# block 1

==> src/rtl/ppu_pkg.sv <==
// Shared PPU types and constants used by the mode-2 OAM scan engine and its sprite buffer.
package ppu_pkg;

  localparam int OAM_ENTRIES          = 40;
  localparam int MAX_SPRITES_PER_LINE = 10;
  localparam int OAM_ENTRY_BYTES      = 4;
  localparam int SPRITE_ENTRY_W       = 22;

  typedef enum logic [1:0] {
    IDLE  = 2'd0,
    SCAN  = 2'd1,
    DRAIN = 2'd2,
    DONE  = 2'd3
  } scan_state_t;

  typedef struct packed {
    logic [7:0] y;
    logic [7:0] x;
    logic [5:0] oam_idx;
  } sprite_entry_t;

  // OAM Y is stored as screen line + 16, so compare in 9 bits to avoid wrap.
  function automatic logic sprite_hits(input logic [7:0] ly, input logic [7:0] y,
                                       input logic tall);
    logic [8:0] line9;
    logic [8:0] top9;
    logic [8:0] bottom9;
    line9   = {1'b0, ly} + 9'd16;
    top9    = {1'b0, y};
    bottom9 = top9 + (tall ? 9'd16 : 9'd8);
    return (line9 >= top9) && (line9 < bottom9);
  endfunction

endpackage

==> src/rtl/line_sprite_buffer.sv <==
// Per-line sprite register file: one write port, asynchronous read port.
module line_sprite_buffer
  import ppu_pkg::*;
#(
  parameter int MAX_HITS = MAX_SPRITES_PER_LINE
) (
  input  logic                      clk_i,
  input  logic                      we_i,
  input  logic [3:0]                waddr_i,
  input  logic [SPRITE_ENTRY_W-1:0] wdata_i,
  input  logic [3:0]                raddr_i,
  output logic [SPRITE_ENTRY_W-1:0] rdata_o
);

  localparam logic [3:0] DEPTH = 4'(MAX_HITS);

  sprite_entry_t mem_q [MAX_HITS];

  always_ff @(posedge clk_i) begin
    if (we_i && (waddr_i < DEPTH)) begin
      mem_q[waddr_i] <= sprite_entry_t'(wdata_i);
    end
  end

  always_comb begin
    rdata_o = '0;
    if (raddr_i < DEPTH) begin
      rdata_o = mem_q[raddr_i];
    end
  end

endmodule

==> src/rtl/oam_scan_unit.sv <==
// PPU mode-2 OAM scan: walks all OAM entries at 2 cycles each and keeps up to
// MAX_HITS sprites covering the latched line in the line sprite buffer.
module oam_scan_unit
  import ppu_pkg::*;
#(
  parameter int NUM_ENTRIES = OAM_ENTRIES,
  parameter int MAX_HITS    = MAX_SPRITES_PER_LINE
) (
  input  logic       clk_i,
  input  logic       reset_i,
  input  logic       start_i,
  input  logic [7:0] ly_i,
  input  logic       obj_size_i,
  input  logic       dma_active_i,
  output logic [7:0] oam_addr_o,
  output logic       oam_read_en_o,
  input  logic [7:0] oam_rdata_i,
  output logic       busy_o,
  output logic       done_o,
  output logic [3:0] hit_count_o,
  input  logic [3:0] buf_rd_idx_i,
  output logic [7:0] buf_y_o,
  output logic [7:0] buf_x_o,
  output logic [5:0] buf_oam_idx_o
);

  localparam logic [6:0] LAST_REQ  = 7'(2 * NUM_ENTRIES - 1);
  localparam logic [3:0] HIT_LIMIT = 4'(MAX_HITS);

  scan_state_t state_q, state_d;
  logic [6:0]  reqCnt_q, reqCnt_d;
  logic [3:0]  hitCount_q, hitCount_d;
  logic [7:0]  ly_q;
  logic        objSize_q;
  logic [7:0]  yByte_q;
  logic        rdValid_q;
  logic        rdIsX_q;
  logic [5:0]  rdEntry_q;

  logic [7:0]  rdByte;
  logic        bufWe;
  sprite_entry_t wrEntry;
  sprite_entry_t rdEntry;
  logic [SPRITE_ENTRY_W-1:0] rdEntryBits;

  always_comb begin
    state_d  = state_q;
    reqCnt_d = reqCnt_q;
    case (state_q)
      IDLE: ;
      SCAN: begin
        reqCnt_d = reqCnt_q + 7'd1;
        if (reqCnt_q == LAST_REQ) state_d = DRAIN;
      end
      DRAIN:   state_d = DONE;
      DONE:    state_d = IDLE;
      default: state_d = IDLE;
    endcase
    // A start pulse always wins, aborting any scan in flight.
    if (start_i) begin
      state_d  = SCAN;
      reqCnt_d = '0;
    end
  end

  // Request address is entry*4 plus 0 for the Y byte or 1 for the X byte.
  assign oam_read_en_o = (state_q == SCAN) && !reset_i;
  assign oam_addr_o    = (state_q == SCAN) ? {reqCnt_q[6:1], 1'b0, reqCnt_q[0]} : 8'd0;
  assign busy_o        = (state_q == SCAN) || (state_q == DRAIN);
  assign done_o        = (state_q == DONE);
  assign hit_count_o   = hitCount_q;

  assign rdByte = dma_active_i ? 8'hFF : oam_rdata_i;

  always_comb begin
    wrEntry.y       = yByte_q;
    wrEntry.x       = rdByte;
    wrEntry.oam_idx = rdEntry_q;
    bufWe = rdValid_q && rdIsX_q && !start_i && (hitCount_q < HIT_LIMIT)
            && sprite_hits(ly_q, yByte_q, objSize_q);
    hitCount_d = hitCount_q;
    if (start_i) begin
      hitCount_d = '0;
    end else if (bufWe) begin
      hitCount_d = hitCount_q + 4'd1;
    end
  end

  always_ff @(posedge clk_i) begin
    if (reset_i) begin
      state_q    <= IDLE;
      reqCnt_q   <= '0;
      hitCount_q <= '0;
      rdValid_q  <= 1'b0;
      rdIsX_q    <= 1'b0;
      rdEntry_q  <= '0;
      ly_q       <= '0;
      objSize_q  <= 1'b0;
      yByte_q    <= '0;
    end else begin
      state_q    <= state_d;
      reqCnt_q   <= reqCnt_d;
      hitCount_q <= hitCount_d;
      rdValid_q  <= (state_q == SCAN) && !start_i;
      rdIsX_q    <= reqCnt_q[0];
      rdEntry_q  <= reqCnt_q[6:1];
      if (start_i) begin
        ly_q      <= ly_i;
        objSize_q <= obj_size_i;
      end
      if (rdValid_q && !rdIsX_q) begin
        yByte_q <= rdByte;
      end
    end
  end

  line_sprite_buffer #(
    .MAX_HITS(MAX_HITS)
  ) u_buffer (
    .clk_i  (clk_i),
    .we_i   (bufWe),
    .waddr_i(hitCount_q),
    .wdata_i(wrEntry),
    .raddr_i(buf_rd_idx_i),
    .rdata_o(rdEntryBits)
  );

  assign rdEntry       = sprite_entry_t'(rdEntryBits);
  assign buf_y_o       = rdEntry.y;
  assign buf_x_o       = rdEntry.x;
  assign buf_oam_idx_o = rdEntry.oam_idx;

endmodule

==> config.mk <==
export PLATFORM = sky130hd
export DESIGN_NAME = oam_scan_unit
export DESIGN_NICKNAME = d
export VERILOG_FILES = /design/src/rtl/ppu_pkg.sv /design/src/rtl/line_sprite_buffer.sv /design/src/rtl/oam_scan_unit.sv
export SDC_FILE = /design/constraint.sdc
export NUM_CORES = 1
export LEC_CHECK = 0
export CORE_UTILIZATION = 54
export CTS_CLUSTER_SIZE = 25
export DETAILED_ROUTE_END_ITERATION = 12
export PLACE_DENSITY = 0.76
export SLEW_MARGIN = 25
export SYNTH_ARGS = -nofsm -noshare
export SYNTH_HDL_FRONTEND = slang
export SYNTH_SLANG_ARGS = --single-unit
==> constraint.sdc <==
create_clock -name clk_i -period 4.4 [get_ports clk_i]
set_clock_uncertainty 0.15 [all_clocks]
set_input_delay 0.88 -clock clk_i [delete_from_list [all_inputs] [get_ports clk_i]]
set_output_delay 0.88 -clock clk_i [all_outputs]
set_load 0.02 [all_outputs]
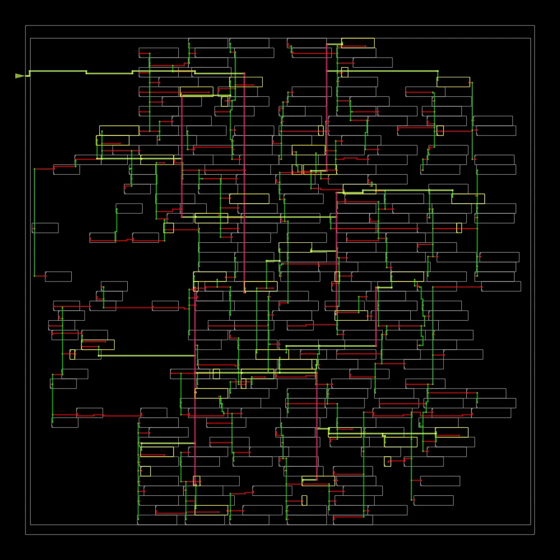
Block 1: clock nets
Clock Sinks: 258
FF+latch count: 258
CLK BUF: 31
CTS buffer count: 26

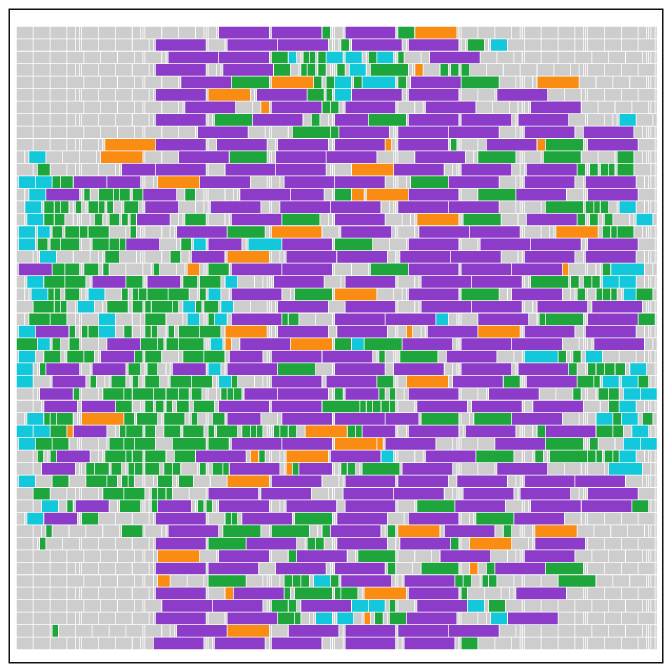
Block 1: cell classes on the final placement
Fill, decap, tap and diode cells in gray.
Key: orange = clock drivers and dummy loads [cells 46]; green = remaining logic cells [cells 370]; cyan = remaining buffers and delay cells [cells 80]; purple = registers [cells 258]

==> results_slide.txt <==
Flow Results at a Glance

STA
  • Rel. slew slack: 0.551
  • Tmin final: 4.24 ns
  • RSZ-0062 raised after global routing: false

Floorplanning
  • I/O pins: 62

Routing
  • Routed WL per cell: 21.2 um
  • DR top layer: met4
  • Routed Wire Length: 21500 um

Logic synthesis
  • Main logic family after synthesis: multiplexers
  • Top-count cell post-synth: edfxtp_1
  • Dominant cell type by area after synthesis: edfxtp_1
  • Synth Instances: 662
  • Yosys stat chip area: 10600 um^2
  • Top cells by count, synth: 220 x edfxtp_1, 59 x nor2_1, 44 x mux4_2
  • Area share, top type: 0.622
  • Post-synth seq share: 0.693

Worst setup path
  • Most frequent CP cell: clkdlybuf4s50_1

Power and ir drop
  • Net Sw Frac: 0.209
  • Power Clock: 2.10 mW
  • Switching pwr: 1.06 mW
  • Maximum vdd drop: 0.000296 V
  • Internal: 4.02 mW
  • Clock network fraction of total power: 0.413

Outcome
  • Status: completed

Finish
  • Non-clock buffer total of the final layout: 80
  • Layout area overhead: 17.2%
  • Inverters: 25
  • Share of cell area taken by multi-input logic gates: 0.245
  • Fin area: 12500 um^2
  • Fraction of area in registers: 0.591
  • Clock buf/inv share: 0.0657
  • Fillers: 1349
  • Filler-free cell count of the finished design: 1014

Global route
  • M2 GR Usage: 0.367
  • First-pass GRT wire length: 33500 um
  • Grt met3 use: 0.0407

Min path
  • Class of the worst hold path: reg2reg

Clocking
  • Number of setup buffers added after CTS: 0

# block 2

Block 2, cell classes on the final placement:
Fill, decap, tap and diode cells in gray.
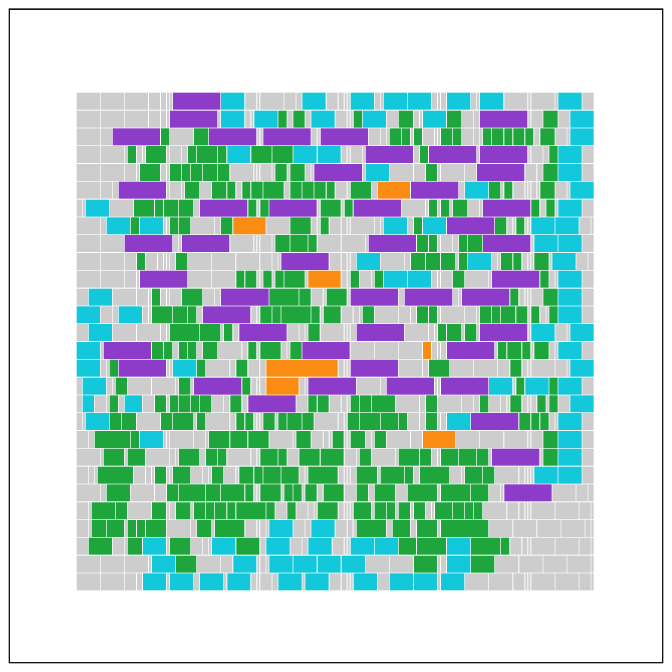
[src/rtl/pc_fetch_unit.sv]
// Program counter and single-in-flight fetch sequencer. Fetches one word, issues it to
// the decoder, then resolves BS/PS/Z on inst_ack to choose the next PC.
module pc_fetch_unit #(
    parameter int                ADDR_W    = 8,
    parameter int                INST_W    = 17,
    parameter logic [ADDR_W-1:0] RESET_PC  = '0,
    parameter int                FETCH_TMO = 15
) (
    input  logic              clk,
    input  logic              rst,
    output logic              imem_req,
    output logic [ADDR_W-1:0] imem_addr,
    input  logic              imem_valid,
    input  logic [INST_W-1:0] imem_rdata,
    output logic [INST_W-1:0] Instruction_out,
    output logic              inst_valid,
    input  logic              inst_ack,
    input  logic [1:0]        BS,
    input  logic              PS,
    input  logic              Z,
    input  logic [ADDR_W-1:0] const_in,
    input  logic [ADDR_W-1:0] reg_a,
    output logic [ADDR_W-1:0] pc_out,
    output logic [15:0]       retired_count,
    output logic              fetch_err
);
    localparam int TMO_W = (FETCH_TMO < 2) ? 1 : $clog2(FETCH_TMO + 1);

    typedef enum logic {FETCH, ISSUE} state_t;

    state_t             state_q, state_d;
    logic [ADDR_W-1:0]  pc_q, pc_d;
    logic [INST_W-1:0]  inst_q, inst_d;
    logic [15:0]        ret_q, ret_d;
    logic               err_q, err_d;
    logic [TMO_W-1:0]   tmo_q, tmo_d;
    logic [ADDR_W-1:0]  pc_inc, pc_next;

    always_ff @(posedge clk) begin
        if (rst) begin
            state_q <= FETCH;
            pc_q    <= RESET_PC;
            inst_q  <= '0;
            ret_q   <= '0;
            err_q   <= 1'b0;
            tmo_q   <= '0;
        end else begin
            state_q <= state_d;
            pc_q    <= pc_d;
            inst_q  <= inst_d;
            ret_q   <= ret_d;
            err_q   <= err_d;
            tmo_q   <= tmo_d;
        end
    end

    // Branch resolution; const_in is already sign-extended so the add wraps naturally.
    always_comb begin
        pc_inc  = pc_q + 1'b1;
        pc_next = pc_inc;
        case (BS)
            2'b00: pc_next = pc_inc;
            2'b01: pc_next = (Z ^ PS) ? pc_inc + const_in : pc_inc;
            2'b10: pc_next = reg_a;
            2'b11: pc_next = const_in;
            default: pc_next = pc_inc;
        endcase
    end

    always_comb begin
        state_d = state_q;
        pc_d    = pc_q;
        inst_d  = inst_q;
        ret_d   = ret_q;
        err_d   = err_q;
        tmo_d   = tmo_q;
        case (state_q)
            FETCH: begin
                if (imem_valid) begin
                    inst_d  = imem_rdata;
                    tmo_d   = '0;
                    state_d = ISSUE;
                end else if (tmo_q == TMO_W'(FETCH_TMO - 1)) begin
                    err_d = 1'b1;
                    tmo_d = '0;
                end else begin
                    tmo_d = tmo_q + 1'b1;
                end
            end
            ISSUE: begin
                if (inst_ack) begin
                    pc_d    = pc_next;
                    ret_d   = ret_q + 16'd1;
                    state_d = FETCH;
                end
            end
            default: state_d = FETCH;
        endcase
    end

    assign imem_req        = (state_q == FETCH) && !rst;
    assign imem_addr       = pc_q;
    assign inst_valid      = (state_q == ISSUE);
    assign Instruction_out = inst_valid ? inst_q : '0;
    assign pc_out          = pc_q;
    assign retired_count   = ret_q;
    assign fetch_err       = err_q;
endmodule

[config.mk]
export PLATFORM = sky130hd
export DESIGN_NAME = pc_fetch_unit
export DESIGN_NICKNAME = d
export VERILOG_FILES = /design/src/rtl/pc_fetch_unit.sv
export SDC_FILE = /design/constraint.sdc
export NUM_CORES = 1
export LEC_CHECK = 0
export CORE_MARGIN = 10
export CORE_UTILIZATION = 44
export CTS_BUF_LIST = sky130_fd_sc_hd__clkbuf_8
export CTS_CLUSTER_DIAMETER = 80
export DETAILED_ROUTE_END_ITERATION = 12
export HOLD_SLACK_MARGIN = 0.12
export PLACE_DENSITY = 0.77
export SYNTH_ARGS = -nofsm -noshare
export SYNTH_HDL_FRONTEND = slang
export SYNTH_SLANG_ARGS = --single-unit
[constraint.sdc]
create_clock -name clk -period 6 [get_ports clk]
set_input_delay 1.2 -clock clk [delete_from_list [all_inputs] [get_ports clk]]
set_output_delay 1.2 -clock clk [all_outputs]
set_load 0.005 [all_outputs]
==> results_slide.txt <==
Flow Results at a Glance

Placement
  • Port bufs: 92
  • Pre-CTS setup slack: 2.54 ns

Routing
  • DR vias: 2683
  • WL met1: 3450 um
  • Remaining antenna violation count: 0
  • Pre-Repair DR Iteration Count: 4
  • Wire length on met3: 617 um

Floorplanning
  • DIE WIDTH: 99.6 um

Clocking
  • Clock latency (worst-skew pair): 0.30 ns
  • Number of setup buffers added after CTS: 0

Outcome
  • Status: completed

Logic synthesis
  • And+or+nand+nor area frac: 0.284
  • Area share, top type: 0.337
  • Post-synth EDFFs: 0
  • Main area contributors: dfxtp_1 34%, nand2_1 7.4%, a21oi_1 6.5%, ha_1 5.4%, nor2_1 5.2%
  • Yosys stat chip area: 2790 um^2
  • Average size of a mapped cell: 7.75 um^2
  • Top cells by count, synth: 55 x nand2_1, 47 x dfxtp_1, 39 x nor2_1

Worst setup path
  • Worst setup startpoint: rst
  • Reg-to-reg slack, setup: 2.95 ns

Global route
  • Layer with the highest usage: met2
  • M2 GR Usage: 0.240
  • First-pass GRT wire length: 12400 um
  • Vias in the first global route: 2586

STA
  • Final Cycle Share: 0.575

Finish
  • Largest cell class by area: multi-input combinational cells
  • Clock buf/inv share: 0.0271
  • Biggest register: inst_q
  • FF+latch count: 47

Min path
  • Worst hold path depth: 2
About 'cell classes on the final placement' of block 2:
Key: cyan = remaining buffers and delay cells [cells 93]; green = remaining logic cells [cells 288]; orange = clock drivers and dummy loads [cells 7]; purple = registers [cells 47]
Core Util, Final: 0.628
core footprint: 6030 um^2
FP Rows: 28
fin area: 3780 um^2


# block 3

<file path="src/rtl/serial_adder_ctrl_if.sv">
// Request/result bundle between a master and serial_adder_ctrl.
// The sub select exists only when SERIAL_ADDER_SUB_EN is defined.
interface serial_adder_ctrl_if #(
  parameter int WIDTH = 8
);
  logic             start;
  logic [WIDTH-1:0] a;
  logic [WIDTH-1:0] b;
`ifdef SERIAL_ADDER_SUB_EN
  logic             sub;
`endif
  logic             busy;
  logic             done;
  logic [WIDTH-1:0] sum;
  logic             carry_out;

`ifdef SERIAL_ADDER_SUB_EN
  modport master (output start, a, b, sub, input busy, done, sum, carry_out);
  modport slave  (input start, a, b, sub, output busy, done, sum, carry_out);
`else
  modport master (output start, a, b, input busy, done, sum, carry_out);
  modport slave  (input start, a, b, output busy, done, sum, carry_out);
`endif
endinterface

</file>
<file path="src/rtl/serial_adder_ctrl.sv">
// Bit-serial WIDTH-bit adder: one full-adder slice (two half-adder stages) stepped LSB first.
// Define SERIAL_ADDER_SUB_EN to add the sub input (a-b via inverted b and carry-in of 1).
module serial_adder_ctrl #(
  parameter int WIDTH = 8
) (
  input logic                clk,
  input logic                rst_n,
  serial_adder_ctrl_if.slave bus
);
  localparam int CNT_W = (WIDTH > 2) ? $clog2(WIDTH) : 1;

  typedef enum logic [1:0] {IDLE, RUN, DONE} state_t;

  state_t           state_reg, state_next;
  logic [WIDTH-1:0] a_sh_reg, b_sh_reg, psum_reg, sum_reg;
  logic [WIDTH-1:0] psum_next;
  logic [CNT_W-1:0] cnt_reg;
  logic             carry_reg, carry_out_reg, carry_next;
  logic             accept, last_bit, cin, inv_b;
  logic             b_bit, s1, c1, s, c2;

`ifdef SERIAL_ADDER_SUB_EN
  logic sub_reg;
  assign cin   = bus.sub;
  assign inv_b = sub_reg;
`else
  assign cin   = 1'b0;
  assign inv_b = 1'b0;
`endif

  // Starts are only honoured outside RUN; DONE may chain straight into a new RUN.
  assign accept   = bus.start && (state_reg != RUN);
  assign last_bit = (cnt_reg == CNT_W'(WIDTH - 1));

  // Two half-adder stages forming the full-adder slice.
  assign b_bit      = b_sh_reg[0] ^ inv_b;
  assign s1         = a_sh_reg[0] ^ b_bit;
  assign c1         = a_sh_reg[0] & b_bit;
  assign s          = s1 ^ carry_reg;
  assign c2         = s1 & carry_reg;
  assign carry_next = c1 | c2;
  assign psum_next  = {s, psum_reg[WIDTH-1:1]};

  always_ff @(posedge clk or negedge rst_n) begin
    if (!rst_n) begin
      state_reg <= IDLE;
    end else begin
      state_reg <= state_next;
    end
  end

  always_comb begin
    state_next = state_reg;
    bus.busy   = 1'b0;
    bus.done   = 1'b0;
    case (state_reg)
      IDLE: begin
        if (accept) state_next = RUN;
      end
      RUN: begin
        bus.busy = 1'b1;
        if (last_bit) state_next = DONE;
      end
      DONE: begin
        bus.done   = 1'b1;
        state_next = accept ? RUN : IDLE;
      end
      default: state_next = IDLE;
    endcase
  end

  always_ff @(posedge clk or negedge rst_n) begin
    if (!rst_n) begin
      a_sh_reg      <= '0;
      b_sh_reg      <= '0;
      psum_reg      <= '0;
      sum_reg       <= '0;
      cnt_reg       <= '0;
      carry_reg     <= 1'b0;
      carry_out_reg <= 1'b0;
`ifdef SERIAL_ADDER_SUB_EN
      sub_reg       <= 1'b0;
`endif
    end else if (accept) begin
      a_sh_reg  <= bus.a;
      b_sh_reg  <= bus.b;
      psum_reg  <= '0;
      cnt_reg   <= '0;
      carry_reg <= cin;
`ifdef SERIAL_ADDER_SUB_EN
      sub_reg   <= bus.sub;
`endif
    end else if (state_reg == RUN) begin
      a_sh_reg  <= a_sh_reg >> 1;
      b_sh_reg  <= b_sh_reg >> 1;
      psum_reg  <= psum_next;
      cnt_reg   <= cnt_reg + 1'b1;
      carry_reg <= carry_next;
      if (last_bit) begin
        sum_reg       <= psum_next;
        carry_out_reg <= carry_next;
      end
    end
  end

  assign bus.sum       = sum_reg;
  assign bus.carry_out = carry_out_reg;
endmodule

</file>
<file path="src/flat_wrapper.sv">
// flat-port wrapper written by rule: the top's interface ports become plain ports
module serial_adder_ctrl_flat 
#(
  parameter int WIDTH = 8
)
  (clk, rst_n, bus_start, bus_a, bus_b, bus_busy, bus_done, bus_sum, bus_carry_out);
  serial_adder_ctrl_if #(.WIDTH(WIDTH)) bus_i ();
  input logic clk;
  input logic rst_n;
  input wire logic [$bits(bus_i.start)-1:0] bus_start;
  input wire logic [$bits(bus_i.a)-1:0] bus_a;
  input wire logic [$bits(bus_i.b)-1:0] bus_b;
  output wire logic [$bits(bus_i.busy)-1:0] bus_busy;
  output wire logic [$bits(bus_i.done)-1:0] bus_done;
  output wire logic [$bits(bus_i.sum)-1:0] bus_sum;
  output wire logic [$bits(bus_i.carry_out)-1:0] bus_carry_out;
  assign bus_i.start = bus_start;
  assign bus_i.a = bus_a;
  assign bus_i.b = bus_b;
  assign bus_busy = bus_i.busy;
  assign bus_done = bus_i.done;
  assign bus_sum = bus_i.sum;
  assign bus_carry_out = bus_i.carry_out;
  serial_adder_ctrl #(.WIDTH(WIDTH)) u_core (.clk(clk), .rst_n(rst_n), .bus(bus_i));
endmodule
</file>
<file path="config.mk">
export PLATFORM = sky130hd
export DESIGN_NAME = serial_adder_ctrl_flat
export DESIGN_NICKNAME = d
export VERILOG_FILES = /design/src/rtl/serial_adder_ctrl_if.sv /design/src/rtl/serial_adder_ctrl.sv /design/src/flat_wrapper.sv
export SDC_FILE = /design/constraint.sdc
export NUM_CORES = 1
export LEC_CHECK = 0
export CAP_MARGIN = 10
export CORE_MARGIN = 4
export CORE_UTILIZATION = 56
export DETAILED_ROUTE_END_ITERATION = 10
export HOLD_SLACK_MARGIN = 0.1
export PLACE_DENSITY_LB_ADDON = 0.05
export SYNTH_ARGS = -nofsm -noshare
export SYNTH_HDL_FRONTEND = slang
export SYNTH_SLANG_ARGS = --single-unit
</file>
<file path="constraint.sdc">
create_clock -name clk -period 3.7 [get_ports clk]
set_input_delay 0.925 -clock clk [delete_from_list [all_inputs] [get_ports clk]]
set_output_delay 0.925 -clock clk [all_outputs]
set_load 0.01 [all_outputs]
</file>
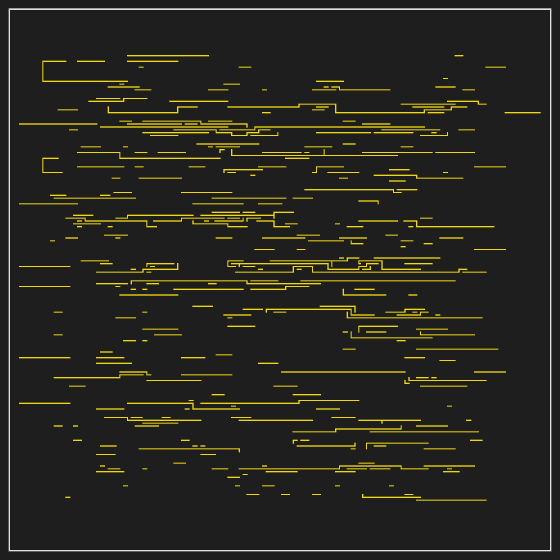
Block 3: metal 1
The longest straight run is 20.2 um. 153 nets have wire on it. The layer carries 1280 um of wire. The layer holds 46% of the routed length.
Routed Wire Length: 2770 um
met1 usage: 0.203
DR vias: 989

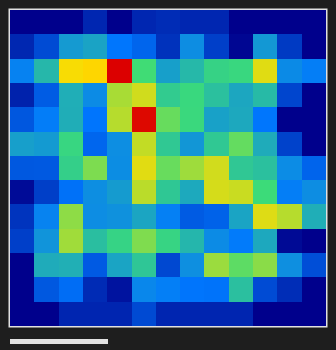
Block 3: signal metal coverage by tile
The bar under the picture is 20 um long. The die is cut into 13 by 13 equal tiles; dark blue is low, red is high, scaled to the fullest tile. Values are wire area over tile area, all layers added.
The mean over all tiles is 0.10. 14% of the tiles are nearly empty. The fullest tile reaches 0.35.

==> results_slide.txt <==
Flow Results at a Glance

Outcome
  • Status: completed

Worst setup path
  • Worst path top cell family by delay: buffers and inverters
  • Capturing point of the worst reg2reg path: u_core.bus.sum[3]
  • Reg-to-reg slack, setup: 1.94 ns
  • Crit Path Category: in2reg
  • Crit path largest cell delay: 1.04 ns
  • Critical path fanouts, max: 17
  • Worst r2r src: u_core.cnt_reg[0]

Finish
  • Fillers: 244
  • Non-clock buffer total of the final layout: 31

Logic synthesis
  • Synth Instances: 118
  • Post-synth EDFFs: 0
  • Top FF cell, synth: dfrtp_1
  • Dominant cell type by area after synthesis: dfrtp_1
  • Area share, top type: 0.533
  • Yosys stat chip area: 1780 um^2
  • Cell Type Count: 16
  • Yosys adder share: 0.0252

Power and ir drop
  • Internal: 1.10 mW
  • Clock network fraction of total power: 0.139
  • Logic pwr share: 0.416

Clocking
  • # hold bufs at CTS: 0
  • Clock Sinks: 38

STA
  • Setup TNS: 0 ns
  • Final Cycle Share: 0.678
  • RSZ-0062 raised after global routing: false
  • Slew at the pin closest to its max-slew limit: 0.873 ns

Routing
  • Met2 wire len: 1330 um

Min path
  • Class of the worst hold path: reg2reg
  • Worst hold path depth: 1

Floorplanning
  • Chip Area: 4150 um^2

Placement
  • Post-DP HPWL: 1900 um
  • Placed Instances: 186
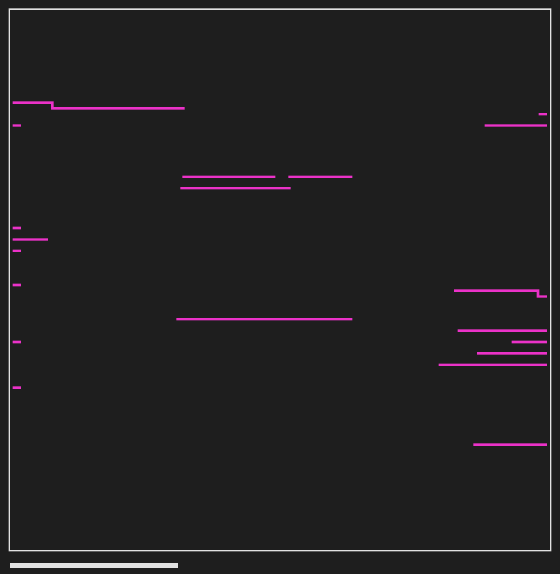
Block 3: M3 wires
The bar under the picture is 20 um long.
The longest straight run is 20.7 um. The wires run mostly horizontal. The layer holds 5.2% of the routed length. 17 nets have wire on it. The layer carries 144 um of wire.


# block 4

===== src/rtl/mem_port_arbiter.sv =====
// mem_port_arbiter: shares one memory port between instruction fetch (I) and the LSU (D).
// It arbitrates in IDLE and holds the grant until the memory accepts. It then tracks the
// single outstanding transaction and routes its response back to the owner.
//
// Optional feature: define MEM_ARB_PERF_CNT_EN to add grant and stall performance counters.
// Without it, the perf_* ports are tied to 0.
//
// Ports:
//   clk, rst_n                  clock, asynchronous active-low reset
//   i_req_valid/ready, i_addr   fetch request (read only)
//   i_resp_valid, i_resp_rdata  fetch response (1-cycle valid pulse)
//   d_req_valid/ready, d_we, d_addr, d_wdata, d_wstrb   LSU request
//   d_resp_valid, d_resp_rdata  LSU response (pulses for stores too, as write ack)
//   m_req_valid/ready, m_we, m_addr, m_wdata, m_wstrb   muxed memory request
//   m_resp_valid, m_resp_rdata  memory response
//   stray_resp                  response seen with no transaction outstanding
//   perf_i_grants, perf_d_grants, perf_stall_cycles   performance counters
module mem_port_arbiter #(
    parameter int unsigned XLEN        = 32,
    parameter int unsigned MAX_DSTREAK = 4
) (
    input  logic              clk,
    input  logic              rst_n,
    input  logic              i_req_valid,
    output logic              i_req_ready,
    input  logic [XLEN-1:0]   i_addr,
    output logic              i_resp_valid,
    output logic [XLEN-1:0]   i_resp_rdata,
    input  logic              d_req_valid,
    output logic              d_req_ready,
    input  logic              d_we,
    input  logic [XLEN-1:0]   d_addr,
    input  logic [XLEN-1:0]   d_wdata,
    input  logic [XLEN/8-1:0] d_wstrb,
    output logic              d_resp_valid,
    output logic [XLEN-1:0]   d_resp_rdata,
    output logic              m_req_valid,
    input  logic              m_req_ready,
    output logic              m_we,
    output logic [XLEN-1:0]   m_addr,
    output logic [XLEN-1:0]   m_wdata,
    output logic [XLEN/8-1:0] m_wstrb,
    input  logic              m_resp_valid,
    input  logic [XLEN-1:0]   m_resp_rdata,
    output logic              stray_resp,
    output logic [31:0]       perf_i_grants,
    output logic [31:0]       perf_d_grants,
    output logic [31:0]       perf_stall_cycles
);

    // A zero-width counter is not legal, so keep at least one bit when MAX_DSTREAK is 0.
    localparam int unsigned StreakW = (MAX_DSTREAK > 0) ? $clog2(MAX_DSTREAK + 1) : 1;
    localparam logic [StreakW-1:0] StreakMax = StreakW'(MAX_DSTREAK);

    typedef enum logic [2:0] {StIdle, StReqI, StReqD, StWaitI, StWaitD} state_e;

    state_e             state_q, state_d;
    logic [StreakW-1:0] streak_q, streak_d;

    logic idle, waiting, i_force, i_win, d_win, use_i, use_d, i_acc, d_acc;

    always_comb begin
        idle    = (state_q == StIdle);
        waiting = (state_q == StWaitI) || (state_q == StWaitD);
        // Anti-starvation: after MAX_DSTREAK back-to-back D wins with I waiting, I goes first.
        i_force = (MAX_DSTREAK != 0) && (streak_q == StreakMax);
        i_win   = i_req_valid & (~d_req_valid | i_force);
        d_win   = d_req_valid & ~i_win;
        // Once presented (REQ_x), the grant is locked to that requester.
        use_i   = (idle & i_win) | (state_q == StReqI);
        use_d   = (idle & d_win) | (state_q == StReqD);
        i_acc   = rst_n & use_i & m_req_ready;
        d_acc   = rst_n & use_d & m_req_ready;

        // Outputs: everything reads 0 while reset is held.
        m_req_valid  = 1'b0;
        m_we         = 1'b0;
        m_addr       = '0;
        m_wdata      = '0;
        m_wstrb      = '0;
        i_req_ready  = 1'b0;
        d_req_ready  = 1'b0;
        i_resp_valid = 1'b0;
        d_resp_valid = 1'b0;
        i_resp_rdata = '0;
        d_resp_rdata = '0;
        stray_resp   = 1'b0;
        if (rst_n) begin
            m_req_valid  = use_i | use_d;
            i_req_ready  = i_acc;
            d_req_ready  = d_acc;
            if (use_i) begin
                m_addr = i_addr;
            end else if (use_d) begin
                m_we    = d_we;
                m_addr  = d_addr;
                m_wdata = d_wdata;
                m_wstrb = d_wstrb;
            end
            i_resp_valid = (state_q == StWaitI) & m_resp_valid;
            d_resp_valid = (state_q == StWaitD) & m_resp_valid;
            i_resp_rdata = m_resp_rdata;
            d_resp_rdata = m_resp_rdata;
            stray_resp   = m_resp_valid & ~waiting;
        end

        state_d = state_q;
        unique case (state_q)
            StIdle, StReqI, StReqD: begin
                if (i_acc)      state_d = StWaitI;
                else if (d_acc) state_d = StWaitD;
                else if (use_i) state_d = StReqI;
                else if (use_d) state_d = StReqD;
                else            state_d = StIdle;
            end
            StWaitI, StWaitD: begin
                if (m_resp_valid) state_d = StIdle;
            end
            default: state_d = StIdle;
        endcase

        streak_d = streak_q;
        if (d_acc & i_req_valid) begin
            if (streak_q != StreakMax) streak_d = streak_q + 1'b1;
        end else if (i_acc | (idle & ~i_req_valid)) begin
            streak_d = '0;
        end
    end

    always_ff @(posedge clk or negedge rst_n) begin
        if (!rst_n) begin
            state_q  <= StIdle;
            streak_q <= '0;
        end else begin
            state_q  <= state_d;
            streak_q <= streak_d;
        end
    end

`ifdef MEM_ARB_PERF_CNT_EN
    logic [31:0] perf_i_q, perf_d_q, perf_stall_q;

    always_ff @(posedge clk or negedge rst_n) begin
        if (!rst_n) begin
            perf_i_q     <= '0;
            perf_d_q     <= '0;
            perf_stall_q <= '0;
        end else begin
            if (i_acc) perf_i_q <= perf_i_q + 32'd1;
            if (d_acc) perf_d_q <= perf_d_q + 32'd1;
            if ((i_req_valid & ~i_req_ready) | (d_req_valid & ~d_req_ready)) begin
                perf_stall_q <= perf_stall_q + 32'd1;
            end
        end
    end

    assign perf_i_grants     = perf_i_q;
    assign perf_d_grants     = perf_d_q;
    assign perf_stall_cycles = perf_stall_q;
`else
    assign perf_i_grants     = '0;
    assign perf_d_grants     = '0;
    assign perf_stall_cycles = '0;
`endif

endmodule


===== config.mk =====
export PLATFORM = sky130hd
export DESIGN_NAME = mem_port_arbiter
export DESIGN_NICKNAME = d
export VERILOG_FILES = /design/src/rtl/mem_port_arbiter.sv
export SDC_FILE = /design/constraint.sdc
export NUM_CORES = 1
export LEC_CHECK = 0
export ABC_AREA = 1
export CAP_MARGIN = 20
export CELL_PAD_IN_SITES_DETAIL_PLACEMENT = 0
export CELL_PAD_IN_SITES_GLOBAL_PLACEMENT = 2
export CORE_ASPECT_RATIO = 1.4
export CORE_MARGIN = 1.5
export CORE_UTILIZATION = 10
export CTS_CLUSTER_DIAMETER = 100
export DETAILED_ROUTE_END_ITERATION = 8
export PLACE_DENSITY = 0.94
export SETUP_SLACK_MARGIN = 0.2
export SLEW_MARGIN = 30
export SYNTH_ARGS = -nofsm -noshare
export SYNTH_HDL_FRONTEND = slang
export SYNTH_SLANG_ARGS = --single-unit

===== constraint.sdc =====
create_clock -name clk -period 5.8 [get_ports clk]
set_clock_uncertainty 0.1 [all_clocks]
set_input_delay 1.74 -clock clk [delete_from_list [all_inputs] [get_ports clk]]
set_output_delay 1.74 -clock clk [all_outputs]
set_load 0.005 [all_outputs]

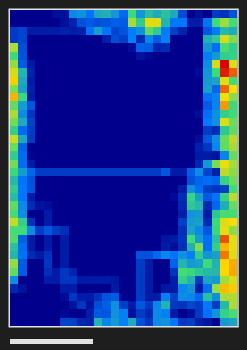
Block 4: signal metal coverage by tile
The bar under the picture is 50 um long. The die is cut into 27 by 38 equal tiles; dark blue is low, red is high, scaled to the fullest tile. Values are wire area over tile area, all layers added.
The densest ninth of the die: bottom right. 53% of the tiles are nearly empty. The fullest tile reaches 0.48. The emptiest ninth of the die: middle.
DR vias: 2876
GRT Util Overall: 0.0643
Routed Wire Length: 9910 um

==> results_slide.txt <==
Flow Results at a Glance

Worst setup path
  • Reg-to-reg slack, setup: 3.93 ns
  • Crit. End Element: output port
  • Worst EP arrival: 3.63 ns
  • Critical path, cell by cell: clkdlybuf4s50_1 > nand2_2 > nand2_2 > nand2_2 > nor2_4 > buf_12 > a22o_1 > clkdlybuf4s50_1
  • Worst r2r src: streak_q[0]
  • R2r worst-path depth: 14
  • Worst path top cell family by delay: buffers and inverters

Global route
  • First-pass GRT wire length: 12800 um
  • Antenna violations before repair: 0
  • M2 GR Usage: 0.150

Finish
  • ANT cells: 0
  • FF+latch count: 6
  • Inverters: 81
  • Fin area: 5070 um^2
  • Layout area overhead: 104%
  • Non-clock buffer total of the final layout: 282

Logic synthesis
  • Cell Type Count: 25
  • Top-count cell post-synth: buf_4
  • Dominant cell type by area after synthesis: buf_4
  • Main area contributors: buf_4 39%, inv_1 12%, a22o_1 11%, nor2_4 6.3%, dfrtp_1 6.0%
  • YS warnings: 0
  • Top FF cell, synth: dfrtp_1

Power and ir drop
  • Maximum vdd drop: 0.000130 V
  • Switching pwr: 0.360 mW
  • Largest Pwr Group: combinational cells
  • P per Cell Area: 188 nW/um^2

STA
  • Final hold slack: 0.435 ns

Floorplanning
  • FP Rows: 68
  • DIE WIDTH: 136 um

Outcome
  • Status: completed

Placement
  • Port bufs: 277

Routing
  • Routed WL per cell: 10.6 um
  • # DRC: 0

Min path
  • Worst hold path depth: 2
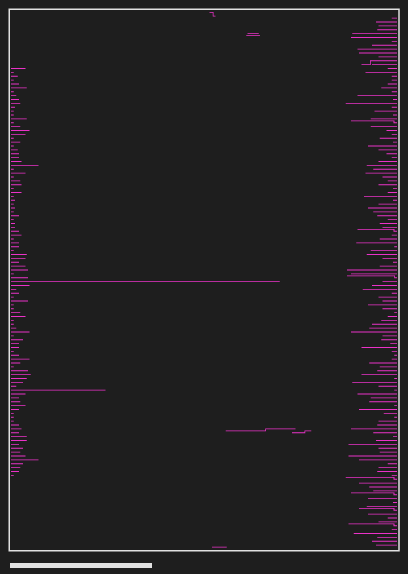
Block 4: M3 wires
The bar under the picture is 50 um long.
The wires run mostly horizontal. 248 nets have wire on it.
grt met3 use: 0.0174


# block 5

Block 5, signal metal coverage by tile:
The bar under the picture is 20 um long. The die is cut into 23 by 23 equal tiles; dark blue is low, red is high, scaled to the fullest tile. Values are wire area over tile area, all layers added.
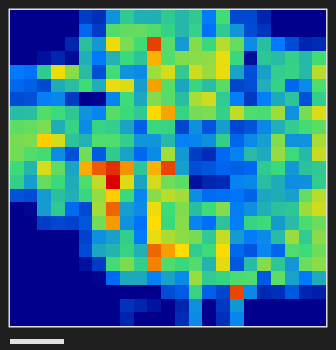
**src/rtl/route_compute_unit_pkg.sv**
```systemverilog
// Shared definitions for the router route-computation stage.
// Contents:
//   - FLIT_TYPE_*    : 2-bit flit type encodings
//   - ROUTING_MODE_* : dimension-order routing mode encodings
//   - DIRECTION_*    : port-direction indices (bit positions in one-hot port vectors)
//   - opposite_direction() : maps a direction to the one facing it
package route_compute_unit_pkg;

   typedef logic [1:0] flit_type_t;

   localparam flit_type_t FLIT_TYPE_BODY     = 2'b00;
   localparam flit_type_t FLIT_TYPE_HEAD     = 2'b01;
   localparam flit_type_t FLIT_TYPE_TAIL     = 2'b10;
   localparam flit_type_t FLIT_TYPE_HEADTAIL = 2'b11;

   localparam logic ROUTING_MODE_XY = 1'b0;
   localparam logic ROUTING_MODE_YX = 1'b1;

   localparam int unsigned DIRECTION_LOCAL = 0;
   localparam int unsigned DIRECTION_NORTH = 1;
   localparam int unsigned DIRECTION_EAST  = 2;
   localparam int unsigned DIRECTION_SOUTH = 3;
   localparam int unsigned DIRECTION_WEST  = 4;
   localparam int unsigned NUM_DIRECTIONS  = 5;

   function automatic int unsigned opposite_direction(int unsigned dir);
      int unsigned result;
      case (dir)
         DIRECTION_NORTH: result = DIRECTION_SOUTH;
         DIRECTION_SOUTH: result = DIRECTION_NORTH;
         DIRECTION_EAST:  result = DIRECTION_WEST;
         DIRECTION_WEST:  result = DIRECTION_EAST;
         default:         result = DIRECTION_LOCAL;
      endcase
      return result;
   endfunction

endpackage

```
**src/rtl/route_compute_unit_route_select_dor.sv**
```systemverilog
// route_select_dor: combinational dimension-order route selection.
// Ports:
//   x_cur_i, y_cur_i   : this node's coordinates
//   x_dst_i, y_dst_i   : destination coordinates from the head flit
//   routing_mode_i     : ROUTING_MODE_XY resolves X first, ROUTING_MODE_YX resolves Y first
//   port_onehot_o      : exactly one bit set, indexed by DIRECTION_* constants
module route_select_dor
   import route_compute_unit_pkg::*;
#(
   parameter int unsigned DimensionXWidth     = 2,
   parameter int unsigned DimensionYWidth     = 2,
   parameter int unsigned NumberOfPorts       = 5,
   parameter int unsigned NodeIdIncreaseXAxis = DIRECTION_EAST,
   parameter int unsigned NodeIdIncreaseYAxis = DIRECTION_SOUTH
) (
   input  logic [DimensionXWidth-1:0] x_cur_i,
   input  logic [DimensionYWidth-1:0] y_cur_i,
   input  logic [DimensionXWidth-1:0] x_dst_i,
   input  logic [DimensionYWidth-1:0] y_dst_i,
   input  logic                       routing_mode_i,
   output logic [NumberOfPorts-1:0]   port_onehot_o
);

   localparam logic [NumberOfPorts-1:0] OneHotBase = NumberOfPorts'(1);
   localparam logic [NumberOfPorts-1:0] LocalMask  = OneHotBase << DIRECTION_LOCAL;
   localparam logic [NumberOfPorts-1:0] XIncMask   = OneHotBase << NodeIdIncreaseXAxis;
   localparam logic [NumberOfPorts-1:0] XDecMask   =
      OneHotBase << opposite_direction(NodeIdIncreaseXAxis);
   localparam logic [NumberOfPorts-1:0] YIncMask   = OneHotBase << NodeIdIncreaseYAxis;
   localparam logic [NumberOfPorts-1:0] YDecMask   =
      OneHotBase << opposite_direction(NodeIdIncreaseYAxis);

   logic                     x_differs;
   logic                     y_differs;
   logic [NumberOfPorts-1:0] x_mask;
   logic [NumberOfPorts-1:0] y_mask;

   always_comb begin
      x_differs = (x_dst_i != x_cur_i);
      y_differs = (y_dst_i != y_cur_i);
      // Direction along each axis: towards increasing ids if the destination is larger
      x_mask    = (x_dst_i > x_cur_i) ? XIncMask : XDecMask;
      y_mask    = (y_dst_i > y_cur_i) ? YIncMask : YDecMask;

      port_onehot_o = LocalMask;
      if (routing_mode_i == ROUTING_MODE_XY) begin
         if (x_differs) begin
            port_onehot_o = x_mask;
         end else if (y_differs) begin
            port_onehot_o = y_mask;
         end
      end else begin
         if (y_differs) begin
            port_onehot_o = y_mask;
         end else if (x_differs) begin
            port_onehot_o = x_mask;
         end
      end
   end

endmodule

```
**src/rtl/route_compute_unit.sv**
```systemverilog
// route_compute_unit: per-input-port, VC-aware route computation stage.
// Head flits get a dimension-order route from their destination field; the route is held
// per VC until the tail. Every forwarded flit passes one registered valid/ready stage.
// Ports:
//   clk_i, rst_ni                : clock, asynchronous active-low reset
//   x_cur_i, y_cur_i             : this node's coordinates (quasi-static)
//   flit_i, flit_type_i, vc_id_i : incoming flit, its type and VC
//   routing_mode_i               : XY/YX, sampled on accepted HEAD/HEADTAIL
//   valid_i / ready_o            : input handshake
//   flit_o, flit_type_o, vc_id_o : registered outgoing flit
//   port_onehot_o                : route of flit_o
//   valid_o / ready_i            : output handshake
//   error_o                      : sticky protocol-error flag
module route_compute_unit
   import route_compute_unit_pkg::*;
#(
   parameter int unsigned FlitWidth               = 64,
   parameter int unsigned DimensionXWidth         = 2,
   parameter int unsigned DimensionYWidth         = 2,
   parameter int unsigned DstXLsb                 = 0,
   parameter int unsigned DstYLsb                 = 2,
   parameter int unsigned NumberOfVirtualChannels = 4,
   parameter int unsigned NumberOfPorts           = 5,
   parameter int unsigned NodeIdIncreaseXAxis     = DIRECTION_EAST,
   parameter int unsigned NodeIdIncreaseYAxis     = DIRECTION_SOUTH,
   localparam int unsigned VcIdWidth =
      (NumberOfVirtualChannels > 1) ? $clog2(NumberOfVirtualChannels) : 1
) (
   input  logic                       clk_i,
   input  logic                       rst_ni,
   input  logic [DimensionXWidth-1:0] x_cur_i,
   input  logic [DimensionYWidth-1:0] y_cur_i,
   input  logic [FlitWidth-1:0]       flit_i,
   input  logic [1:0]                 flit_type_i,
   input  logic [VcIdWidth-1:0]       vc_id_i,
   input  logic                       routing_mode_i,
   input  logic                       valid_i,
   output logic                       ready_o,
   output logic [FlitWidth-1:0]       flit_o,
   output logic [1:0]                 flit_type_o,
   output logic [VcIdWidth-1:0]       vc_id_o,
   output logic [NumberOfPorts-1:0]   port_onehot_o,
   output logic                       valid_o,
   input  logic                       ready_i,
   output logic                       error_o
);

   typedef logic [NumberOfVirtualChannels-1:0][NumberOfPorts-1:0] route_table_t;

   logic [FlitWidth-1:0]               flit_q, flit_d;
   logic [1:0]                         flit_type_q, flit_type_d;
   logic [VcIdWidth-1:0]               vc_id_q, vc_id_d;
   logic [NumberOfPorts-1:0]           port_q, port_d;
   logic                               valid_q, valid_d;
   logic                               error_q, error_d;
   logic [NumberOfVirtualChannels-1:0] active_q, active_d;
   route_table_t                       route_q, route_d;

   logic                               accept;
   logic                               is_head;
   logic                               vc_active;
   logic                               drop;
   logic [NumberOfPorts-1:0]           head_route;
   logic [NumberOfPorts-1:0]           fwd_route;

   route_select_dor #(
      .DimensionXWidth     (DimensionXWidth),
      .DimensionYWidth     (DimensionYWidth),
      .NumberOfPorts       (NumberOfPorts),
      .NodeIdIncreaseXAxis (NodeIdIncreaseXAxis),
      .NodeIdIncreaseYAxis (NodeIdIncreaseYAxis)
   ) u_route_select_dor (
      .x_cur_i        (x_cur_i),
      .y_cur_i        (y_cur_i),
      .x_dst_i        (flit_i[DstXLsb +: DimensionXWidth]),
      .y_dst_i        (flit_i[DstYLsb +: DimensionYWidth]),
      .routing_mode_i (routing_mode_i),
      .port_onehot_o  (head_route)
   );

   // Output register is free when empty or being drained this cycle
   assign ready_o = ~valid_q | ready_i;
   assign accept  = valid_i & ready_o;

   always_comb begin
      is_head   = (flit_type_i == FLIT_TYPE_HEAD) || (flit_type_i == FLIT_TYPE_HEADTAIL);
      vc_active = active_q[vc_id_i];
      // BODY/TAIL with no open packet on its VC is consumed but never forwarded
      drop      = accept & ~is_head & ~vc_active;
      fwd_route = is_head ? head_route : route_q[vc_id_i];
   end

   always_comb begin
      flit_d      = flit_q;
      flit_type_d = flit_type_q;
      vc_id_d     = vc_id_q;
      port_d      = port_q;
      valid_d     = valid_q;
      error_d     = error_q;
      active_d    = active_q;
      route_d     = route_q;

      if (accept) begin
         valid_d = ~drop;
      end else if (ready_i) begin
         valid_d = 1'b0;
      end

      if (accept && !drop) begin
         flit_d      = flit_i;
         flit_type_d = flit_type_i;
         vc_id_d     = vc_id_i;
         port_d      = fwd_route;
      end

      if (accept && flit_type_i == FLIT_TYPE_HEAD) begin
         // A HEAD on an open VC still wins: route is replaced, error is flagged
         route_d[vc_id_i]  = head_route;
         active_d[vc_id_i] = 1'b1;
         if (vc_active) begin
            error_d = 1'b1;
         end
      end

      if (accept && flit_type_i == FLIT_TYPE_TAIL && vc_active) begin
         active_d[vc_id_i] = 1'b0;
      end

      if (drop) begin
         error_d = 1'b1;
      end
   end

   always_ff @(posedge clk_i or negedge rst_ni) begin
      if (!rst_ni) begin
         flit_q      <= '0;
         flit_type_q <= '0;
         vc_id_q     <= '0;
         port_q      <= '0;
         valid_q     <= 1'b0;
         error_q     <= 1'b0;
         active_q    <= '0;
         route_q     <= '0;
      end else begin
         flit_q      <= flit_d;
         flit_type_q <= flit_type_d;
         vc_id_q     <= vc_id_d;
         port_q      <= port_d;
         valid_q     <= valid_d;
         error_q     <= error_d;
         active_q    <= active_d;
         route_q     <= route_d;
      end
   end

   assign flit_o        = flit_q;
   assign flit_type_o   = flit_type_q;
   assign vc_id_o       = vc_id_q;
   assign port_onehot_o = port_q;
   assign valid_o       = valid_q;
   assign error_o       = error_q;

endmodule

```
**config.mk**
```make
export PLATFORM = sky130hd
export DESIGN_NAME = route_compute_unit
export DESIGN_NICKNAME = d
export VERILOG_FILES = /design/src/rtl/route_compute_unit_pkg.sv /design/src/rtl/route_compute_unit_route_select_dor.sv /design/src/rtl/route_compute_unit.sv
export SDC_FILE = /design/constraint.sdc
export NUM_CORES = 1
export LEC_CHECK = 0
export CORE_MARGIN = 8
export CORE_UTILIZATION = 40
export DETAILED_ROUTE_END_ITERATION = 8
export PLACE_DENSITY = 0.73
export SLEW_MARGIN = 10
export SYNTH_ARGS = -nofsm -noshare
export SYNTH_HDL_FRONTEND = slang
export SYNTH_SLANG_ARGS = --single-unit
```
**constraint.sdc**
```tcl
create_clock -name clk_i -period 2.7 [get_ports clk_i]
set_clock_uncertainty 0.1 [all_clocks]
set_input_delay 0.54 -clock clk_i [delete_from_list [all_inputs] [get_ports clk_i]]
set_output_delay 0.54 -clock clk_i [all_outputs]
set_load 0.01 [all_outputs]
```
==> results_slide.txt <==
Flow Results at a Glance

Power and ir drop
  • Logic pwr share: 0.339
  • Seq power: 2.01 mW
  • Pwr Total: 4.41 mW
  • Maximum vdd drop: 0.000285 V

Logic synthesis
  • And+or+nand+nor area frac: 0.0515
  • Compound Share, Synth: 0.0368
  • Main area contributors: dfrtp_1 60%, mux2_2 22%, mux4_2 3.3%, mux2_1 1.6%, ha_1 1.2%
  • Main logic family after synthesis: multiplexers
  • Mux area share: 0.268
  • Top FF cell, synth: dfrtp_1

Global route
  • Largest net degree at the start of global routing: 100
  • Grt met3 use: 0.0571

Worst setup path
  • Worst path top cell family by delay: multiplexers
  • R2r worst-path depth: 4
  • Critical path fanouts, max: 46
  • Worst setup startpoint: vc_id_i[1]
  • Reg-to-reg slack, setup: 0.63 ns
  • Worst r2r src: active_q[3]

Clocking
  • Number of setup buffers added after CTS: 0
  • H-tree lvl count: 3
  • CTS max path bufs: 2

STA
  • Final Cycle Share: 0.895
  • Tmin final: 2.42 ns
  • Slew Viols, Final: 0
  • Rel. slew slack: 0.620

Finish
  • Clock buf/inv share: 0.0309
  • Largest cell class by area: sequential cells
  • Filler-free cell count of the finished design: 583
  • Fillers: 812
  • Fraction of area in registers: 0.411
  • Fin area: 6030 um^2
  • Seq. cell area: 2480 um^2
  • Inverters: 10

Floorplanning
  • Height of the die: 117 um
  • Floorplan Utilization: 0.405

Outcome
  • Status: completed

Placement
  • Placed cell area: 5850 um^2
  • Post-DP HPWL: 7650 um
  • Pre-CTS setup slack: -0.0987 ns

Run
  • Max Cap Viol: 0

Routing
  • Routed WL per cell: 17.5 um
About 'signal metal coverage by tile' of block 5:
The mean over all tiles is 0.12. The fullest tile reaches 0.35. The emptiest ninth of the die: bottom left.


# block 6

Block 6, M3 wires:
The bar under the picture is 50 um long.
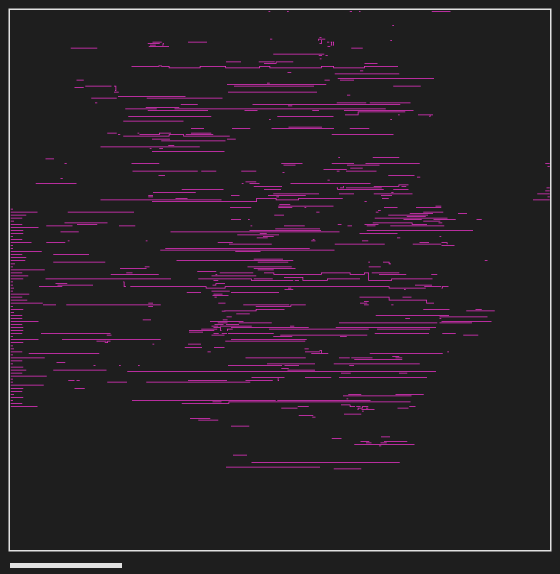
Block 6, signal metal coverage by tile:
The bar under the picture is 50 um long. The die is cut into 24 by 24 equal tiles; dark blue is low, red is high, scaled to the fullest tile. Values are wire area over tile area, all layers added.
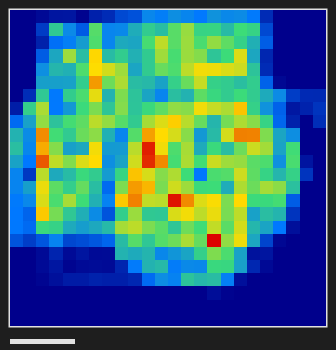
**src/rtl/mult_div_unit.sv**
```systemverilog
// Iterative HI/LO multiply/divide unit (MULT, MULTU, DIV, DIVU).
// One result bit per cycle; HI/LO also writable directly via MTHI/MTLO.
module mult_div_unit #(
    parameter int DATA_WIDTH = 32
) (
    input  logic                  clk,
    input  logic                  reset,
    input  logic                  start,
    input  logic [1:0]            op,
    input  logic [DATA_WIDTH-1:0] a,
    input  logic [DATA_WIDTH-1:0] b,
    input  logic                  hi_wr,
    input  logic                  lo_wr,
    input  logic [DATA_WIDTH-1:0] wdata,
    output logic                  busy,
    output logic                  done,
    output logic                  div_zero,
    output logic [DATA_WIDTH-1:0] hi,
    output logic [DATA_WIDTH-1:0] lo
);

    localparam int W = DATA_WIDTH;
    localparam logic [5:0] LAST = 6'(W - 1);

    typedef enum logic [1:0] {
        IDLE,
        RUN,
        DONE
    } state_t;

    state_t           state_q;
    logic [5:0]       cnt_q;
    logic [2*W-1:0]   acc_q;
    logic [2*W-1:0]   acc_d;
    logic [W-1:0]     mag_q;
    logic             is_div_q;
    logic             neg_q;
    logic             rneg_q;
    logic             zero_q;
    logic             busy_q;
    logic             done_q;
    logic             dz_q;
    logic [W-1:0]     hi_q;
    logic [W-1:0]     lo_q;

    logic             sgn;
    logic             a_neg;
    logic             b_neg;
    logic [W-1:0]     a_mag;
    logic [W-1:0]     b_mag;

    logic [W:0]       sum;
    logic [W:0]       rsh;
    logic [W:0]       rdif;
    logic [2*W-1:0]   prod;
    logic [W-1:0]     quot;
    logic [W-1:0]     rem;
    logic [W-1:0]     res_hi;
    logic [W-1:0]     res_lo;

    // Operand magnitudes and signs; signed ops work on |a| and |b|.
    always_comb begin
        sgn   = ~op[0];
        a_neg = sgn & a[W-1];
        b_neg = sgn & b[W-1];
        a_mag = a_neg ? (~a + 1'b1) : a;
        b_mag = b_neg ? (~b + 1'b1) : b;
    end

    // One iteration: shift-add for multiply, restoring shift-subtract for divide.
    // acc holds {partial product, multiplier} or {remainder, quotient}.
    always_comb begin
        acc_d = acc_q;
        sum   = '0;
        rsh   = '0;
        rdif  = '0;
        if (is_div_q) begin
            rsh  = acc_q[2*W-1:W-1];
            rdif = rsh - {1'b0, mag_q};
            if (rsh >= {1'b0, mag_q}) begin
                acc_d = {rdif[W-1:0], acc_q[W-2:0], 1'b1};
            end else begin
                acc_d = {rsh[W-1:0], acc_q[W-2:0], 1'b0};
            end
        end else begin
            sum   = {1'b0, acc_q[2*W-1:W]}
                  + (acc_q[0] ? {1'b0, mag_q} : {(W+1){1'b0}});
            acc_d = {sum, acc_q[W-1:1]};
        end
    end

    // Sign correction of the final iteration's result.
    always_comb begin
        prod   = neg_q ? (~acc_d + 1'b1) : acc_d;
        quot   = acc_d[W-1:0];
        rem    = acc_d[2*W-1:W];
        res_hi = prod[2*W-1:W];
        res_lo = prod[W-1:0];
        if (is_div_q) begin
            res_lo = neg_q ? (~quot + 1'b1) : quot;
            res_hi = rneg_q ? (~rem + 1'b1) : rem;
        end
    end

    // Control FSM, iteration state and registered outputs.
    always_ff @(posedge clk) begin
        if (reset) begin
            state_q  <= IDLE;
            cnt_q    <= '0;
            acc_q    <= '0;
            mag_q    <= '0;
            is_div_q <= 1'b0;
            neg_q    <= 1'b0;
            rneg_q   <= 1'b0;
            zero_q   <= 1'b0;
            busy_q   <= 1'b0;
            done_q   <= 1'b0;
            dz_q     <= 1'b0;
            hi_q     <= '0;
            lo_q     <= '0;
        end else begin
            unique case (state_q)
                IDLE: begin
                    done_q <= 1'b0;
                    dz_q   <= 1'b0;
                    if (hi_wr) hi_q <= wdata;
                    if (lo_wr) lo_q <= wdata;
                    if (start) begin
                        is_div_q <= op[1];
                        neg_q    <= a_neg ^ b_neg;
                        rneg_q   <= a_neg;
                        zero_q   <= (b == '0);
                        mag_q    <= op[1] ? b_mag : a_mag;
                        acc_q    <= {{W{1'b0}}, (op[1] ? a_mag : b_mag)};
                        cnt_q    <= '0;
                        busy_q   <= 1'b1;
                        state_q  <= RUN;
                    end
                end
                RUN: begin
                    acc_q <= acc_d;
                    cnt_q <= cnt_q + 6'd1;
                    if (cnt_q == LAST) begin
                        busy_q  <= 1'b0;
                        done_q  <= 1'b1;
                        state_q <= DONE;
                        if (is_div_q && zero_q) begin
                            dz_q <= 1'b1;
                        end else begin
                            hi_q <= res_hi;
                            lo_q <= res_lo;
                        end
                    end
                end
                DONE: begin
                    done_q  <= 1'b0;
                    dz_q    <= 1'b0;
                    state_q <= IDLE;
                end
                default: begin
                    state_q <= IDLE;
                end
            endcase
        end
    end

    assign busy     = busy_q;
    assign done     = done_q;
    assign div_zero = dz_q;
    assign hi       = hi_q;
    assign lo       = lo_q;

endmodule

```
**config.mk**
```make
export PLATFORM = sky130hd
export DESIGN_NAME = mult_div_unit
export DESIGN_NICKNAME = d
export VERILOG_FILES = /design/src/rtl/mult_div_unit.sv
export SDC_FILE = /design/constraint.sdc
export NUM_CORES = 1
export LEC_CHECK = 0
export CAP_MARGIN = 20
export CORE_MARGIN = 5
export CORE_UTILIZATION = 30
export DETAILED_ROUTE_END_ITERATION = 7
export SETUP_SLACK_MARGIN = 0.15
export SLEW_MARGIN = 40
export SYNTH_ARGS = -nofsm -noshare
export SYNTH_HDL_FRONTEND = slang
export SYNTH_SLANG_ARGS = --single-unit
```
**constraint.sdc**
```tcl
create_clock -name clk -period 5.6 [get_ports clk]
set_input_delay 0.56 -clock clk [delete_from_list [all_inputs] [get_ports clk]]
set_output_delay 0.56 -clock clk [all_outputs]
set_load 0.03 [all_outputs]
```
==> results_slide.txt <==
Flow Results at a Glance

STA
  • Final hold slack: 0.460 ns
  • RSZ-0062 raised after global routing: true
  • Clock skew: 0.0184 ns
  • Final Cycle Share: 0.940
  • Max Clock Freq: 0.190 GHz
  • Setup TNS: 0 ns

Logic synthesis
  • And+or+nand+nor area frac: 0.263
  • Main logic family after synthesis: AND-OR/OR-AND gates
  • Post-synth EDFFs: 0
  • Top cells by count, synth: 284 x nor2_1, 272 x nand2_1, 215 x a21oi_1
  • Compound Share, Synth: 0.295
  • Yosys adder share: 0.0560
  • Mux area share: 0.0337

Min path
  • Worst Hold End: hi[5]
  • Hold Path Origin: hi[5]

Floorplanning
  • I/O pins: 170
  • FP Rows: 85

Finish
  • Layout area overhead: 19.3%
  • CLK BUF: 19
  • Non-clock buffer total of the final layout: 226
  • ANT cells: 1
  • FF+latch count: 175

Worst setup path
  • Critical Path End: hi[24]
  • Slowest CP cell: o31ai_1

Outcome
  • Status: completed

Global route
  • Grt met3 use: 0.0438
About 'M3 wires' of block 6:
The wires run mostly horizontal. 334 nets have wire on it. The layer holds 7.9% of the routed length. The longest straight run is 138 um. The layer carries 5760 um of wire.

About 'signal metal coverage by tile' of block 6:
30% of the tiles are over half the peak. The fullest tile reaches 0.64. The densest ninth of the die: middle. The mean over all tiles is 0.21. 26% of the tiles are nearly empty. The emptiest ninth of the die: bottom left.
GRT Util Overall: 0.237
Routed Wire Length: 72800 um


# block 7

## config.mk

```make
export PLATFORM = sky130hd
export DESIGN_NAME = traffic_light_monitor
export DESIGN_NICKNAME = d
export VERILOG_FILES = /design/src/rtl/traffic_pkg.sv /design/src/rtl/tl_dwell_counter.sv /design/src/rtl/traffic_light_monitor.sv
export SDC_FILE = /design/constraint.sdc
export NUM_CORES = 1
export LEC_CHECK = 0
export ABC_AREA = 1
export CAP_MARGIN = 30
export CORE_MARGIN = 3
export CORE_UTILIZATION = 50
export DETAILED_ROUTE_END_ITERATION = 16
export GPL_TIMING_DRIVEN = 0
export PLACE_DENSITY = 0.78
export SLEW_MARGIN = 40
export SYNTH_ARGS = -nofsm -noshare
export SYNTH_HDL_FRONTEND = slang
export SYNTH_SLANG_ARGS = --single-unit
```

## constraint.sdc

```tcl
create_clock -name clk -period 4.5 [get_ports clk]
set_input_delay 0.45 -clock clk [delete_from_list [all_inputs] [get_ports clk]]
set_output_delay 0.45 -clock clk [all_outputs]
set_load 0.005 [all_outputs]
```

## src/rtl/traffic_pkg.sv

```systemverilog
// -----------------------------------------------------------------------------
// traffic_pkg
// Shared definitions for the traffic light monitor:
//   - light codes for one road (RED/YELLOW/GREEN, code 3 is illegal)
//   - the five legal {highway, small_road} phase combos of the light ring
//   - monitor FSM state encoding
//   - fault codes (lower code = higher priority)
//   - ring helpers: successor combo and successor state
// -----------------------------------------------------------------------------
package traffic_pkg;

    localparam logic [1:0] LIGHT_RED    = 2'd0;
    localparam logic [1:0] LIGHT_YELLOW = 2'd1;
    localparam logic [1:0] LIGHT_GREEN  = 2'd2;
    localparam logic [1:0] LIGHT_BAD    = 2'd3;

    // Phase combos, {highway, small_road}
    localparam logic [3:0] P_HG = {LIGHT_GREEN,  LIGHT_RED};
    localparam logic [3:0] P_HY = {LIGHT_YELLOW, LIGHT_RED};
    localparam logic [3:0] P_AR = {LIGHT_RED,    LIGHT_RED};
    localparam logic [3:0] P_SG = {LIGHT_RED,    LIGHT_GREEN};
    localparam logic [3:0] P_SY = {LIGHT_RED,    LIGHT_YELLOW};

    localparam logic [3:0] DWELL_MAX = 4'd15;

    typedef enum logic [2:0] {
        M_SYNC  = 3'd0,
        M_HG    = 3'd1,
        M_HY    = 3'd2,
        M_AR    = 3'd3,
        M_SG    = 3'd4,
        M_SY    = 3'd5,
        M_FAULT = 3'd6
    } mon_state_t;

    localparam logic [2:0] FC_NONE      = 3'd0;
    localparam logic [2:0] FC_BAD_CODE  = 3'd1;
    localparam logic [2:0] FC_CONFLICT  = 3'd2;
    localparam logic [2:0] FC_BAD_TRANS = 3'd3;
    localparam logic [2:0] FC_SHORT_YEL = 3'd4;
    localparam logic [2:0] FC_SHORT_AR  = 3'd5;
    localparam logic [2:0] FC_SENSOR    = 3'd6;

    // The only combo allowed to follow c on the ring.
    function automatic logic [3:0] ring_next(input logic [3:0] c);
        logic [3:0] n;
        case (c)
            P_HG:    n = P_HY;
            P_HY:    n = P_AR;
            P_AR:    n = P_SG;
            P_SG:    n = P_SY;
            default: n = P_HG;
        endcase
        return n;
    endfunction

    // Monitor state that tracks the next ring phase.
    function automatic mon_state_t state_next(input mon_state_t s);
        mon_state_t n;
        case (s)
            M_HG:    n = M_HY;
            M_HY:    n = M_AR;
            M_AR:    n = M_SG;
            M_SG:    n = M_SY;
            M_SY:    n = M_HG;
            default: n = s;
        endcase
        return n;
    endfunction

endpackage

```

## src/rtl/tl_dwell_counter.sv

```systemverilog
// -----------------------------------------------------------------------------
// tl_dwell_counter
// Counts how many consecutive samples the current light combo has been held.
//   clk   : clock
//   clr   : asynchronous active-high reset, count -> 0
//   load  : combo changed this sample, count -> 1
//   dwell : current count, increments otherwise and saturates at 15
// -----------------------------------------------------------------------------
module tl_dwell_counter
    import traffic_pkg::*;
(
    input  logic       clk,
    input  logic       clr,
    input  logic       load,
    output logic [3:0] dwell
);

    logic [3:0] dwell_reg;

    always_ff @(posedge clk or posedge clr) begin
        if (clr) begin
            dwell_reg <= 4'd0;
        end else if (load) begin
            dwell_reg <= 4'd1;
        end else if (dwell_reg != DWELL_MAX) begin
            dwell_reg <= dwell_reg + 4'd1;
        end
    end

    assign dwell = dwell_reg;

endmodule

```

## src/rtl/traffic_light_monitor.sv

```systemverilog
// -----------------------------------------------------------------------------
// traffic_light_monitor
// Watches the highway / small-road light outputs of a traffic controller and
// latches the first protocol violation (illegal code, conflicting greens,
// illegal ring step, short yellow, short all-red, optionally ignored sensor).
//
// Parameters:
//   MIN_YELLOW : minimum samples any yellow phase must be held (1..15)
//   MIN_ALLRED : minimum samples the all-red phase must be held (1..15)
// Ports:
//   clk         : clock
//   clr         : asynchronous active-high reset
//   highway     : highway light code
//   small_road  : small-road light code
//   sensor      : small-road vehicle sensor as seen by the controller
//   fault_clr   : synchronous clear of fault / fault_code, re-enters sync
//   fault       : sticky fault flag
//   fault_code  : code of the first fault since the last clear
//   phase_count : completed light cycles (SY -> HG), saturates at 255
// Build option:
//   MON_SENSOR_CHECK_EN : when defined, a small-road green held while the
//                         sensor reads 0 for two consecutive samples raises
//                         fault code 6. Undefined: sensor is ignored.
// -----------------------------------------------------------------------------
module traffic_light_monitor
    import traffic_pkg::*;
#(
    parameter int MIN_YELLOW = 2,
    parameter int MIN_ALLRED = 1
) (
    input  logic       clk,
    input  logic       clr,
    input  logic [1:0] highway,
    input  logic [1:0] small_road,
    input  logic       sensor,
    input  logic       fault_clr,
    output logic       fault,
    output logic [2:0] fault_code,
    output logic [7:0] phase_count
);

    localparam logic [3:0] MIN_YEL_L = 4'(MIN_YELLOW);
    localparam logic [3:0] MIN_AR_L  = 4'(MIN_ALLRED);

    mon_state_t state_reg;
    logic [3:0] prev_combo_reg;
    logic       fault_reg;
    logic [2:0] fault_code_reg;
    logic [7:0] phase_count_reg;

    logic [3:0] combo;
    logic       changed;
    logic [3:0] dwell;
    logic [2:0] det_code;

`ifdef MON_SENSOR_CHECK_EN
    // Previous sample was a legal small-road green with the sensor low.
    logic sensor_low_reg;
`else
    logic sensor_unused;
    assign sensor_unused = sensor;
`endif

    assign combo   = {highway, small_road};
    assign changed = (combo != prev_combo_reg);

    // dwell holds the sample count of prev_combo, i.e. of the phase being
    // left when changed is high.
    tl_dwell_counter u_dwell (
        .clk   (clk),
        .clr   (clr),
        .load  (changed),
        .dwell (dwell)
    );

    // Fault detection; the if/else order gives lower codes priority.
    always_comb begin
        det_code = FC_NONE;
        if (state_reg != M_FAULT) begin
            if (highway == LIGHT_BAD || small_road == LIGHT_BAD) begin
                det_code = FC_BAD_CODE;
            end else if (highway != LIGHT_RED && small_road != LIGHT_RED) begin
                det_code = FC_CONFLICT;
            end else if (state_reg != M_SYNC) begin
                if (changed) begin
                    if (combo != ring_next(prev_combo_reg)) begin
                        det_code = FC_BAD_TRANS;
                    end else if ((state_reg == M_HY || state_reg == M_SY) &&
                                 dwell < MIN_YEL_L) begin
                        det_code = FC_SHORT_YEL;
                    end else if (state_reg == M_AR && dwell < MIN_AR_L) begin
                        det_code = FC_SHORT_AR;
                    end
                end
`ifdef MON_SENSOR_CHECK_EN
                else if (state_reg == M_SG && !sensor && sensor_low_reg) begin
                    det_code = FC_SENSOR;
                end
`endif
            end
        end
    end

    always_ff @(posedge clk or posedge clr) begin
        if (clr) begin
            state_reg       <= M_SYNC;
            prev_combo_reg  <= P_HG;
            fault_reg       <= 1'b0;
            fault_code_reg  <= FC_NONE;
            phase_count_reg <= 8'd0;
`ifdef MON_SENSOR_CHECK_EN
            sensor_low_reg  <= 1'b0;
`endif
        end else begin
            prev_combo_reg <= combo;
`ifdef MON_SENSOR_CHECK_EN
            // Entry sample from all-red counts as the first low sample.
            sensor_low_reg <= !sensor && (combo == P_SG) &&
                              (state_reg == M_AR || state_reg == M_SG);
`endif
            if (fault_clr) begin
                // Clear wins over a fault detected on the same sample.
                state_reg      <= M_SYNC;
                fault_reg      <= 1'b0;
                fault_code_reg <= FC_NONE;
            end else if (det_code != FC_NONE) begin
                state_reg      <= M_FAULT;
                fault_reg      <= 1'b1;
                fault_code_reg <= det_code;
            end else begin
                case (state_reg)
                    M_SYNC: begin
                        if (combo == P_HG) begin
                            state_reg <= M_HG;
                        end
                    end
                    M_FAULT: begin
                        state_reg <= M_FAULT;
                    end
                    default: begin
                        // No fault on a change means a legal ring step.
                        if (changed) begin
                            state_reg <= state_next(state_reg);
                            if (state_reg == M_SY && phase_count_reg != 8'hFF) begin
                                phase_count_reg <= phase_count_reg + 8'd1;
                            end
                        end
                    end
                endcase
            end
        end
    end

    assign fault       = fault_reg;
    assign fault_code  = fault_code_reg;
    assign phase_count = phase_count_reg;

endmodule

```

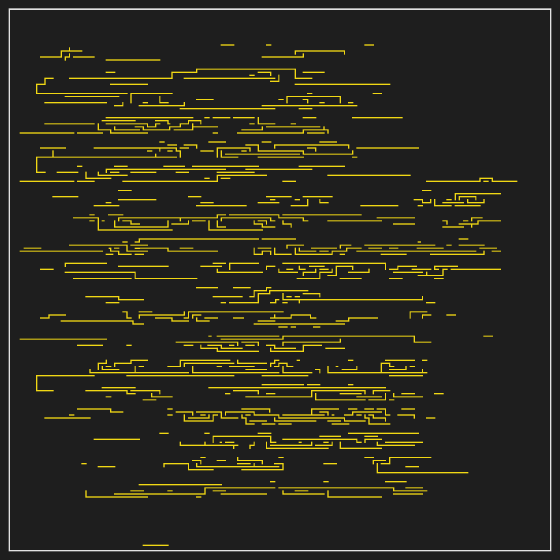
Block 7: metal 1
The wires run mostly horizontal. The longest straight run is 19.8 um. 222 nets have wire on it.
met1 usage: 0.282
Routed Wire Length: 2990 um
DR vias: 1359

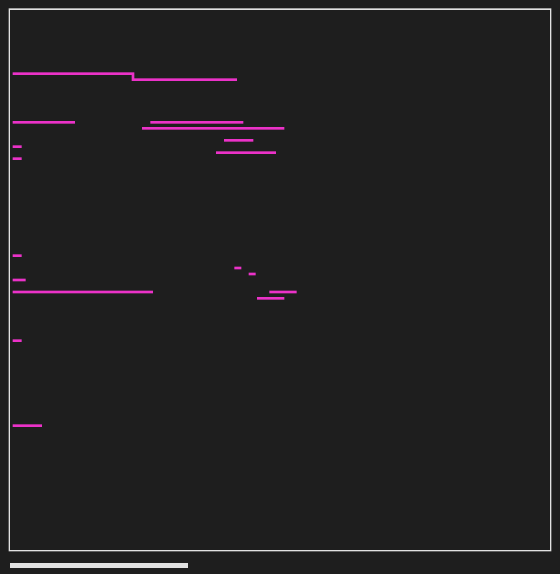
Block 7: M3 wires
The bar under the picture is 20 um long.
15 nets have wire on it. The layer carries 95.7 um of wire.
grt met3 use: 0.0255

==> results_slide.txt <==
Flow Results at a Glance

Routing
  • DR vias/cell: 5.27
  • Starting DRC count in detailed routing: 84
  • WL met1: 1580 um
  • Remaining antenna violation count: 0

Worst setup path
  • Crit. End Element: flip-flop
  • Critical Path RT: 4.72 ns
  • R2r worst-path depth: 8
  • Worst setup SP type: input pin
  • Critical Path End: phase_count[3]

Logic synthesis
  • Top-count cell post-synth: nand2_1
  • Top FF cell, synth: dfrtp_1
  • Mux area share: 0
  • Registers, synthesis: 23
  • Post-synth seq share: 0.388
  • Average size of a mapped cell: 7.25 um^2

Finish
  • Filler-free cell count of the finished design: 258
  • Final nets: 239
  • Largest cell class by area: multi-input combinational cells
  • ANT cells: 0
  • Commonest Layout Cell: nand2_1
  • Inverters: 26
  • Seq. cell area: 577 um^2
  • Layout cells sized above 1: 0.110
  • Core Util, Final: 0.618
  • Clock buf/inv share: 0.0159

Power and ir drop
  • Net Sw Frac: 0.360
  • Largest Pwr Group: sequential cells
  • Clock network fraction of total power: 0.196
  • Switching pwr: 0.182 mW

Floorplanning
  • Chip Area: 3660 um^2
  • I/O pins: 20
  • FP Rows: 19
  • Height of the die: 60.5 um

Placement
  • Placed Instances: 254

STA
  • Setup ws final: 2.34 ns
  • Rel. slew slack: 0.680
  • Setup TNS: 0 ns
  • Max Clock Freq: 0.463 GHz
  • Clock skew: 0.00163 ns
  • Fin. Hold Viols: 0
  • Tmin final: 2.16 ns

Clocking
  • Number of setup buffers added after CTS: 0

Global route
  • Largest net degree at the start of global routing: 24
  • Antenna violations before repair: 0

Outcome
  • Status: completed

# block 8

Block 8, M3 wires:
The bar under the picture is 20 um long.
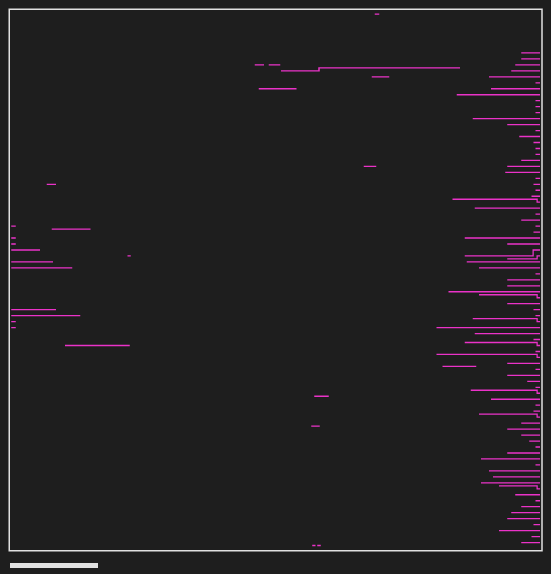
Block 8, clock nets:
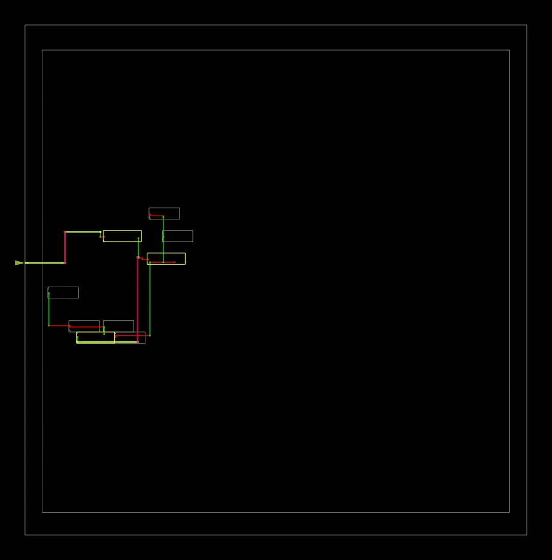
$ cat config.mk
export PLATFORM = sky130hd
export DESIGN_NAME = scene_rom_arbiter_flat
export DESIGN_NICKNAME = d
export VERILOG_FILES = /design/src/rtl/scene_rom_pkg.sv /design/src/rtl/scene_rom_arbiter_if.sv /design/src/rtl/scene_rom_arbiter_rr_pick.sv /design/src/rtl/scene_rom_arbiter.sv /design/src/flat_wrapper.sv
export SDC_FILE = /design/constraint.sdc
export NUM_CORES = 1
export LEC_CHECK = 0
export CORE_AREA = 4 4 117 119
export DETAILED_ROUTE_END_ITERATION = 10
export DIE_AREA = 0 0 121 123
export SLEW_MARGIN = 0
export SYNTH_ARGS = -nofsm -noshare
export SYNTH_HDL_FRONTEND = slang
export SYNTH_SLANG_ARGS = --single-unit
export TNS_END_PERCENT = 20
$ cat constraint.sdc
create_clock -name clk -period 6.4 [get_ports clk]
set_input_delay 1.28 -clock clk [delete_from_list [all_inputs] [get_ports clk]]
set_output_delay 1.28 -clock clk [all_outputs]
set_load 0.05 [all_outputs]
$ cat src/rtl/scene_rom_pkg.sv
// Shared scene ROM constants: geometry, client ids, header word layout.
// Imported by the arbiter, its interface and the fetch engines.
package scene_rom_pkg;

  localparam int SCENE_AW = 17;
  localparam int SCENE_DW = 32;

  typedef enum logic [1:0] {
    CLI_HDR,
    CLI_LIGHT,
    CLI_GEOM,
    CLI_MAT
  } cli_e;

  typedef enum logic [3:0] {
    HDR_SIZE,
    HDR_NUMV,
    HDR_NUMF,
    HDR_NUML,
    HDR_LOFF,
    HDR_VOFF,
    HDR_NVOFF,
    HDR_FOFF,
    HDR_NFOFF,
    HDR_MOFF,
    HDR_MFOFF
  } hdr_e;

  localparam int HDR_WORDS = 11;

  function automatic int rr_next(input int idx, input int n);
    return (idx + 1 >= n) ? 0 : idx + 1;
  endfunction

endpackage

$ cat src/rtl/scene_rom_arbiter_if.sv
// Client request/return bus plus the dual ROM port of the scene ROM arbiter.
// slave = arbiter side, master = clients and ROM side.
interface scene_rom_arbiter_if
  import scene_rom_pkg::*;
#(
  parameter int NREQ = 4,
  parameter int AW   = SCENE_AW,
  parameter int DW   = SCENE_DW
);

  logic [NREQ-1:0]    req;
  logic [NREQ*AW-1:0] req_addr;
  logic [NREQ-1:0]    gnt;
  logic [NREQ-1:0]    rvalid;
  logic [NREQ*DW-1:0] rdata;
  logic [AW-1:0]      address_a;
  logic               rden_a;
  logic [AW-1:0]      address_b;
  logic               rden_b;
  logic [DW-1:0]      q_a;
  logic [DW-1:0]      q_b;
  logic               busy;

  modport slave (
    input  req, req_addr, q_a, q_b,
    output gnt, rvalid, rdata,
    output address_a, rden_a,
    output address_b, rden_b,
    output busy
  );

  modport master (
    output req, req_addr, q_a, q_b,
    input  gnt, rvalid, rdata,
    input  address_a, rden_a,
    input  address_b, rden_b,
    input  busy
  );

endinterface

$ cat src/rtl/scene_rom_arbiter_rr_pick.sv
// Combinational round-robin priority encoder: first set, unmasked req bit
// at or after start (wrapping) wins.
module rr_pick #(
  parameter int N = 4,
  localparam int IW = (N > 1) ? $clog2(N) : 1
) (
  input  logic [N-1:0]  req,
  input  logic [IW-1:0] start,
  input  logic [N-1:0]  mask,
  output logic [N-1:0]  onehot,
  output logic [IW-1:0] idx,
  output logic          any
);

  logic [IW-1:0] k;

  always_comb begin
    onehot = '0;
    idx    = '0;
    any    = 1'b0;
    k      = '0;
    for (int i = 0; i < N; i++) begin
      k = IW'((int'(start) + i) % N);
      if (!any && req[k] && mask[k]) begin
        any       = 1'b1;
        onehot[k] = 1'b1;
        idx       = k;
      end
    end
  end

endmodule

$ cat src/rtl/scene_rom_arbiter.sv
// Round-robin read arbiter in front of the dual-port scene ROM.
// Define SCENE_ARB_PORTB_EN to grant a second client per cycle on port B.
module scene_rom_arbiter
  import scene_rom_pkg::*;
#(
  parameter int NREQ     = 4,
  parameter int AW       = SCENE_AW,
  parameter int DW       = SCENE_DW,
  parameter int READ_LAT = 1
) (
  input logic              clk,
  input logic              reset,
  scene_rom_arbiter_if.slave bus
);

  localparam int IW = $clog2(NREQ);
  localparam logic [NREQ-1:0] ALL = '1;

  logic [IW-1:0]   rr_ptr;
  logic [IW-1:0]   ptr_nxt;
  logic [NREQ-1:0] oh_a;
  logic [NREQ-1:0] oh_b;
  logic [IW-1:0]   idx_a;
  logic [IW-1:0]   idx_b;
  logic            any_a;
  logic            any_b;

  logic [NREQ-1:0] ga_pipe [READ_LAT];
  logic [NREQ-1:0] gb_pipe [READ_LAT];
  logic [NREQ-1:0] va;
  logic [NREQ-1:0] vb;
  logic            inflight;
  logic [NREQ*DW-1:0] rdata_c;

  rr_pick #(.N(NREQ)) u_pick_a (
    .req    (bus.req),
    .start  (rr_ptr),
    .mask   (ALL),
    .onehot (oh_a),
    .idx    (idx_a),
    .any    (any_a)
  );

`ifdef SCENE_ARB_PORTB_EN
  logic [IW-1:0] start_b;

  // Port B continues the scan right after the port-A winner.
  assign start_b = IW'(rr_next(int'(idx_a), NREQ));

  rr_pick #(.N(NREQ)) u_pick_b (
    .req    (bus.req),
    .start  (start_b),
    .mask   (~oh_a),
    .onehot (oh_b),
    .idx    (idx_b),
    .any    (any_b)
  );
`else
  assign oh_b  = '0;
  assign idx_b = '0;
  assign any_b = 1'b0;
`endif

  always_comb begin
    ptr_nxt = rr_ptr;
    if (any_b)
      ptr_nxt = IW'(rr_next(int'(idx_b), NREQ));
    else if (any_a)
      ptr_nxt = IW'(rr_next(int'(idx_a), NREQ));
  end

  assign bus.gnt    = reset ? (oh_a | oh_b) : '0;
  assign bus.rden_a = reset & any_a;
  assign bus.rden_b = reset & any_b;

  assign bus.address_a = (reset && any_a) ?
    bus.req_addr[idx_a*AW +: AW] : '0;
  assign bus.address_b = (reset && any_b) ?
    bus.req_addr[idx_b*AW +: AW] : '0;

  always_ff @(posedge clk) begin
    if (!reset) begin
      rr_ptr <= '0;
      for (int i = 0; i < READ_LAT; i++) begin
        ga_pipe[i] <= '0;
        gb_pipe[i] <= '0;
      end
    end else begin
      rr_ptr     <= ptr_nxt;
      ga_pipe[0] <= oh_a;
      gb_pipe[0] <= oh_b;
      for (int i = 1; i < READ_LAT; i++) begin
        ga_pipe[i] <= ga_pipe[i-1];
        gb_pipe[i] <= gb_pipe[i-1];
      end
    end
  end

  assign va = ga_pipe[READ_LAT-1];
  assign vb = gb_pipe[READ_LAT-1];

  always_comb begin
    inflight = 1'b0;
    for (int i = 0; i < READ_LAT; i++)
      inflight = inflight | (|ga_pipe[i]) | (|gb_pipe[i]);
  end

  always_comb begin
    rdata_c = '0;
    for (int i = 0; i < NREQ; i++) begin
      if (reset && va[i])
        rdata_c[i*DW +: DW] = bus.q_a;
      else if (reset && vb[i])
        rdata_c[i*DW +: DW] = bus.q_b;
    end
  end

  assign bus.rdata  = rdata_c;
  assign bus.rvalid = reset ? (va | vb) : '0;
  assign bus.busy   = reset & ((|bus.req) | inflight);

endmodule

$ cat src/flat_wrapper.sv
// flat-port wrapper written by rule: the top's interface ports become plain ports
module scene_rom_arbiter_flat import scene_rom_pkg::*;
#(
  parameter int NREQ     = 4,
  parameter int AW       = SCENE_AW,
  parameter int DW       = SCENE_DW,
  parameter int READ_LAT = 1
)
  (clk, reset, bus_req, bus_req_addr, bus_q_a, bus_q_b, bus_gnt, bus_rvalid, bus_rdata, bus_address_a, bus_rden_a, bus_address_b, bus_rden_b, bus_busy);
  scene_rom_arbiter_if #(.NREQ(NREQ), .AW(AW), .DW(DW)) bus_i ();
  input logic clk;
  input logic reset;
  input wire logic [$bits(bus_i.req)-1:0] bus_req;
  input wire logic [$bits(bus_i.req_addr)-1:0] bus_req_addr;
  input wire logic [$bits(bus_i.q_a)-1:0] bus_q_a;
  input wire logic [$bits(bus_i.q_b)-1:0] bus_q_b;
  output wire logic [$bits(bus_i.gnt)-1:0] bus_gnt;
  output wire logic [$bits(bus_i.rvalid)-1:0] bus_rvalid;
  output wire logic [$bits(bus_i.rdata)-1:0] bus_rdata;
  output wire logic [$bits(bus_i.address_a)-1:0] bus_address_a;
  output wire logic [$bits(bus_i.rden_a)-1:0] bus_rden_a;
  output wire logic [$bits(bus_i.address_b)-1:0] bus_address_b;
  output wire logic [$bits(bus_i.rden_b)-1:0] bus_rden_b;
  output wire logic [$bits(bus_i.busy)-1:0] bus_busy;
  assign bus_i.req = bus_req;
  assign bus_i.req_addr = bus_req_addr;
  assign bus_i.q_a = bus_q_a;
  assign bus_i.q_b = bus_q_b;
  assign bus_gnt = bus_i.gnt;
  assign bus_rvalid = bus_i.rvalid;
  assign bus_rdata = bus_i.rdata;
  assign bus_address_a = bus_i.address_a;
  assign bus_rden_a = bus_i.rden_a;
  assign bus_address_b = bus_i.address_b;
  assign bus_rden_b = bus_i.rden_b;
  assign bus_busy = bus_i.busy;
  scene_rom_arbiter #(.NREQ(NREQ), .AW(AW), .DW(DW), .READ_LAT(READ_LAT)) u_core (.clk(clk), .reset(reset), .bus(bus_i));
endmodule
==> results_slide.txt <==
Flow Results at a Glance

Finish
  • Final nets: 687
  • Seq. cell area: 120 um^2
  • Multi-input gate area: 1900 um^2
  • Layout area overhead: 114%
  • Core Util, Final: 0.394

Worst setup path
  • Crit Path Category: in2out
  • Worst EP arrival: 4.72 ns
  • Worst path top cell family by delay: buffers and inverters
  • Critical Path RT: 5.12 ns
  • Capturing point of the worst reg2reg path: u_core.rr_ptr[1]
  • Slowest CP cell: clkdlybuf4s50_1
  • Worst setup SP type: input pin
  • Reg-to-reg slack, setup: 3.28 ns
  • Critical Path End: bus_address_a[12]
  • Crit path largest cell delay: 0.86 ns

Clocking
  • CTS tree: yes
  • Number of setup buffers added after CTS: 0
  • CTS max path bufs: 2

Routing
  • Remaining antenna violation count: 0
  • Met2 wire len: 6560 um

STA
  • Final Cycle Share: 0.937

Logic synthesis
  • Synth Instances: 312
  • Compound Share, Synth: 0.136
  • Cell Type Count: 44
  • Registers, synthesis: 6
  • Yosys cell count: 312
  • Average size of a mapped cell: 7.41 um^2
  • Dominant cell type by area after synthesis: and3_1
  • Synth async-reset ratio: 0

Placement
  • Post-DP HPWL: 9490 um

Power and ir drop
  • Reg power frac: 0.081
  • Comb pwr: 1.47 mW

Run
  • Tool Warnings: 67

Global route
  • Largest net degree at the start of global routing: 140

Outcome
  • Status: completed

Min path
  • Class of the worst hold path: reg2reg
  • Worst Hold End: u_core.rr_ptr[1]

Floorplanning
  • Core footprint: 12600 um^2
## Picture notes: 'M3 wires' of block 8
104 nets have wire on it. The layer holds 6.1% of the routed length. The longest straight run is 32.0 um. The layer carries 737 um of wire. The wires run mostly horizontal.
grt met3 use: 0.0242
DR vias: 3197
Routed Wire Length: 12000 um

## Picture notes: 'clock nets' of block 8
clock skew: 0.00300 ns
FF+latch count: 6
clock latency (worst-skew pair): 0.23 ns
CTS buffer count: 3


# block 9

<file path="config.mk">
export PLATFORM = sky130hd
export DESIGN_NAME = async_fifo_wptr_ctrl
export DESIGN_NICKNAME = d
export VERILOG_FILES = /design/src/rtl/async_fifo_wptr_ctrl.sv
export SDC_FILE = /design/constraint.sdc
export NUM_CORES = 1
export LEC_CHECK = 0
export CAP_MARGIN = 20
export CORE_MARGIN = 10
export CORE_UTILIZATION = 41
export CTS_CLUSTER_SIZE = 14
export DETAILED_ROUTE_END_ITERATION = 6
export GPL_TIMING_DRIVEN = 0
export PLACE_DENSITY = 0.8
export SYNTH_ARGS = -nofsm -noshare
export SYNTH_HDL_FRONTEND = slang
export SYNTH_SLANG_ARGS = --single-unit
</file>
<file path="constraint.sdc">
create_clock -name clk_tx -period 3.3 [get_ports clk_tx]
set_clock_uncertainty 0.15 [all_clocks]
set_input_delay 0.66 -clock clk_tx [delete_from_list [all_inputs] [get_ports clk_tx]]
set_output_delay 0.66 -clock clk_tx [all_outputs]
set_load 0.02 [all_outputs]
</file>
<file path="src/rtl/async_fifo_wptr_ctrl.sv">
// async_fifo_wptr_ctrl
//   Write-side pointer controller for the async FIFO, clk_tx domain.
//   Keeps an (ADDR_W+1)-bit binary write counter, drives the RAM write
//   address/strobe, exports a registered Gray write pointer to the read
//   domain, and derives full / free_count / almost_full from the
//   synchronised Gray read pointer. A sticky overflow flag records any push
//   attempted while full.
// Ports:
//   clk_tx                         tx-domain clock
//   rst_tx                         synchronous reset, active-high
//   push                           write request from producer
//   synced_graycoded_read_pointer  Gray read pointer, already in clk_tx
//   clr_overflow                   clears the sticky overflow flag
//   write_en                       push accepted this cycle (RAM write strobe)
//   write_pointer                  RAM write address
//   graycoded_write_pointer        registered Gray write pointer for the CDC
//   full                           FIFO full
//   almost_full                    free slots <= AFULL_TH
//   free_count                     free slots, 0..DEPTH
//   overflow                       sticky: push attempted while full
module async_fifo_wptr_ctrl #(
  parameter int unsigned ADDR_W   = 3,
  parameter int unsigned AFULL_TH = 2
) (
  input  logic              clk_tx,
  input  logic              rst_tx,
  input  logic              push,
  input  logic [ADDR_W:0]   synced_graycoded_read_pointer,
  input  logic              clr_overflow,
  output logic              write_en,
  output logic [ADDR_W-1:0] write_pointer,
  output logic [ADDR_W:0]   graycoded_write_pointer,
  output logic              full,
  output logic              almost_full,
  output logic [ADDR_W:0]   free_count,
  output logic              overflow
);

  localparam logic [ADDR_W:0] DEPTH_V  = (ADDR_W+1)'(1) << ADDR_W;
  // The two MSBs of the Gray pointers differ when full; lower bits match.
  // For ADDR_W=1 the mask covers the whole pointer, so the lower field is empty.
  localparam logic [ADDR_W:0] TOP_MASK = (ADDR_W+1)'(3) << (ADDR_W-1);
  localparam logic [ADDR_W:0] AFULL_V  = (ADDR_W+1)'(AFULL_TH);

  logic [ADDR_W:0] write_counter;
  logic [ADDR_W:0] write_gray;
  logic [ADDR_W:0] read_bin;
  logic [ADDR_W:0] used;

  // Gray decode: bit i is the XOR of all Gray bits at and above i.
  for (genvar i = 0; i <= ADDR_W; i++) begin : g_rdec
    assign read_bin[i] = ^(synced_graycoded_read_pointer >> i);
  end

  always_comb begin
    write_gray    = write_counter ^ (write_counter >> 1);
    full          = (write_gray == (synced_graycoded_read_pointer ^ TOP_MASK));
    write_en      = push & ~full;
    write_pointer = write_counter[ADDR_W-1:0];
    used          = write_counter - read_bin;
    free_count    = DEPTH_V - used;
    almost_full   = (free_count <= AFULL_V);
  end

  always_ff @(posedge clk_tx) begin
    if (rst_tx) begin
      write_counter           <= '0;
      graycoded_write_pointer <= '0;
      overflow                <= 1'b0;
    end else begin
      if (write_en) begin
        write_counter <= write_counter + 1'b1;
      end
      graycoded_write_pointer <= write_gray;
      if (push && full) begin
        overflow <= 1'b1;
      end else if (clr_overflow) begin
        overflow <= 1'b0;
      end
    end
  end

endmodule
</file>
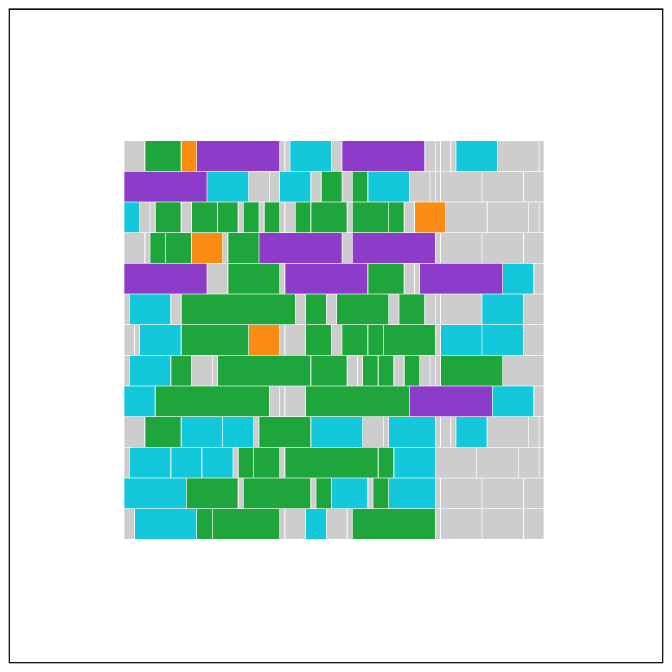
Block 9: cell classes on the final placement
Fill, decap, tap and diode cells in gray.
Key: purple = registers [cells 9]; cyan = remaining buffers and delay cells [cells 29]; orange = clock drivers and dummy loads [cells 4]; green = remaining logic cells [cells 48]
fraction of area in registers: 0.189
FP Rows: 13
core footprint: 1320 um^2
fin area: 952 um^2
Core Util, Final: 0.723

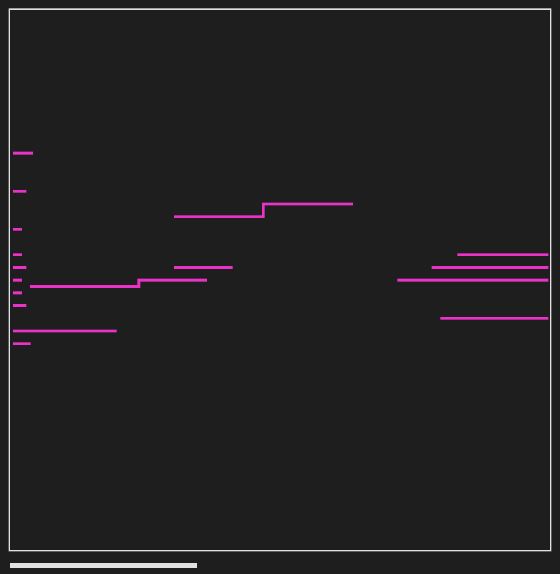
Block 9: M3 wires
The bar under the picture is 20 um long.
The longest straight run is 15.9 um. 15 nets have wire on it. The layer holds 7.4% of the routed length.

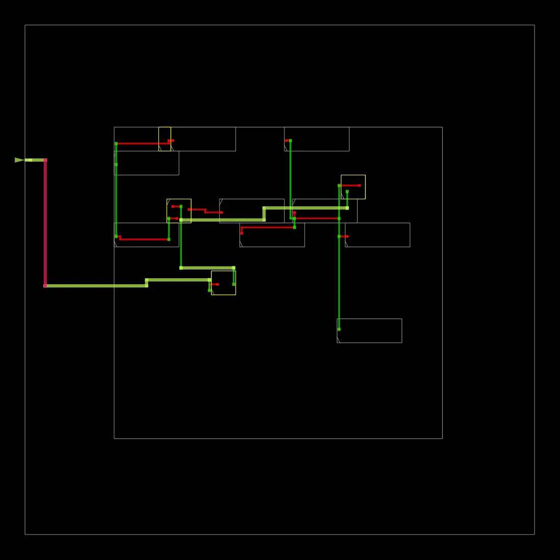
Block 9: clock nets
clock latency (worst-skew pair): 0.26 ns
CLK BUF: 4
CTS buffer count: 3

==> results_slide.txt <==
Flow Results at a Glance

Outcome
  • Status: finished with violations
  • Violated checks: setup timing

Finish
  • Multi-input gate area: 414 um^2
  • Layout cells sized above 1: 0.322
  • FF+latch count: 9

STA
  • Max Clock Freq: 0.288 GHz
  • # setup viols final: 2
  • Setup TNS: -0.294 ns
  • Setup ws final: -0.175 ns

Min path
  • Hold Path Origin: write_counter[1]

Global route
  • Antenna violations before repair: 0
  • First-pass GRT wire length: 2700 um
  • GRT Util Overall: 0.102
  • Met1 usage: 0.104

Floorplanning
  • Chip Area: 3340 um^2

Power and ir drop
  • Internal: 0.297 mW
  • Clock network fraction of total power: 0.176
  • Seq power: 0.121 mW
  • Switching pwr: 0.192 mW

Clocking
  • Number of setup buffers added after CTS: 2

Logic synthesis
  • Main logic family after synthesis: XOR/XNOR gates
  • Post-synth seq share: 0.307
  • Cell Type Count: 22

Placement
  • Port bufs: 21

Worst setup path
  • Critical Path End: almost_full

# block 10

Block 10, clock nets:
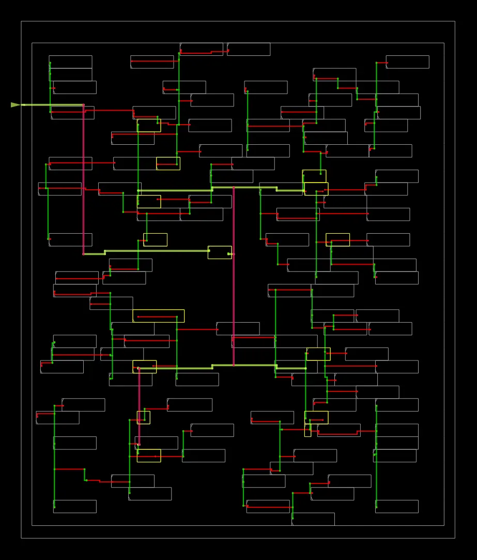
Block 10, signal metal coverage by tile:
The bar under the picture is 20 um long. The die is cut into 19 by 22 equal tiles; dark blue is low, red is high, scaled to the fullest tile. Values are wire area over tile area, all layers added.
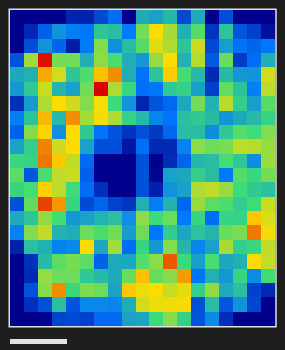
`src/rtl/branch_pkg.sv`:
```
// rtl/branch_pkg.sv - shared types and constants for the branch redirect controller
// Purpose : FSM state type, RV opcode/funct3 constants, default widths.
// Ports   : none (package).
package branch_pkg;

    localparam int XLEN_DEF   = 32;
    localparam int INFLIGHT_W = 3;   // enough for 0..7 wrong-path responses

    localparam logic [6:0] OP_BRANCH = 7'b110_0011;
    localparam logic [6:0] OP_JAL    = 7'b110_1111;

    localparam logic [2:0] F3_BEQ  = 3'b000;
    localparam logic [2:0] F3_BNE  = 3'b001;
    localparam logic [2:0] F3_BLT  = 3'b100;
    localparam logic [2:0] F3_BGE  = 3'b101;
    localparam logic [2:0] F3_BLTU = 3'b110;
    localparam logic [2:0] F3_BGEU = 3'b111;

    typedef enum logic [1:0] {
        ST_IDLE     = 2'd0,
        ST_REDIRECT = 2'd1,
        ST_SQUASH   = 2'd2
    } brc_state_t;

    // Targets must be word aligned; anything else traps instead of redirecting.
    function automatic logic is_misaligned(input logic [1:0] low_bits);
        return low_bits != 2'b00;
    endfunction

endpackage

```
`src/rtl/redirect_squash_cnt.sv`:
```
// rtl/redirect_squash_cnt.sv - loadable down-counter of wrong-path responses still to drop
// Purpose : counts outstanding wrong-path imem responses after a redirect.
// Ports   : clk, rst_n (async active-low), i_load/i_load_val (load),
//           i_dec (decrement), o_cnt (value), o_zero (cnt==0), o_last (cnt==1).
module redirect_squash_cnt
    import branch_pkg::*;
#(
    parameter int W = INFLIGHT_W
) (
    input  logic         clk,
    input  logic         rst_n,
    input  logic         i_load,
    input  logic [W-1:0] i_load_val,
    input  logic         i_dec,
    output logic [W-1:0] o_cnt,
    output logic         o_zero,
    output logic         o_last
);

    logic [W-1:0] r_cnt;

    always_ff @(posedge clk or negedge rst_n) begin
        if (!rst_n) begin
            r_cnt <= '0;
        end else if (i_load) begin
            r_cnt <= i_load_val;
        end else if (i_dec && (r_cnt != '0)) begin
            r_cnt <= r_cnt - W'(1);
        end
    end

    assign o_cnt  = r_cnt;
    assign o_zero = (r_cnt == '0);
    assign o_last = (r_cnt == W'(1));

endmodule

```
`src/rtl/branch_redirect_ctrl.sv`:
```
// rtl/branch_redirect_ctrl.sv - sequences fetch redirect, flushes and wrong-path squash for taken branches
// Purpose : turns a taken EX branch/jump into a valid/ready redirect to fetch,
//           flushes IF/ID and ID/EX, drops in-flight wrong-path imem responses,
//           and raises a one-cycle trap for misaligned targets.
// Ports   : clk, rst_n (async active-low); ex_valid, ex_br_en, ex_target (EX);
//           fetch_ready, imem_rsp_valid (fetch side); redirect_valid, redirect_pc,
//           flush_ifid, flush_idex, stall_ex, squash_rsp, misalign_trap,
//           trap_addr, taken_count (outputs).
module branch_redirect_ctrl
    import branch_pkg::*;
#(
    parameter int XLEN     = XLEN_DEF,
    parameter int INFLIGHT = 2,
    parameter int CNT_W    = 32
) (
    input  logic             clk,
    input  logic             rst_n,
    input  logic             ex_valid,
    input  logic             ex_br_en,
    input  logic [XLEN-1:0]  ex_target,
    input  logic             fetch_ready,
    input  logic             imem_rsp_valid,
    output logic             redirect_valid,
    output logic [XLEN-1:0]  redirect_pc,
    output logic             flush_ifid,
    output logic             flush_idex,
    output logic             stall_ex,
    output logic             squash_rsp,
    output logic             misalign_trap,
    output logic [XLEN-1:0]  trap_addr,
    output logic [CNT_W-1:0] taken_count
);

    localparam logic [INFLIGHT_W-1:0] LP_INFLIGHT = INFLIGHT_W'(INFLIGHT);

    brc_state_t             r_state;
    logic                   r_redirect_valid;
    logic [XLEN-1:0]        r_redirect_pc;
    logic                   r_flush_ifid;
    logic                   r_flush_idex;
    logic                   r_stall_ex;
    logic                   r_trap;
    logic [XLEN-1:0]        r_trap_addr;
    logic [CNT_W-1:0]       r_taken_count;

    logic                   w_trigger;
    logic                   w_accept;
    logic                   w_dec;
    logic [INFLIGHT_W-1:0]  w_sq_cnt;
    logic                   w_sq_zero;
    logic                   w_sq_last;

    assign w_trigger = ex_valid && ex_br_en;
    assign w_accept  = (r_state == ST_REDIRECT) && fetch_ready;
    assign w_dec     = (r_state == ST_SQUASH) && imem_rsp_valid;

    redirect_squash_cnt #(
        .W (INFLIGHT_W)
    ) u_squash_cnt (
        .clk        (clk),
        .rst_n      (rst_n),
        .i_load     (w_accept && (INFLIGHT != 0)),
        .i_load_val (LP_INFLIGHT),
        .i_dec      (w_dec),
        .o_cnt      (w_sq_cnt),
        .o_zero     (w_sq_zero),
        .o_last     (w_sq_last)
    );

    always_ff @(posedge clk or negedge rst_n) begin
        if (!rst_n) begin
            r_state          <= ST_IDLE;
            r_redirect_valid <= 1'b0;
            r_redirect_pc    <= '0;
            r_flush_ifid     <= 1'b0;
            r_flush_idex     <= 1'b0;
            r_stall_ex       <= 1'b0;
            r_trap           <= 1'b0;
            r_trap_addr      <= '0;
            r_taken_count    <= '0;
        end else begin
            r_trap <= 1'b0;
            case (r_state)
                ST_IDLE: begin
                    if (w_trigger) begin
                        if (is_misaligned(ex_target[1:0])) begin
                            r_trap      <= 1'b1;
                            r_trap_addr <= ex_target;
                        end else begin
                            r_redirect_pc    <= ex_target;
                            r_state          <= ST_REDIRECT;
                            r_redirect_valid <= 1'b1;
                            r_flush_ifid     <= 1'b1;
                            r_flush_idex     <= 1'b1;
                            r_stall_ex       <= 1'b1;
                        end
                    end
                end
                ST_REDIRECT: begin
                    if (fetch_ready) begin
                        r_taken_count    <= r_taken_count + CNT_W'(1);
                        r_redirect_valid <= 1'b0;
                        r_flush_idex     <= 1'b0;
                        if (INFLIGHT == 0) begin
                            r_state      <= ST_IDLE;
                            r_flush_ifid <= 1'b0;
                            r_stall_ex   <= 1'b0;
                        end else begin
                            r_state <= ST_SQUASH;
                        end
                    end
                end
                ST_SQUASH: begin
                    // The zero check only guards against a counter that was never
                    // loaded, so SQUASH can never wait forever.
                    if ((w_dec && w_sq_last) || w_sq_zero) begin
                        r_state      <= ST_IDLE;
                        r_flush_ifid <= 1'b0;
                        r_stall_ex   <= 1'b0;
                    end
                end
                default: begin
                    r_state          <= ST_IDLE;
                    r_redirect_valid <= 1'b0;
                    r_flush_ifid     <= 1'b0;
                    r_flush_idex     <= 1'b0;
                    r_stall_ex       <= 1'b0;
                end
            endcase
        end
    end

    assign redirect_valid = r_redirect_valid;
    assign redirect_pc    = r_redirect_pc;
    assign flush_ifid     = r_flush_ifid;
    assign flush_idex     = r_flush_idex;
    assign stall_ex       = r_stall_ex;
    assign squash_rsp     = w_dec;
    assign misalign_trap  = r_trap;
    assign trap_addr      = r_trap_addr;
    assign taken_count    = r_taken_count;

endmodule

```
`config.mk`:
```
export PLATFORM = sky130hd
export DESIGN_NAME = branch_redirect_ctrl
export DESIGN_NICKNAME = d
export VERILOG_FILES = /design/src/rtl/branch_pkg.sv /design/src/rtl/redirect_squash_cnt.sv /design/src/rtl/branch_redirect_ctrl.sv
export SDC_FILE = /design/constraint.sdc
export NUM_CORES = 1
export LEC_CHECK = 0
export CORE_ASPECT_RATIO = 1.2
export CORE_MARGIN = 2
export CORE_UTILIZATION = 46
export CTS_CLUSTER_SIZE = 8
export DETAILED_ROUTE_END_ITERATION = 8
export PLACE_DENSITY = 0.8
export RECOVER_POWER = 50
export SLEW_MARGIN = 5
export SYNTH_ARGS = -nofsm -noshare
export SYNTH_HDL_FRONTEND = slang
export SYNTH_HIERARCHICAL = 1
export SYNTH_SLANG_ARGS = --single-unit
```
`constraint.sdc`:
```
create_clock -name clk -period 1.87 [get_ports clk]
set_input_delay 0.374 -clock clk [delete_from_list [all_inputs] [get_ports clk]]
set_output_delay 0.374 -clock clk [all_outputs]
set_load 0.05 [all_outputs]
```
==> results_slide.txt <==
Flow Results at a Glance

Worst setup path
  • Critical path, cell by cell: dlygate4sd3_1 > nand2_1 > nor3_1 > nand2_4 > buf_12 > mux2_1
  • Worst EP arrival: 2.01 ns
  • R2r worst-path depth: 5

Finish
  • Fin area: 5940 um^2
  • Inverters: 9
  • Filler-free cell count of the finished design: 612

Min path
  • Worst Hold End: taken_count[31]

Run
  • Tool Warnings: 28

STA
  • Final hold slack: 0.482 ns

Power and ir drop
  • Logic pwr share: 0.468
  • Switching pwr: 4.08 mW
  • Power Clock: 1.43 mW

Logic synthesis
  • Cell Type Count: 39
  • Top cells by count, synth: 104 x dfrtp_1, 55 x mux2_2, 25 x nand2_1, 25 x xnor2_1, 14 x nand3_1
  • Average size of a mapped cell: 13.6 um^2
  • Synth Instances: 321
  • Post-synth EDFFs: 0
  • Yosys stat chip area: 4370 um^2
  • Area share, top type: 0.596

Outcome
  • Status: completed

Clocking
  • Clock latency (worst-skew pair): 0.35 ns
  • Clock slew at reported path FFs: 0.09 ns

Placement
  • RePlAce Congestion: 0.788

Global route
  • Vias in the first global route: 3233
  • Grt met3 use: 0.0367

Floorplanning
  • TAP cells: 120
About 'clock nets' of block 10:
FF+latch count: 104
CTS buffer count: 9
CLK BUF: 13
clock skew: 0.00730 ns

About 'signal metal coverage by tile' of block 10:
The fullest tile reaches 0.37. 34% of the tiles are over half the peak. The emptiest ninth of the die: middle. The mean over all tiles is 0.15.
Routed WL per cell: 15.6 um
GRT Util Overall: 0.192
Routed Wire Length: 9570 um
DR vias: 3112


# block 11

Block 11, metal 1:
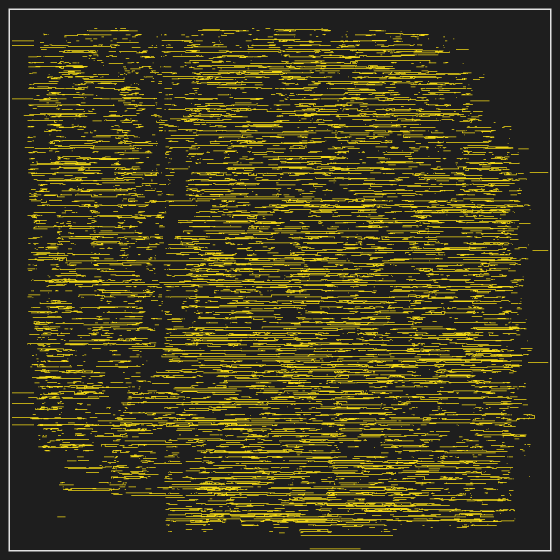
**src/rtl/io_word_buffer.sv**
```systemverilog
// io_word_buffer
//   Host I/O buffering between the UART byte interface and the pipeline's
//   ININT/INFLT/OUT instructions.
//   Input side : received bytes are assembled big-endian into 32-bit words
//                and queued in a word FIFO read by ININT/INFLT at commit.
//   Output side: bytes written by OUT at commit are queued in a byte FIFO
//                and drained to the UART transmitter with a valid/ready pair.
//
// Ports
//   clk, rst     : clock (rising edge), synchronous active-high reset
//   rx_valid     : one-cycle strobe, rx_data holds a received byte
//   rx_data      : received byte
//   in_pop       : pipeline consumes the head word
//   in_word      : head word of input FIFO, 0 when empty
//   in_busy      : input FIFO empty (stall ININT/INFLT)
//   out_push     : pipeline writes out_byte
//   out_byte     : byte to transmit
//   out_busy     : output FIFO full (stall OUT)
//   tx_valid     : output FIFO non-empty
//   tx_data      : head byte of output FIFO, 0 when empty
//   tx_ready     : transmitter accepts tx_data this cycle
//   rx_overflow  : sticky, a completed word was dropped on a full input FIFO
//   tx_overflow  : sticky, out_push arrived while output FIFO was full
module io_word_buffer #(
  parameter int IN_DEPTH_LOG2  = 4,
  parameter int OUT_DEPTH_LOG2 = 4
) (
  input  logic        clk,
  input  logic        rst,
  input  logic        rx_valid,
  input  logic [7:0]  rx_data,
  input  logic        in_pop,
  output logic [31:0] in_word,
  output logic        in_busy,
  input  logic        out_push,
  input  logic [7:0]  out_byte,
  output logic        out_busy,
  output logic        tx_valid,
  output logic [7:0]  tx_data,
  input  logic        tx_ready,
  output logic        rx_overflow,
  output logic        tx_overflow
);

  localparam int IN_DEPTH  = 1 << IN_DEPTH_LOG2;
  localparam int OUT_DEPTH = 1 << OUT_DEPTH_LOG2;

  localparam logic [IN_DEPTH_LOG2:0]  IN_PTR_ONE  = {{IN_DEPTH_LOG2{1'b0}}, 1'b1};
  localparam logic [OUT_DEPTH_LOG2:0] OUT_PTR_ONE = {{OUT_DEPTH_LOG2{1'b0}}, 1'b1};

  // ---------------------------------------------------------------------
  // Input side state
  // ---------------------------------------------------------------------
  logic [31:0]              in_mem [IN_DEPTH];
  logic [IN_DEPTH_LOG2:0]   in_wptr;
  logic [IN_DEPTH_LOG2:0]   in_rptr;
  logic [1:0]               bcnt;
  logic [23:0]              shreg;

  logic                     in_empty;
  logic                     in_full;
  logic                     word_done;
  logic                     in_pop_ok;
  logic                     in_push_ok;
  logic                     in_drop;
  logic [31:0]              word_new;

  assign in_empty  = (in_wptr == in_rptr);
  // Extra pointer MSB differs only when the writer is a full lap ahead.
  assign in_full   = (in_wptr[IN_DEPTH_LOG2] != in_rptr[IN_DEPTH_LOG2]) &&
                     (in_wptr[IN_DEPTH_LOG2-1:0] == in_rptr[IN_DEPTH_LOG2-1:0]);
  assign word_done = rx_valid && (bcnt == 2'd3);
  assign word_new  = {shreg, rx_data};
  assign in_pop_ok = in_pop && !in_empty;
  // A pop on the same edge frees the slot, so a full FIFO can still accept.
  assign in_push_ok = word_done && (!in_full || in_pop_ok);
  assign in_drop    = word_done && in_full && !in_pop_ok;

  assign in_busy = in_empty;
  assign in_word = in_empty ? 32'h0 : in_mem[in_rptr[IN_DEPTH_LOG2-1:0]];

  // ---------------------------------------------------------------------
  // Input assembly and word FIFO control
  // ---------------------------------------------------------------------
  always_ff @(posedge clk) begin
    if (rst) begin
      bcnt        <= 2'd0;
      shreg       <= 24'h0;
      in_wptr     <= '0;
      in_rptr     <= '0;
      rx_overflow <= 1'b0;
    end else begin
      if (rx_valid) begin
        if (bcnt == 2'd3) begin
          bcnt <= 2'd0;
        end else begin
          shreg <= {shreg[15:0], rx_data};
          bcnt  <= bcnt + 2'd1;
        end
      end
      if (in_push_ok) begin
        in_wptr <= in_wptr + IN_PTR_ONE;
      end
      if (in_pop_ok) begin
        in_rptr <= in_rptr + IN_PTR_ONE;
      end
      if (in_drop) begin
        rx_overflow <= 1'b1;
      end
    end
  end

  // Storage carries no reset; validity is tracked by the pointers alone.
  always_ff @(posedge clk) begin
    if (!rst && in_push_ok) begin
      in_mem[in_wptr[IN_DEPTH_LOG2-1:0]] <= word_new;
    end
  end

  // ---------------------------------------------------------------------
  // Output side state
  // ---------------------------------------------------------------------
  logic [7:0]               out_mem [OUT_DEPTH];
  logic [OUT_DEPTH_LOG2:0]  out_wptr;
  logic [OUT_DEPTH_LOG2:0]  out_rptr;

  logic                     out_empty;
  logic                     out_full;
  logic                     tx_pop;
  logic                     out_push_ok;
  logic                     out_drop;

  assign out_empty   = (out_wptr == out_rptr);
  assign out_full    = (out_wptr[OUT_DEPTH_LOG2] != out_rptr[OUT_DEPTH_LOG2]) &&
                       (out_wptr[OUT_DEPTH_LOG2-1:0] == out_rptr[OUT_DEPTH_LOG2-1:0]);
  assign tx_pop      = !out_empty && tx_ready;
  assign out_push_ok = out_push && (!out_full || tx_pop);
  assign out_drop    = out_push && out_full && !tx_pop;

  assign out_busy = out_full;
  assign tx_valid = !out_empty;
  // Head only moves on a pop, so tx_data is stable while stalled.
  assign tx_data  = out_empty ? 8'h0 : out_mem[out_rptr[OUT_DEPTH_LOG2-1:0]];

  // ---------------------------------------------------------------------
  // Output byte FIFO control
  // ---------------------------------------------------------------------
  always_ff @(posedge clk) begin
    if (rst) begin
      out_wptr    <= '0;
      out_rptr    <= '0;
      tx_overflow <= 1'b0;
    end else begin
      if (out_push_ok) begin
        out_wptr <= out_wptr + OUT_PTR_ONE;
      end
      if (tx_pop) begin
        out_rptr <= out_rptr + OUT_PTR_ONE;
      end
      if (out_drop) begin
        tx_overflow <= 1'b1;
      end
    end
  end

  always_ff @(posedge clk) begin
    if (!rst && out_push_ok) begin
      out_mem[out_wptr[OUT_DEPTH_LOG2-1:0]] <= out_byte;
    end
  end

endmodule

```
**config.mk**
```make
export PLATFORM = sky130hd
export DESIGN_NAME = io_word_buffer
export DESIGN_NICKNAME = d
export VERILOG_FILES = /design/src/rtl/io_word_buffer.sv
export SDC_FILE = /design/constraint.sdc
export NUM_CORES = 1
export LEC_CHECK = 0
export ABC_AREA = 1
export CELL_PAD_IN_SITES_DETAIL_PLACEMENT = 1
export CELL_PAD_IN_SITES_GLOBAL_PLACEMENT = 2
export CORE_MARGIN = 8
export CORE_UTILIZATION = 43
export CTS_CLUSTER_SIZE = 16
export DETAILED_ROUTE_END_ITERATION = 7
export PLACE_DENSITY_LB_ADDON = 0.1
export SETUP_SLACK_MARGIN = 0.2
export SKIP_CTS_REPAIR_TIMING = 1
export SYNTH_ARGS = -nofsm -noshare
export SYNTH_HDL_FRONTEND = slang
export SYNTH_SLANG_ARGS = --single-unit
export TNS_END_PERCENT = 5
```
**constraint.sdc**
```tcl
create_clock -name clk -period 4.95 [get_ports clk]
set_input_delay 1.2375 -clock clk [delete_from_list [all_inputs] [get_ports clk]]
set_output_delay 1.2375 -clock clk [all_outputs]
set_load 0.03 [all_outputs]
```
==> results_slide.txt <==
Flow Results at a Glance

Clocking
  • Clock slew at reported path FFs: 0.06 ns
  • CTS buffer count: 76
  • CTS Root Cell: clkbuf_16

Logic synthesis
  • Average size of a mapped cell: 11.8 um^2
  • XOR Share, Synth: 0.00545
  • Top-count cell post-synth: edfxtp_1

Outcome
  • Status: completed

Finish
  • Layout cells sized above 1: 0.101
  • FF+latch count: 696
  • Inverters: 351
  • Filler-free cell count of the finished design: 3448
  • Non-clock buffer total of the final layout: 139

Min path
  • Worst Hold End: tx_overflow

STA
  • Fin. Hold Viols: 0
  • Tmin final: 4.52 ns
  • Rel. slew slack: 0.381

Worst setup path
  • Capturing point of the worst reg2reg path: in_mem[2][23]
  • Slowest CP cell: clkdlybuf4s50_1
  • Worst setup SP type: flip-flop

Routing
  • Routed Wire Length: 76400 um
  • Starting DRC count in detailed routing: 1218

Power and ir drop
  • Pwr Total: 13.9 mW

Global route
  • GR Overflow Total: 0

Floorplanning
  • I/O pins: 67
Notes on 'metal 1' of block 11 above:
The wires run mostly horizontal. The layer holds 44% of the routed length. The longest straight run is 113 um.


# block 12

Block 12, clock nets:
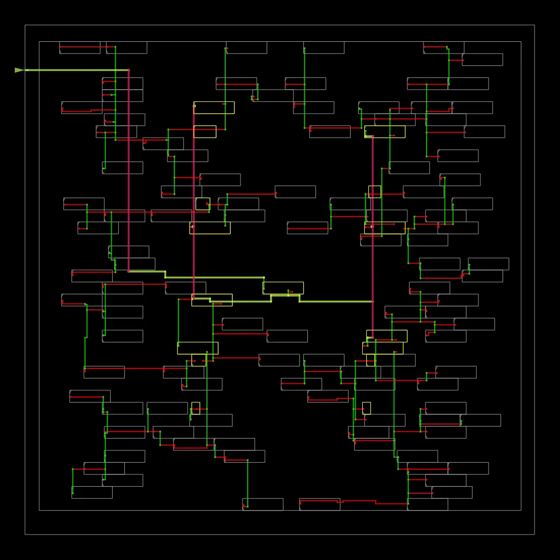
Block 12, signal metal coverage by tile:
The bar under the picture is 20 um long. The die is cut into 23 by 23 equal tiles; dark blue is low, red is high, scaled to the fullest tile. Values are wire area over tile area, all layers added.
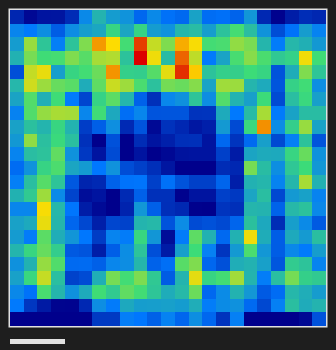
Block 12, metal 1:
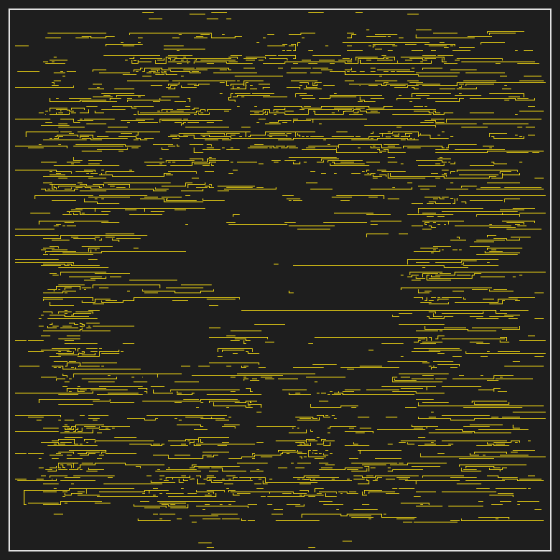
===== src/rtl/ls_data_arbiter.sv =====
// ls_data_arbiter
// Shares one load/store data memory port between two requesters:
//   port 0 = core load/store unit, port 1 = auxiliary master.
// Round-robin arbitration with one outstanding access at a time, an
// optional access timeout, and a registered response path.
//
// Ports
//   clk, reset              clock, asynchronous active-high reset
//   req[1:0]                per-port request, held until the matching gnt bit
//   we/be/addr/wdata        per-port request fields, port p in slice p
//   gnt[1:0]                one-hot acceptance pulse (combinational)
//   ack[1:0]                one-hot completion pulse (registered)
//   err                     with ack: 1 = access aborted by timeout
//   rdata                   load data, valid with ack
//   mem_en/we/be/addr/wdata memory request, mem_en held until mem_ack
//   mem_rdata, mem_ack      memory load data and completion pulse
module ls_data_arbiter #(
  parameter int ADDR_WIDTH = 32,
  parameter int DATA_WIDTH = 32,
  parameter int TIMEOUT    = 0
) (
  input  logic                          clk,
  input  logic                          reset,
  input  logic [1:0]                    req,
  input  logic [1:0]                    we,
  input  logic [2*(DATA_WIDTH/8)-1:0]   be,
  input  logic [2*ADDR_WIDTH-1:0]       addr,
  input  logic [2*DATA_WIDTH-1:0]       wdata,
  output logic [1:0]                    gnt,
  output logic [1:0]                    ack,
  output logic                          err,
  output logic [DATA_WIDTH-1:0]         rdata,
  output logic                          mem_en,
  output logic                          mem_we,
  output logic [DATA_WIDTH/8-1:0]       mem_be,
  output logic [ADDR_WIDTH-1:0]         mem_addr,
  output logic [DATA_WIDTH-1:0]         mem_wdata,
  input  logic [DATA_WIDTH-1:0]         mem_rdata,
  input  logic                          mem_ack
);

  localparam int BW = DATA_WIDTH / 8;
  // Counter is sized to hold TIMEOUT; it is a single bit when the timeout is disabled.
  localparam int CW = (TIMEOUT > 0) ? $clog2(TIMEOUT + 1) : 1;
  // Abort fires on the edge where the counter would reach TIMEOUT, so
  // mem_en is high for exactly TIMEOUT cycles.
  localparam logic [CW-1:0] C_TO_LAST = (TIMEOUT > 0) ? CW'(TIMEOUT - 1) : {CW{1'b0}};
  localparam logic [CW-1:0] C_CNT_ONE = CW'(1);

  typedef enum logic [0:0] {
    S_IDLE = 1'b0,
    S_BUSY = 1'b1
  } state_t;

  state_t                r_state;
  state_t                w_state_nxt;
  logic                  r_last_owner;
  logic                  r_owner;
  logic [CW-1:0]         r_cnt;
  logic [1:0]            r_ack;
  logic                  r_err;
  logic [DATA_WIDTH-1:0] r_rdata;
  logic                  r_mem_en;
  logic                  r_mem_we;
  logic [BW-1:0]         r_mem_be;
  logic [ADDR_WIDTH-1:0] r_mem_addr;
  logic [DATA_WIDTH-1:0] r_mem_wdata;

  logic [1:0]            w_gnt;
  logic                  w_grant;
  logic                  w_winner;
  logic                  w_done_ok;
  logic                  w_done_to;

  function automatic logic [1:0] f_onehot(input logic p);
    return p ? 2'b10 : 2'b01;
  endfunction

  // State register
  always_ff @(posedge clk or posedge reset) begin
    if (reset) begin
      r_state <= S_IDLE;
    end else begin
      r_state <= w_state_nxt;
    end
  end

  // Next-state, arbitration and completion decode
  always_comb begin
    w_state_nxt = r_state;
    w_gnt       = 2'b00;
    w_grant     = 1'b0;
    w_winner    = 1'b0;
    w_done_ok   = 1'b0;
    w_done_to   = 1'b0;
    case (r_state)
      S_IDLE: begin
        // On a tie the port that did not own the last access wins.
        if (req == 2'b11) begin
          w_winner = ~r_last_owner;
        end else if (req == 2'b10) begin
          w_winner = 1'b1;
        end else begin
          w_winner = 1'b0;
        end
        if (req != 2'b00) begin
          w_grant     = 1'b1;
          w_gnt       = f_onehot(w_winner);
          w_state_nxt = S_BUSY;
        end else begin
          w_state_nxt = S_IDLE;
        end
      end
      S_BUSY: begin
        // mem_ack takes priority over a timeout in the same cycle.
        if (mem_ack) begin
          w_done_ok   = 1'b1;
          w_state_nxt = S_IDLE;
        end else if ((TIMEOUT != 0) && (r_cnt == C_TO_LAST)) begin
          w_done_to   = 1'b1;
          w_state_nxt = S_IDLE;
        end else begin
          w_state_nxt = S_BUSY;
        end
      end
      default: begin
        w_state_nxt = S_IDLE;
      end
    endcase
  end

  // Request latch, ownership, timeout counter and response registers
  always_ff @(posedge clk or posedge reset) begin
    if (reset) begin
      r_last_owner <= 1'b1;
      r_owner      <= 1'b0;
      r_cnt        <= {CW{1'b0}};
      r_ack        <= 2'b00;
      r_err        <= 1'b0;
      r_rdata      <= {DATA_WIDTH{1'b0}};
      r_mem_en     <= 1'b0;
      r_mem_we     <= 1'b0;
      r_mem_be     <= {BW{1'b0}};
      r_mem_addr   <= {ADDR_WIDTH{1'b0}};
      r_mem_wdata  <= {DATA_WIDTH{1'b0}};
    end else begin
      r_ack <= 2'b00;
      r_err <= 1'b0;
      if (w_grant) begin
        r_owner      <= w_winner;
        r_last_owner <= w_winner;
        r_mem_en     <= 1'b1;
        r_cnt        <= {CW{1'b0}};
        r_mem_we     <= w_winner ? we[1] : we[0];
        r_mem_be     <= w_winner ? be[2*BW-1:BW] : be[BW-1:0];
        r_mem_addr   <= w_winner ? addr[2*ADDR_WIDTH-1:ADDR_WIDTH] : addr[ADDR_WIDTH-1:0];
        r_mem_wdata  <= w_winner ? wdata[2*DATA_WIDTH-1:DATA_WIDTH] : wdata[DATA_WIDTH-1:0];
      end else if (w_done_ok) begin
        r_mem_en <= 1'b0;
        r_ack    <= f_onehot(r_owner);
        r_err    <= 1'b0;
        // Stores leave the last load data visible.
        if (!r_mem_we) begin
          r_rdata <= mem_rdata;
        end
      end else if (w_done_to) begin
        r_mem_en <= 1'b0;
        r_ack    <= f_onehot(r_owner);
        r_err    <= 1'b1;
      end else if (r_state == S_BUSY) begin
        // Saturating wait counter.
        if (r_cnt != {CW{1'b1}}) begin
          r_cnt <= r_cnt + C_CNT_ONE;
        end
      end
    end
  end

  assign gnt       = w_gnt;
  assign ack       = r_ack;
  assign err       = r_err;
  assign rdata     = r_rdata;
  assign mem_en    = r_mem_en;
  assign mem_we    = r_mem_we;
  assign mem_be    = r_mem_be;
  assign mem_addr  = r_mem_addr;
  assign mem_wdata = r_mem_wdata;

endmodule


===== config.mk =====
export PLATFORM = sky130hd
export DESIGN_NAME = ls_data_arbiter
export DESIGN_NICKNAME = d
export VERILOG_FILES = /design/src/rtl/ls_data_arbiter.sv
export SDC_FILE = /design/constraint.sdc
export NUM_CORES = 1
export LEC_CHECK = 0
export CORE_MARGIN = 3
export CORE_UTILIZATION = 42
export DETAILED_ROUTE_END_ITERATION = 7
export PLACE_DENSITY = 0.92
export SLEW_MARGIN = 10
export SYNTH_ARGS = -nofsm -noshare
export SYNTH_HDL_FRONTEND = slang
export SYNTH_SLANG_ARGS = --single-unit

===== constraint.sdc =====
create_clock -name clk -period 5.16 [get_ports clk]
set_input_delay 1.032 -clock clk [delete_from_list [all_inputs] [get_ports clk]]
set_output_delay 1.032 -clock clk [all_outputs]
set_load 0.05 [all_outputs]

==> results_slide.txt <==
Flow Results at a Glance

Outcome
  • Status: completed

Clocking
  • Post-CTS Resized: 0
  • Number of setup buffers added after CTS: 0

Logic synthesis
  • Registers, synthesis: 107
  • XOR Share, Synth: 0
  • Top cells by count, synth: 106 x dfrtp_1, 70 x nand2_1, 69 x a21oi_1, 69 x a22oi_1, 69 x o21ai_0
  • Post-synth EDFFs: 0
  • Main logic family after synthesis: AND-OR/OR-AND gates
  • Top-count cell post-synth: dfrtp_1

Finish
  • Multi-In Gates: 325
  • NonClk Buf Share: 0.353
  • Top Layout Cells: 280 x clkdlybuf4s50_1, 106 x dfrtp_1
  • Fin area: 8080 um^2
  • Commonest Layout Cell: clkdlybuf4s50_1

STA
  • # setup viols final: 0
  • Setup ws final: 1.26 ns
  • Setup TNS: 0 ns
  • Tmin final: 3.90 ns
  • Max Clock Freq: 0.257 GHz

Worst setup path
  • Crit path largest cell delay: 0.83 ns
  • Critical Path RT: 4.13 ns

Global route
  • First-pass GRT wire length: 26100 um

Power and ir drop
  • Comb pwr: 1.98 mW
  • Net Sw Frac: 0.443

Run
  • Max Cap Viol: 0
  • Tool Warnings: 26

Placement
  • RePlAce Congestion: 0.782
## Picture notes: 'clock nets' of block 12
clock latency (worst-skew pair): 0.34 ns
CLK BUF: 10
clock skew: 0.00583 ns
FF+latch count: 107

## Picture notes: 'signal metal coverage by tile' of block 12
5.5% of the tiles are nearly empty. 19% of the tiles are over half the peak. The emptiest ninth of the die: middle. The mean over all tiles is 0.22. The fullest tile reaches 0.66.
DR vias: 4961
GRT Util Overall: 0.250
Routed WL per cell: 19.5 um

## Picture notes: 'metal 1' of block 12
776 nets have wire on it. The longest straight run is 54.3 um. The layer holds 38% of the routed length. The wires run mostly horizontal. The layer carries 6480 um of wire.
met1 usage: 0.304
Routed Wire Length: 17100 um



==> layout pictures side by side <==
Cell classes on the final placement.
Fill, decap, tap and diode cells in gray.
Plate I
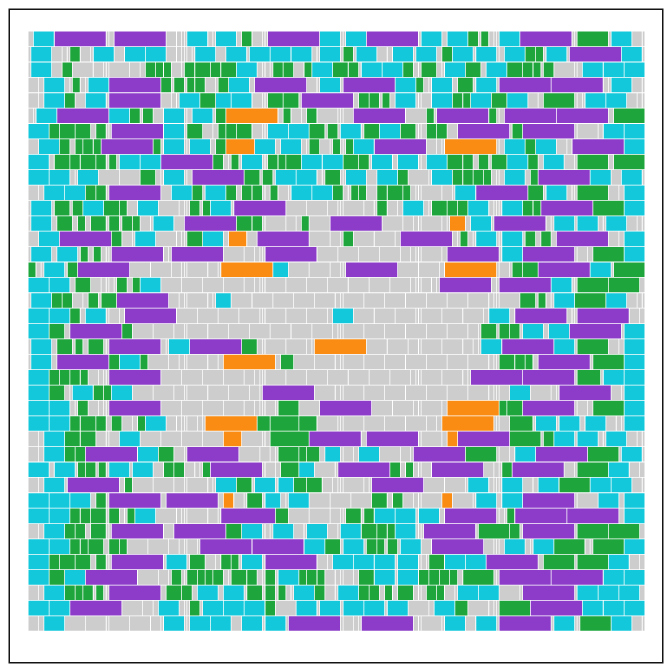
Plate II
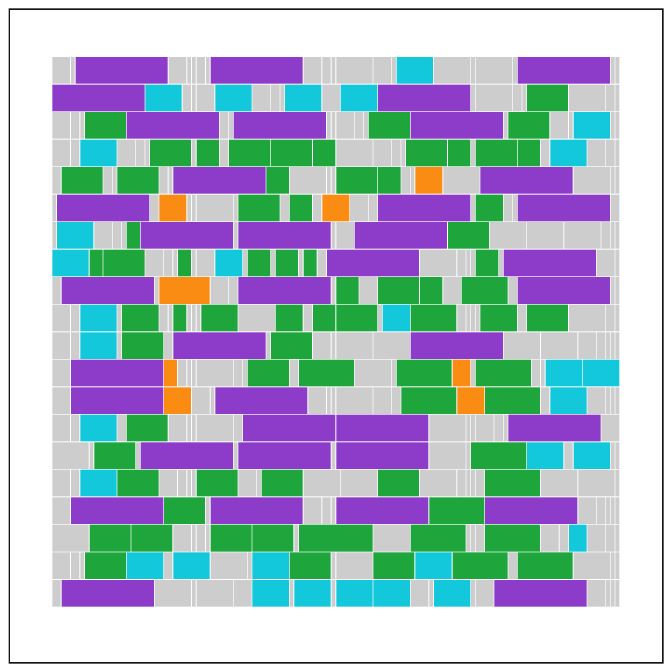
Plate III
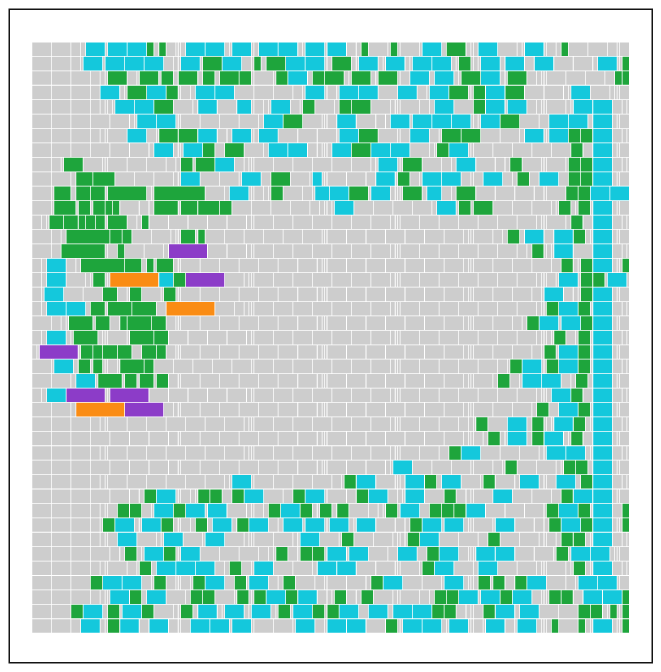
Plate IV
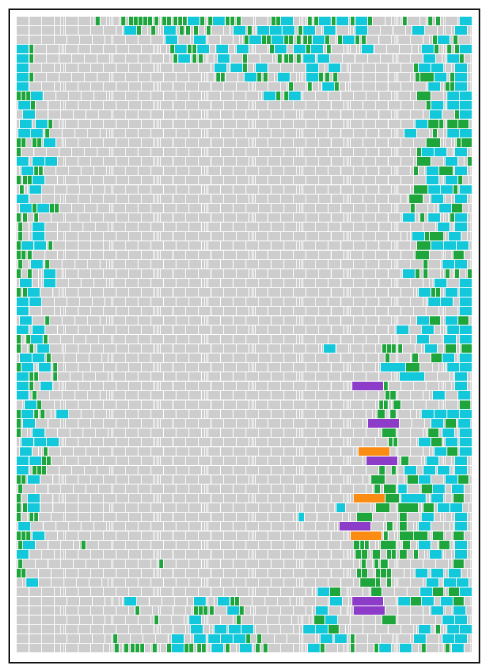
Plate V
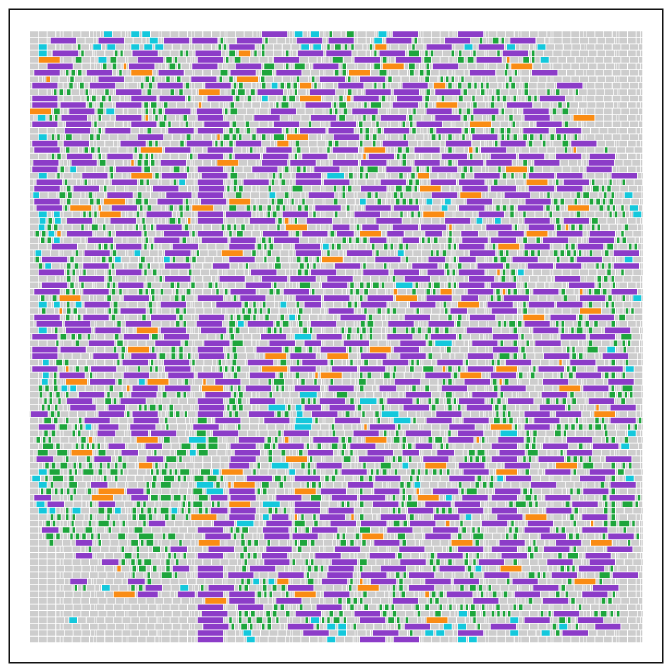
Plate VI
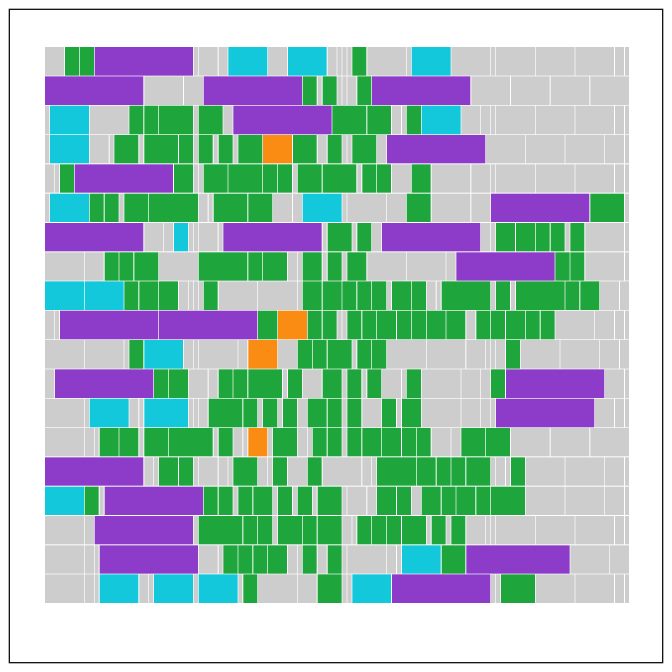
- lowest utilization: Plate IV
- most cells: Plate V
| picture | from |
|---|---|
| Plate VI | block 7 |
| Plate IV | block 4 |
| Plate III | block 8 |
| Plate II | block 3 |
| Plate I | block 12 |
| Plate V | block 11 |

Power and IR drop assume default switching activity.
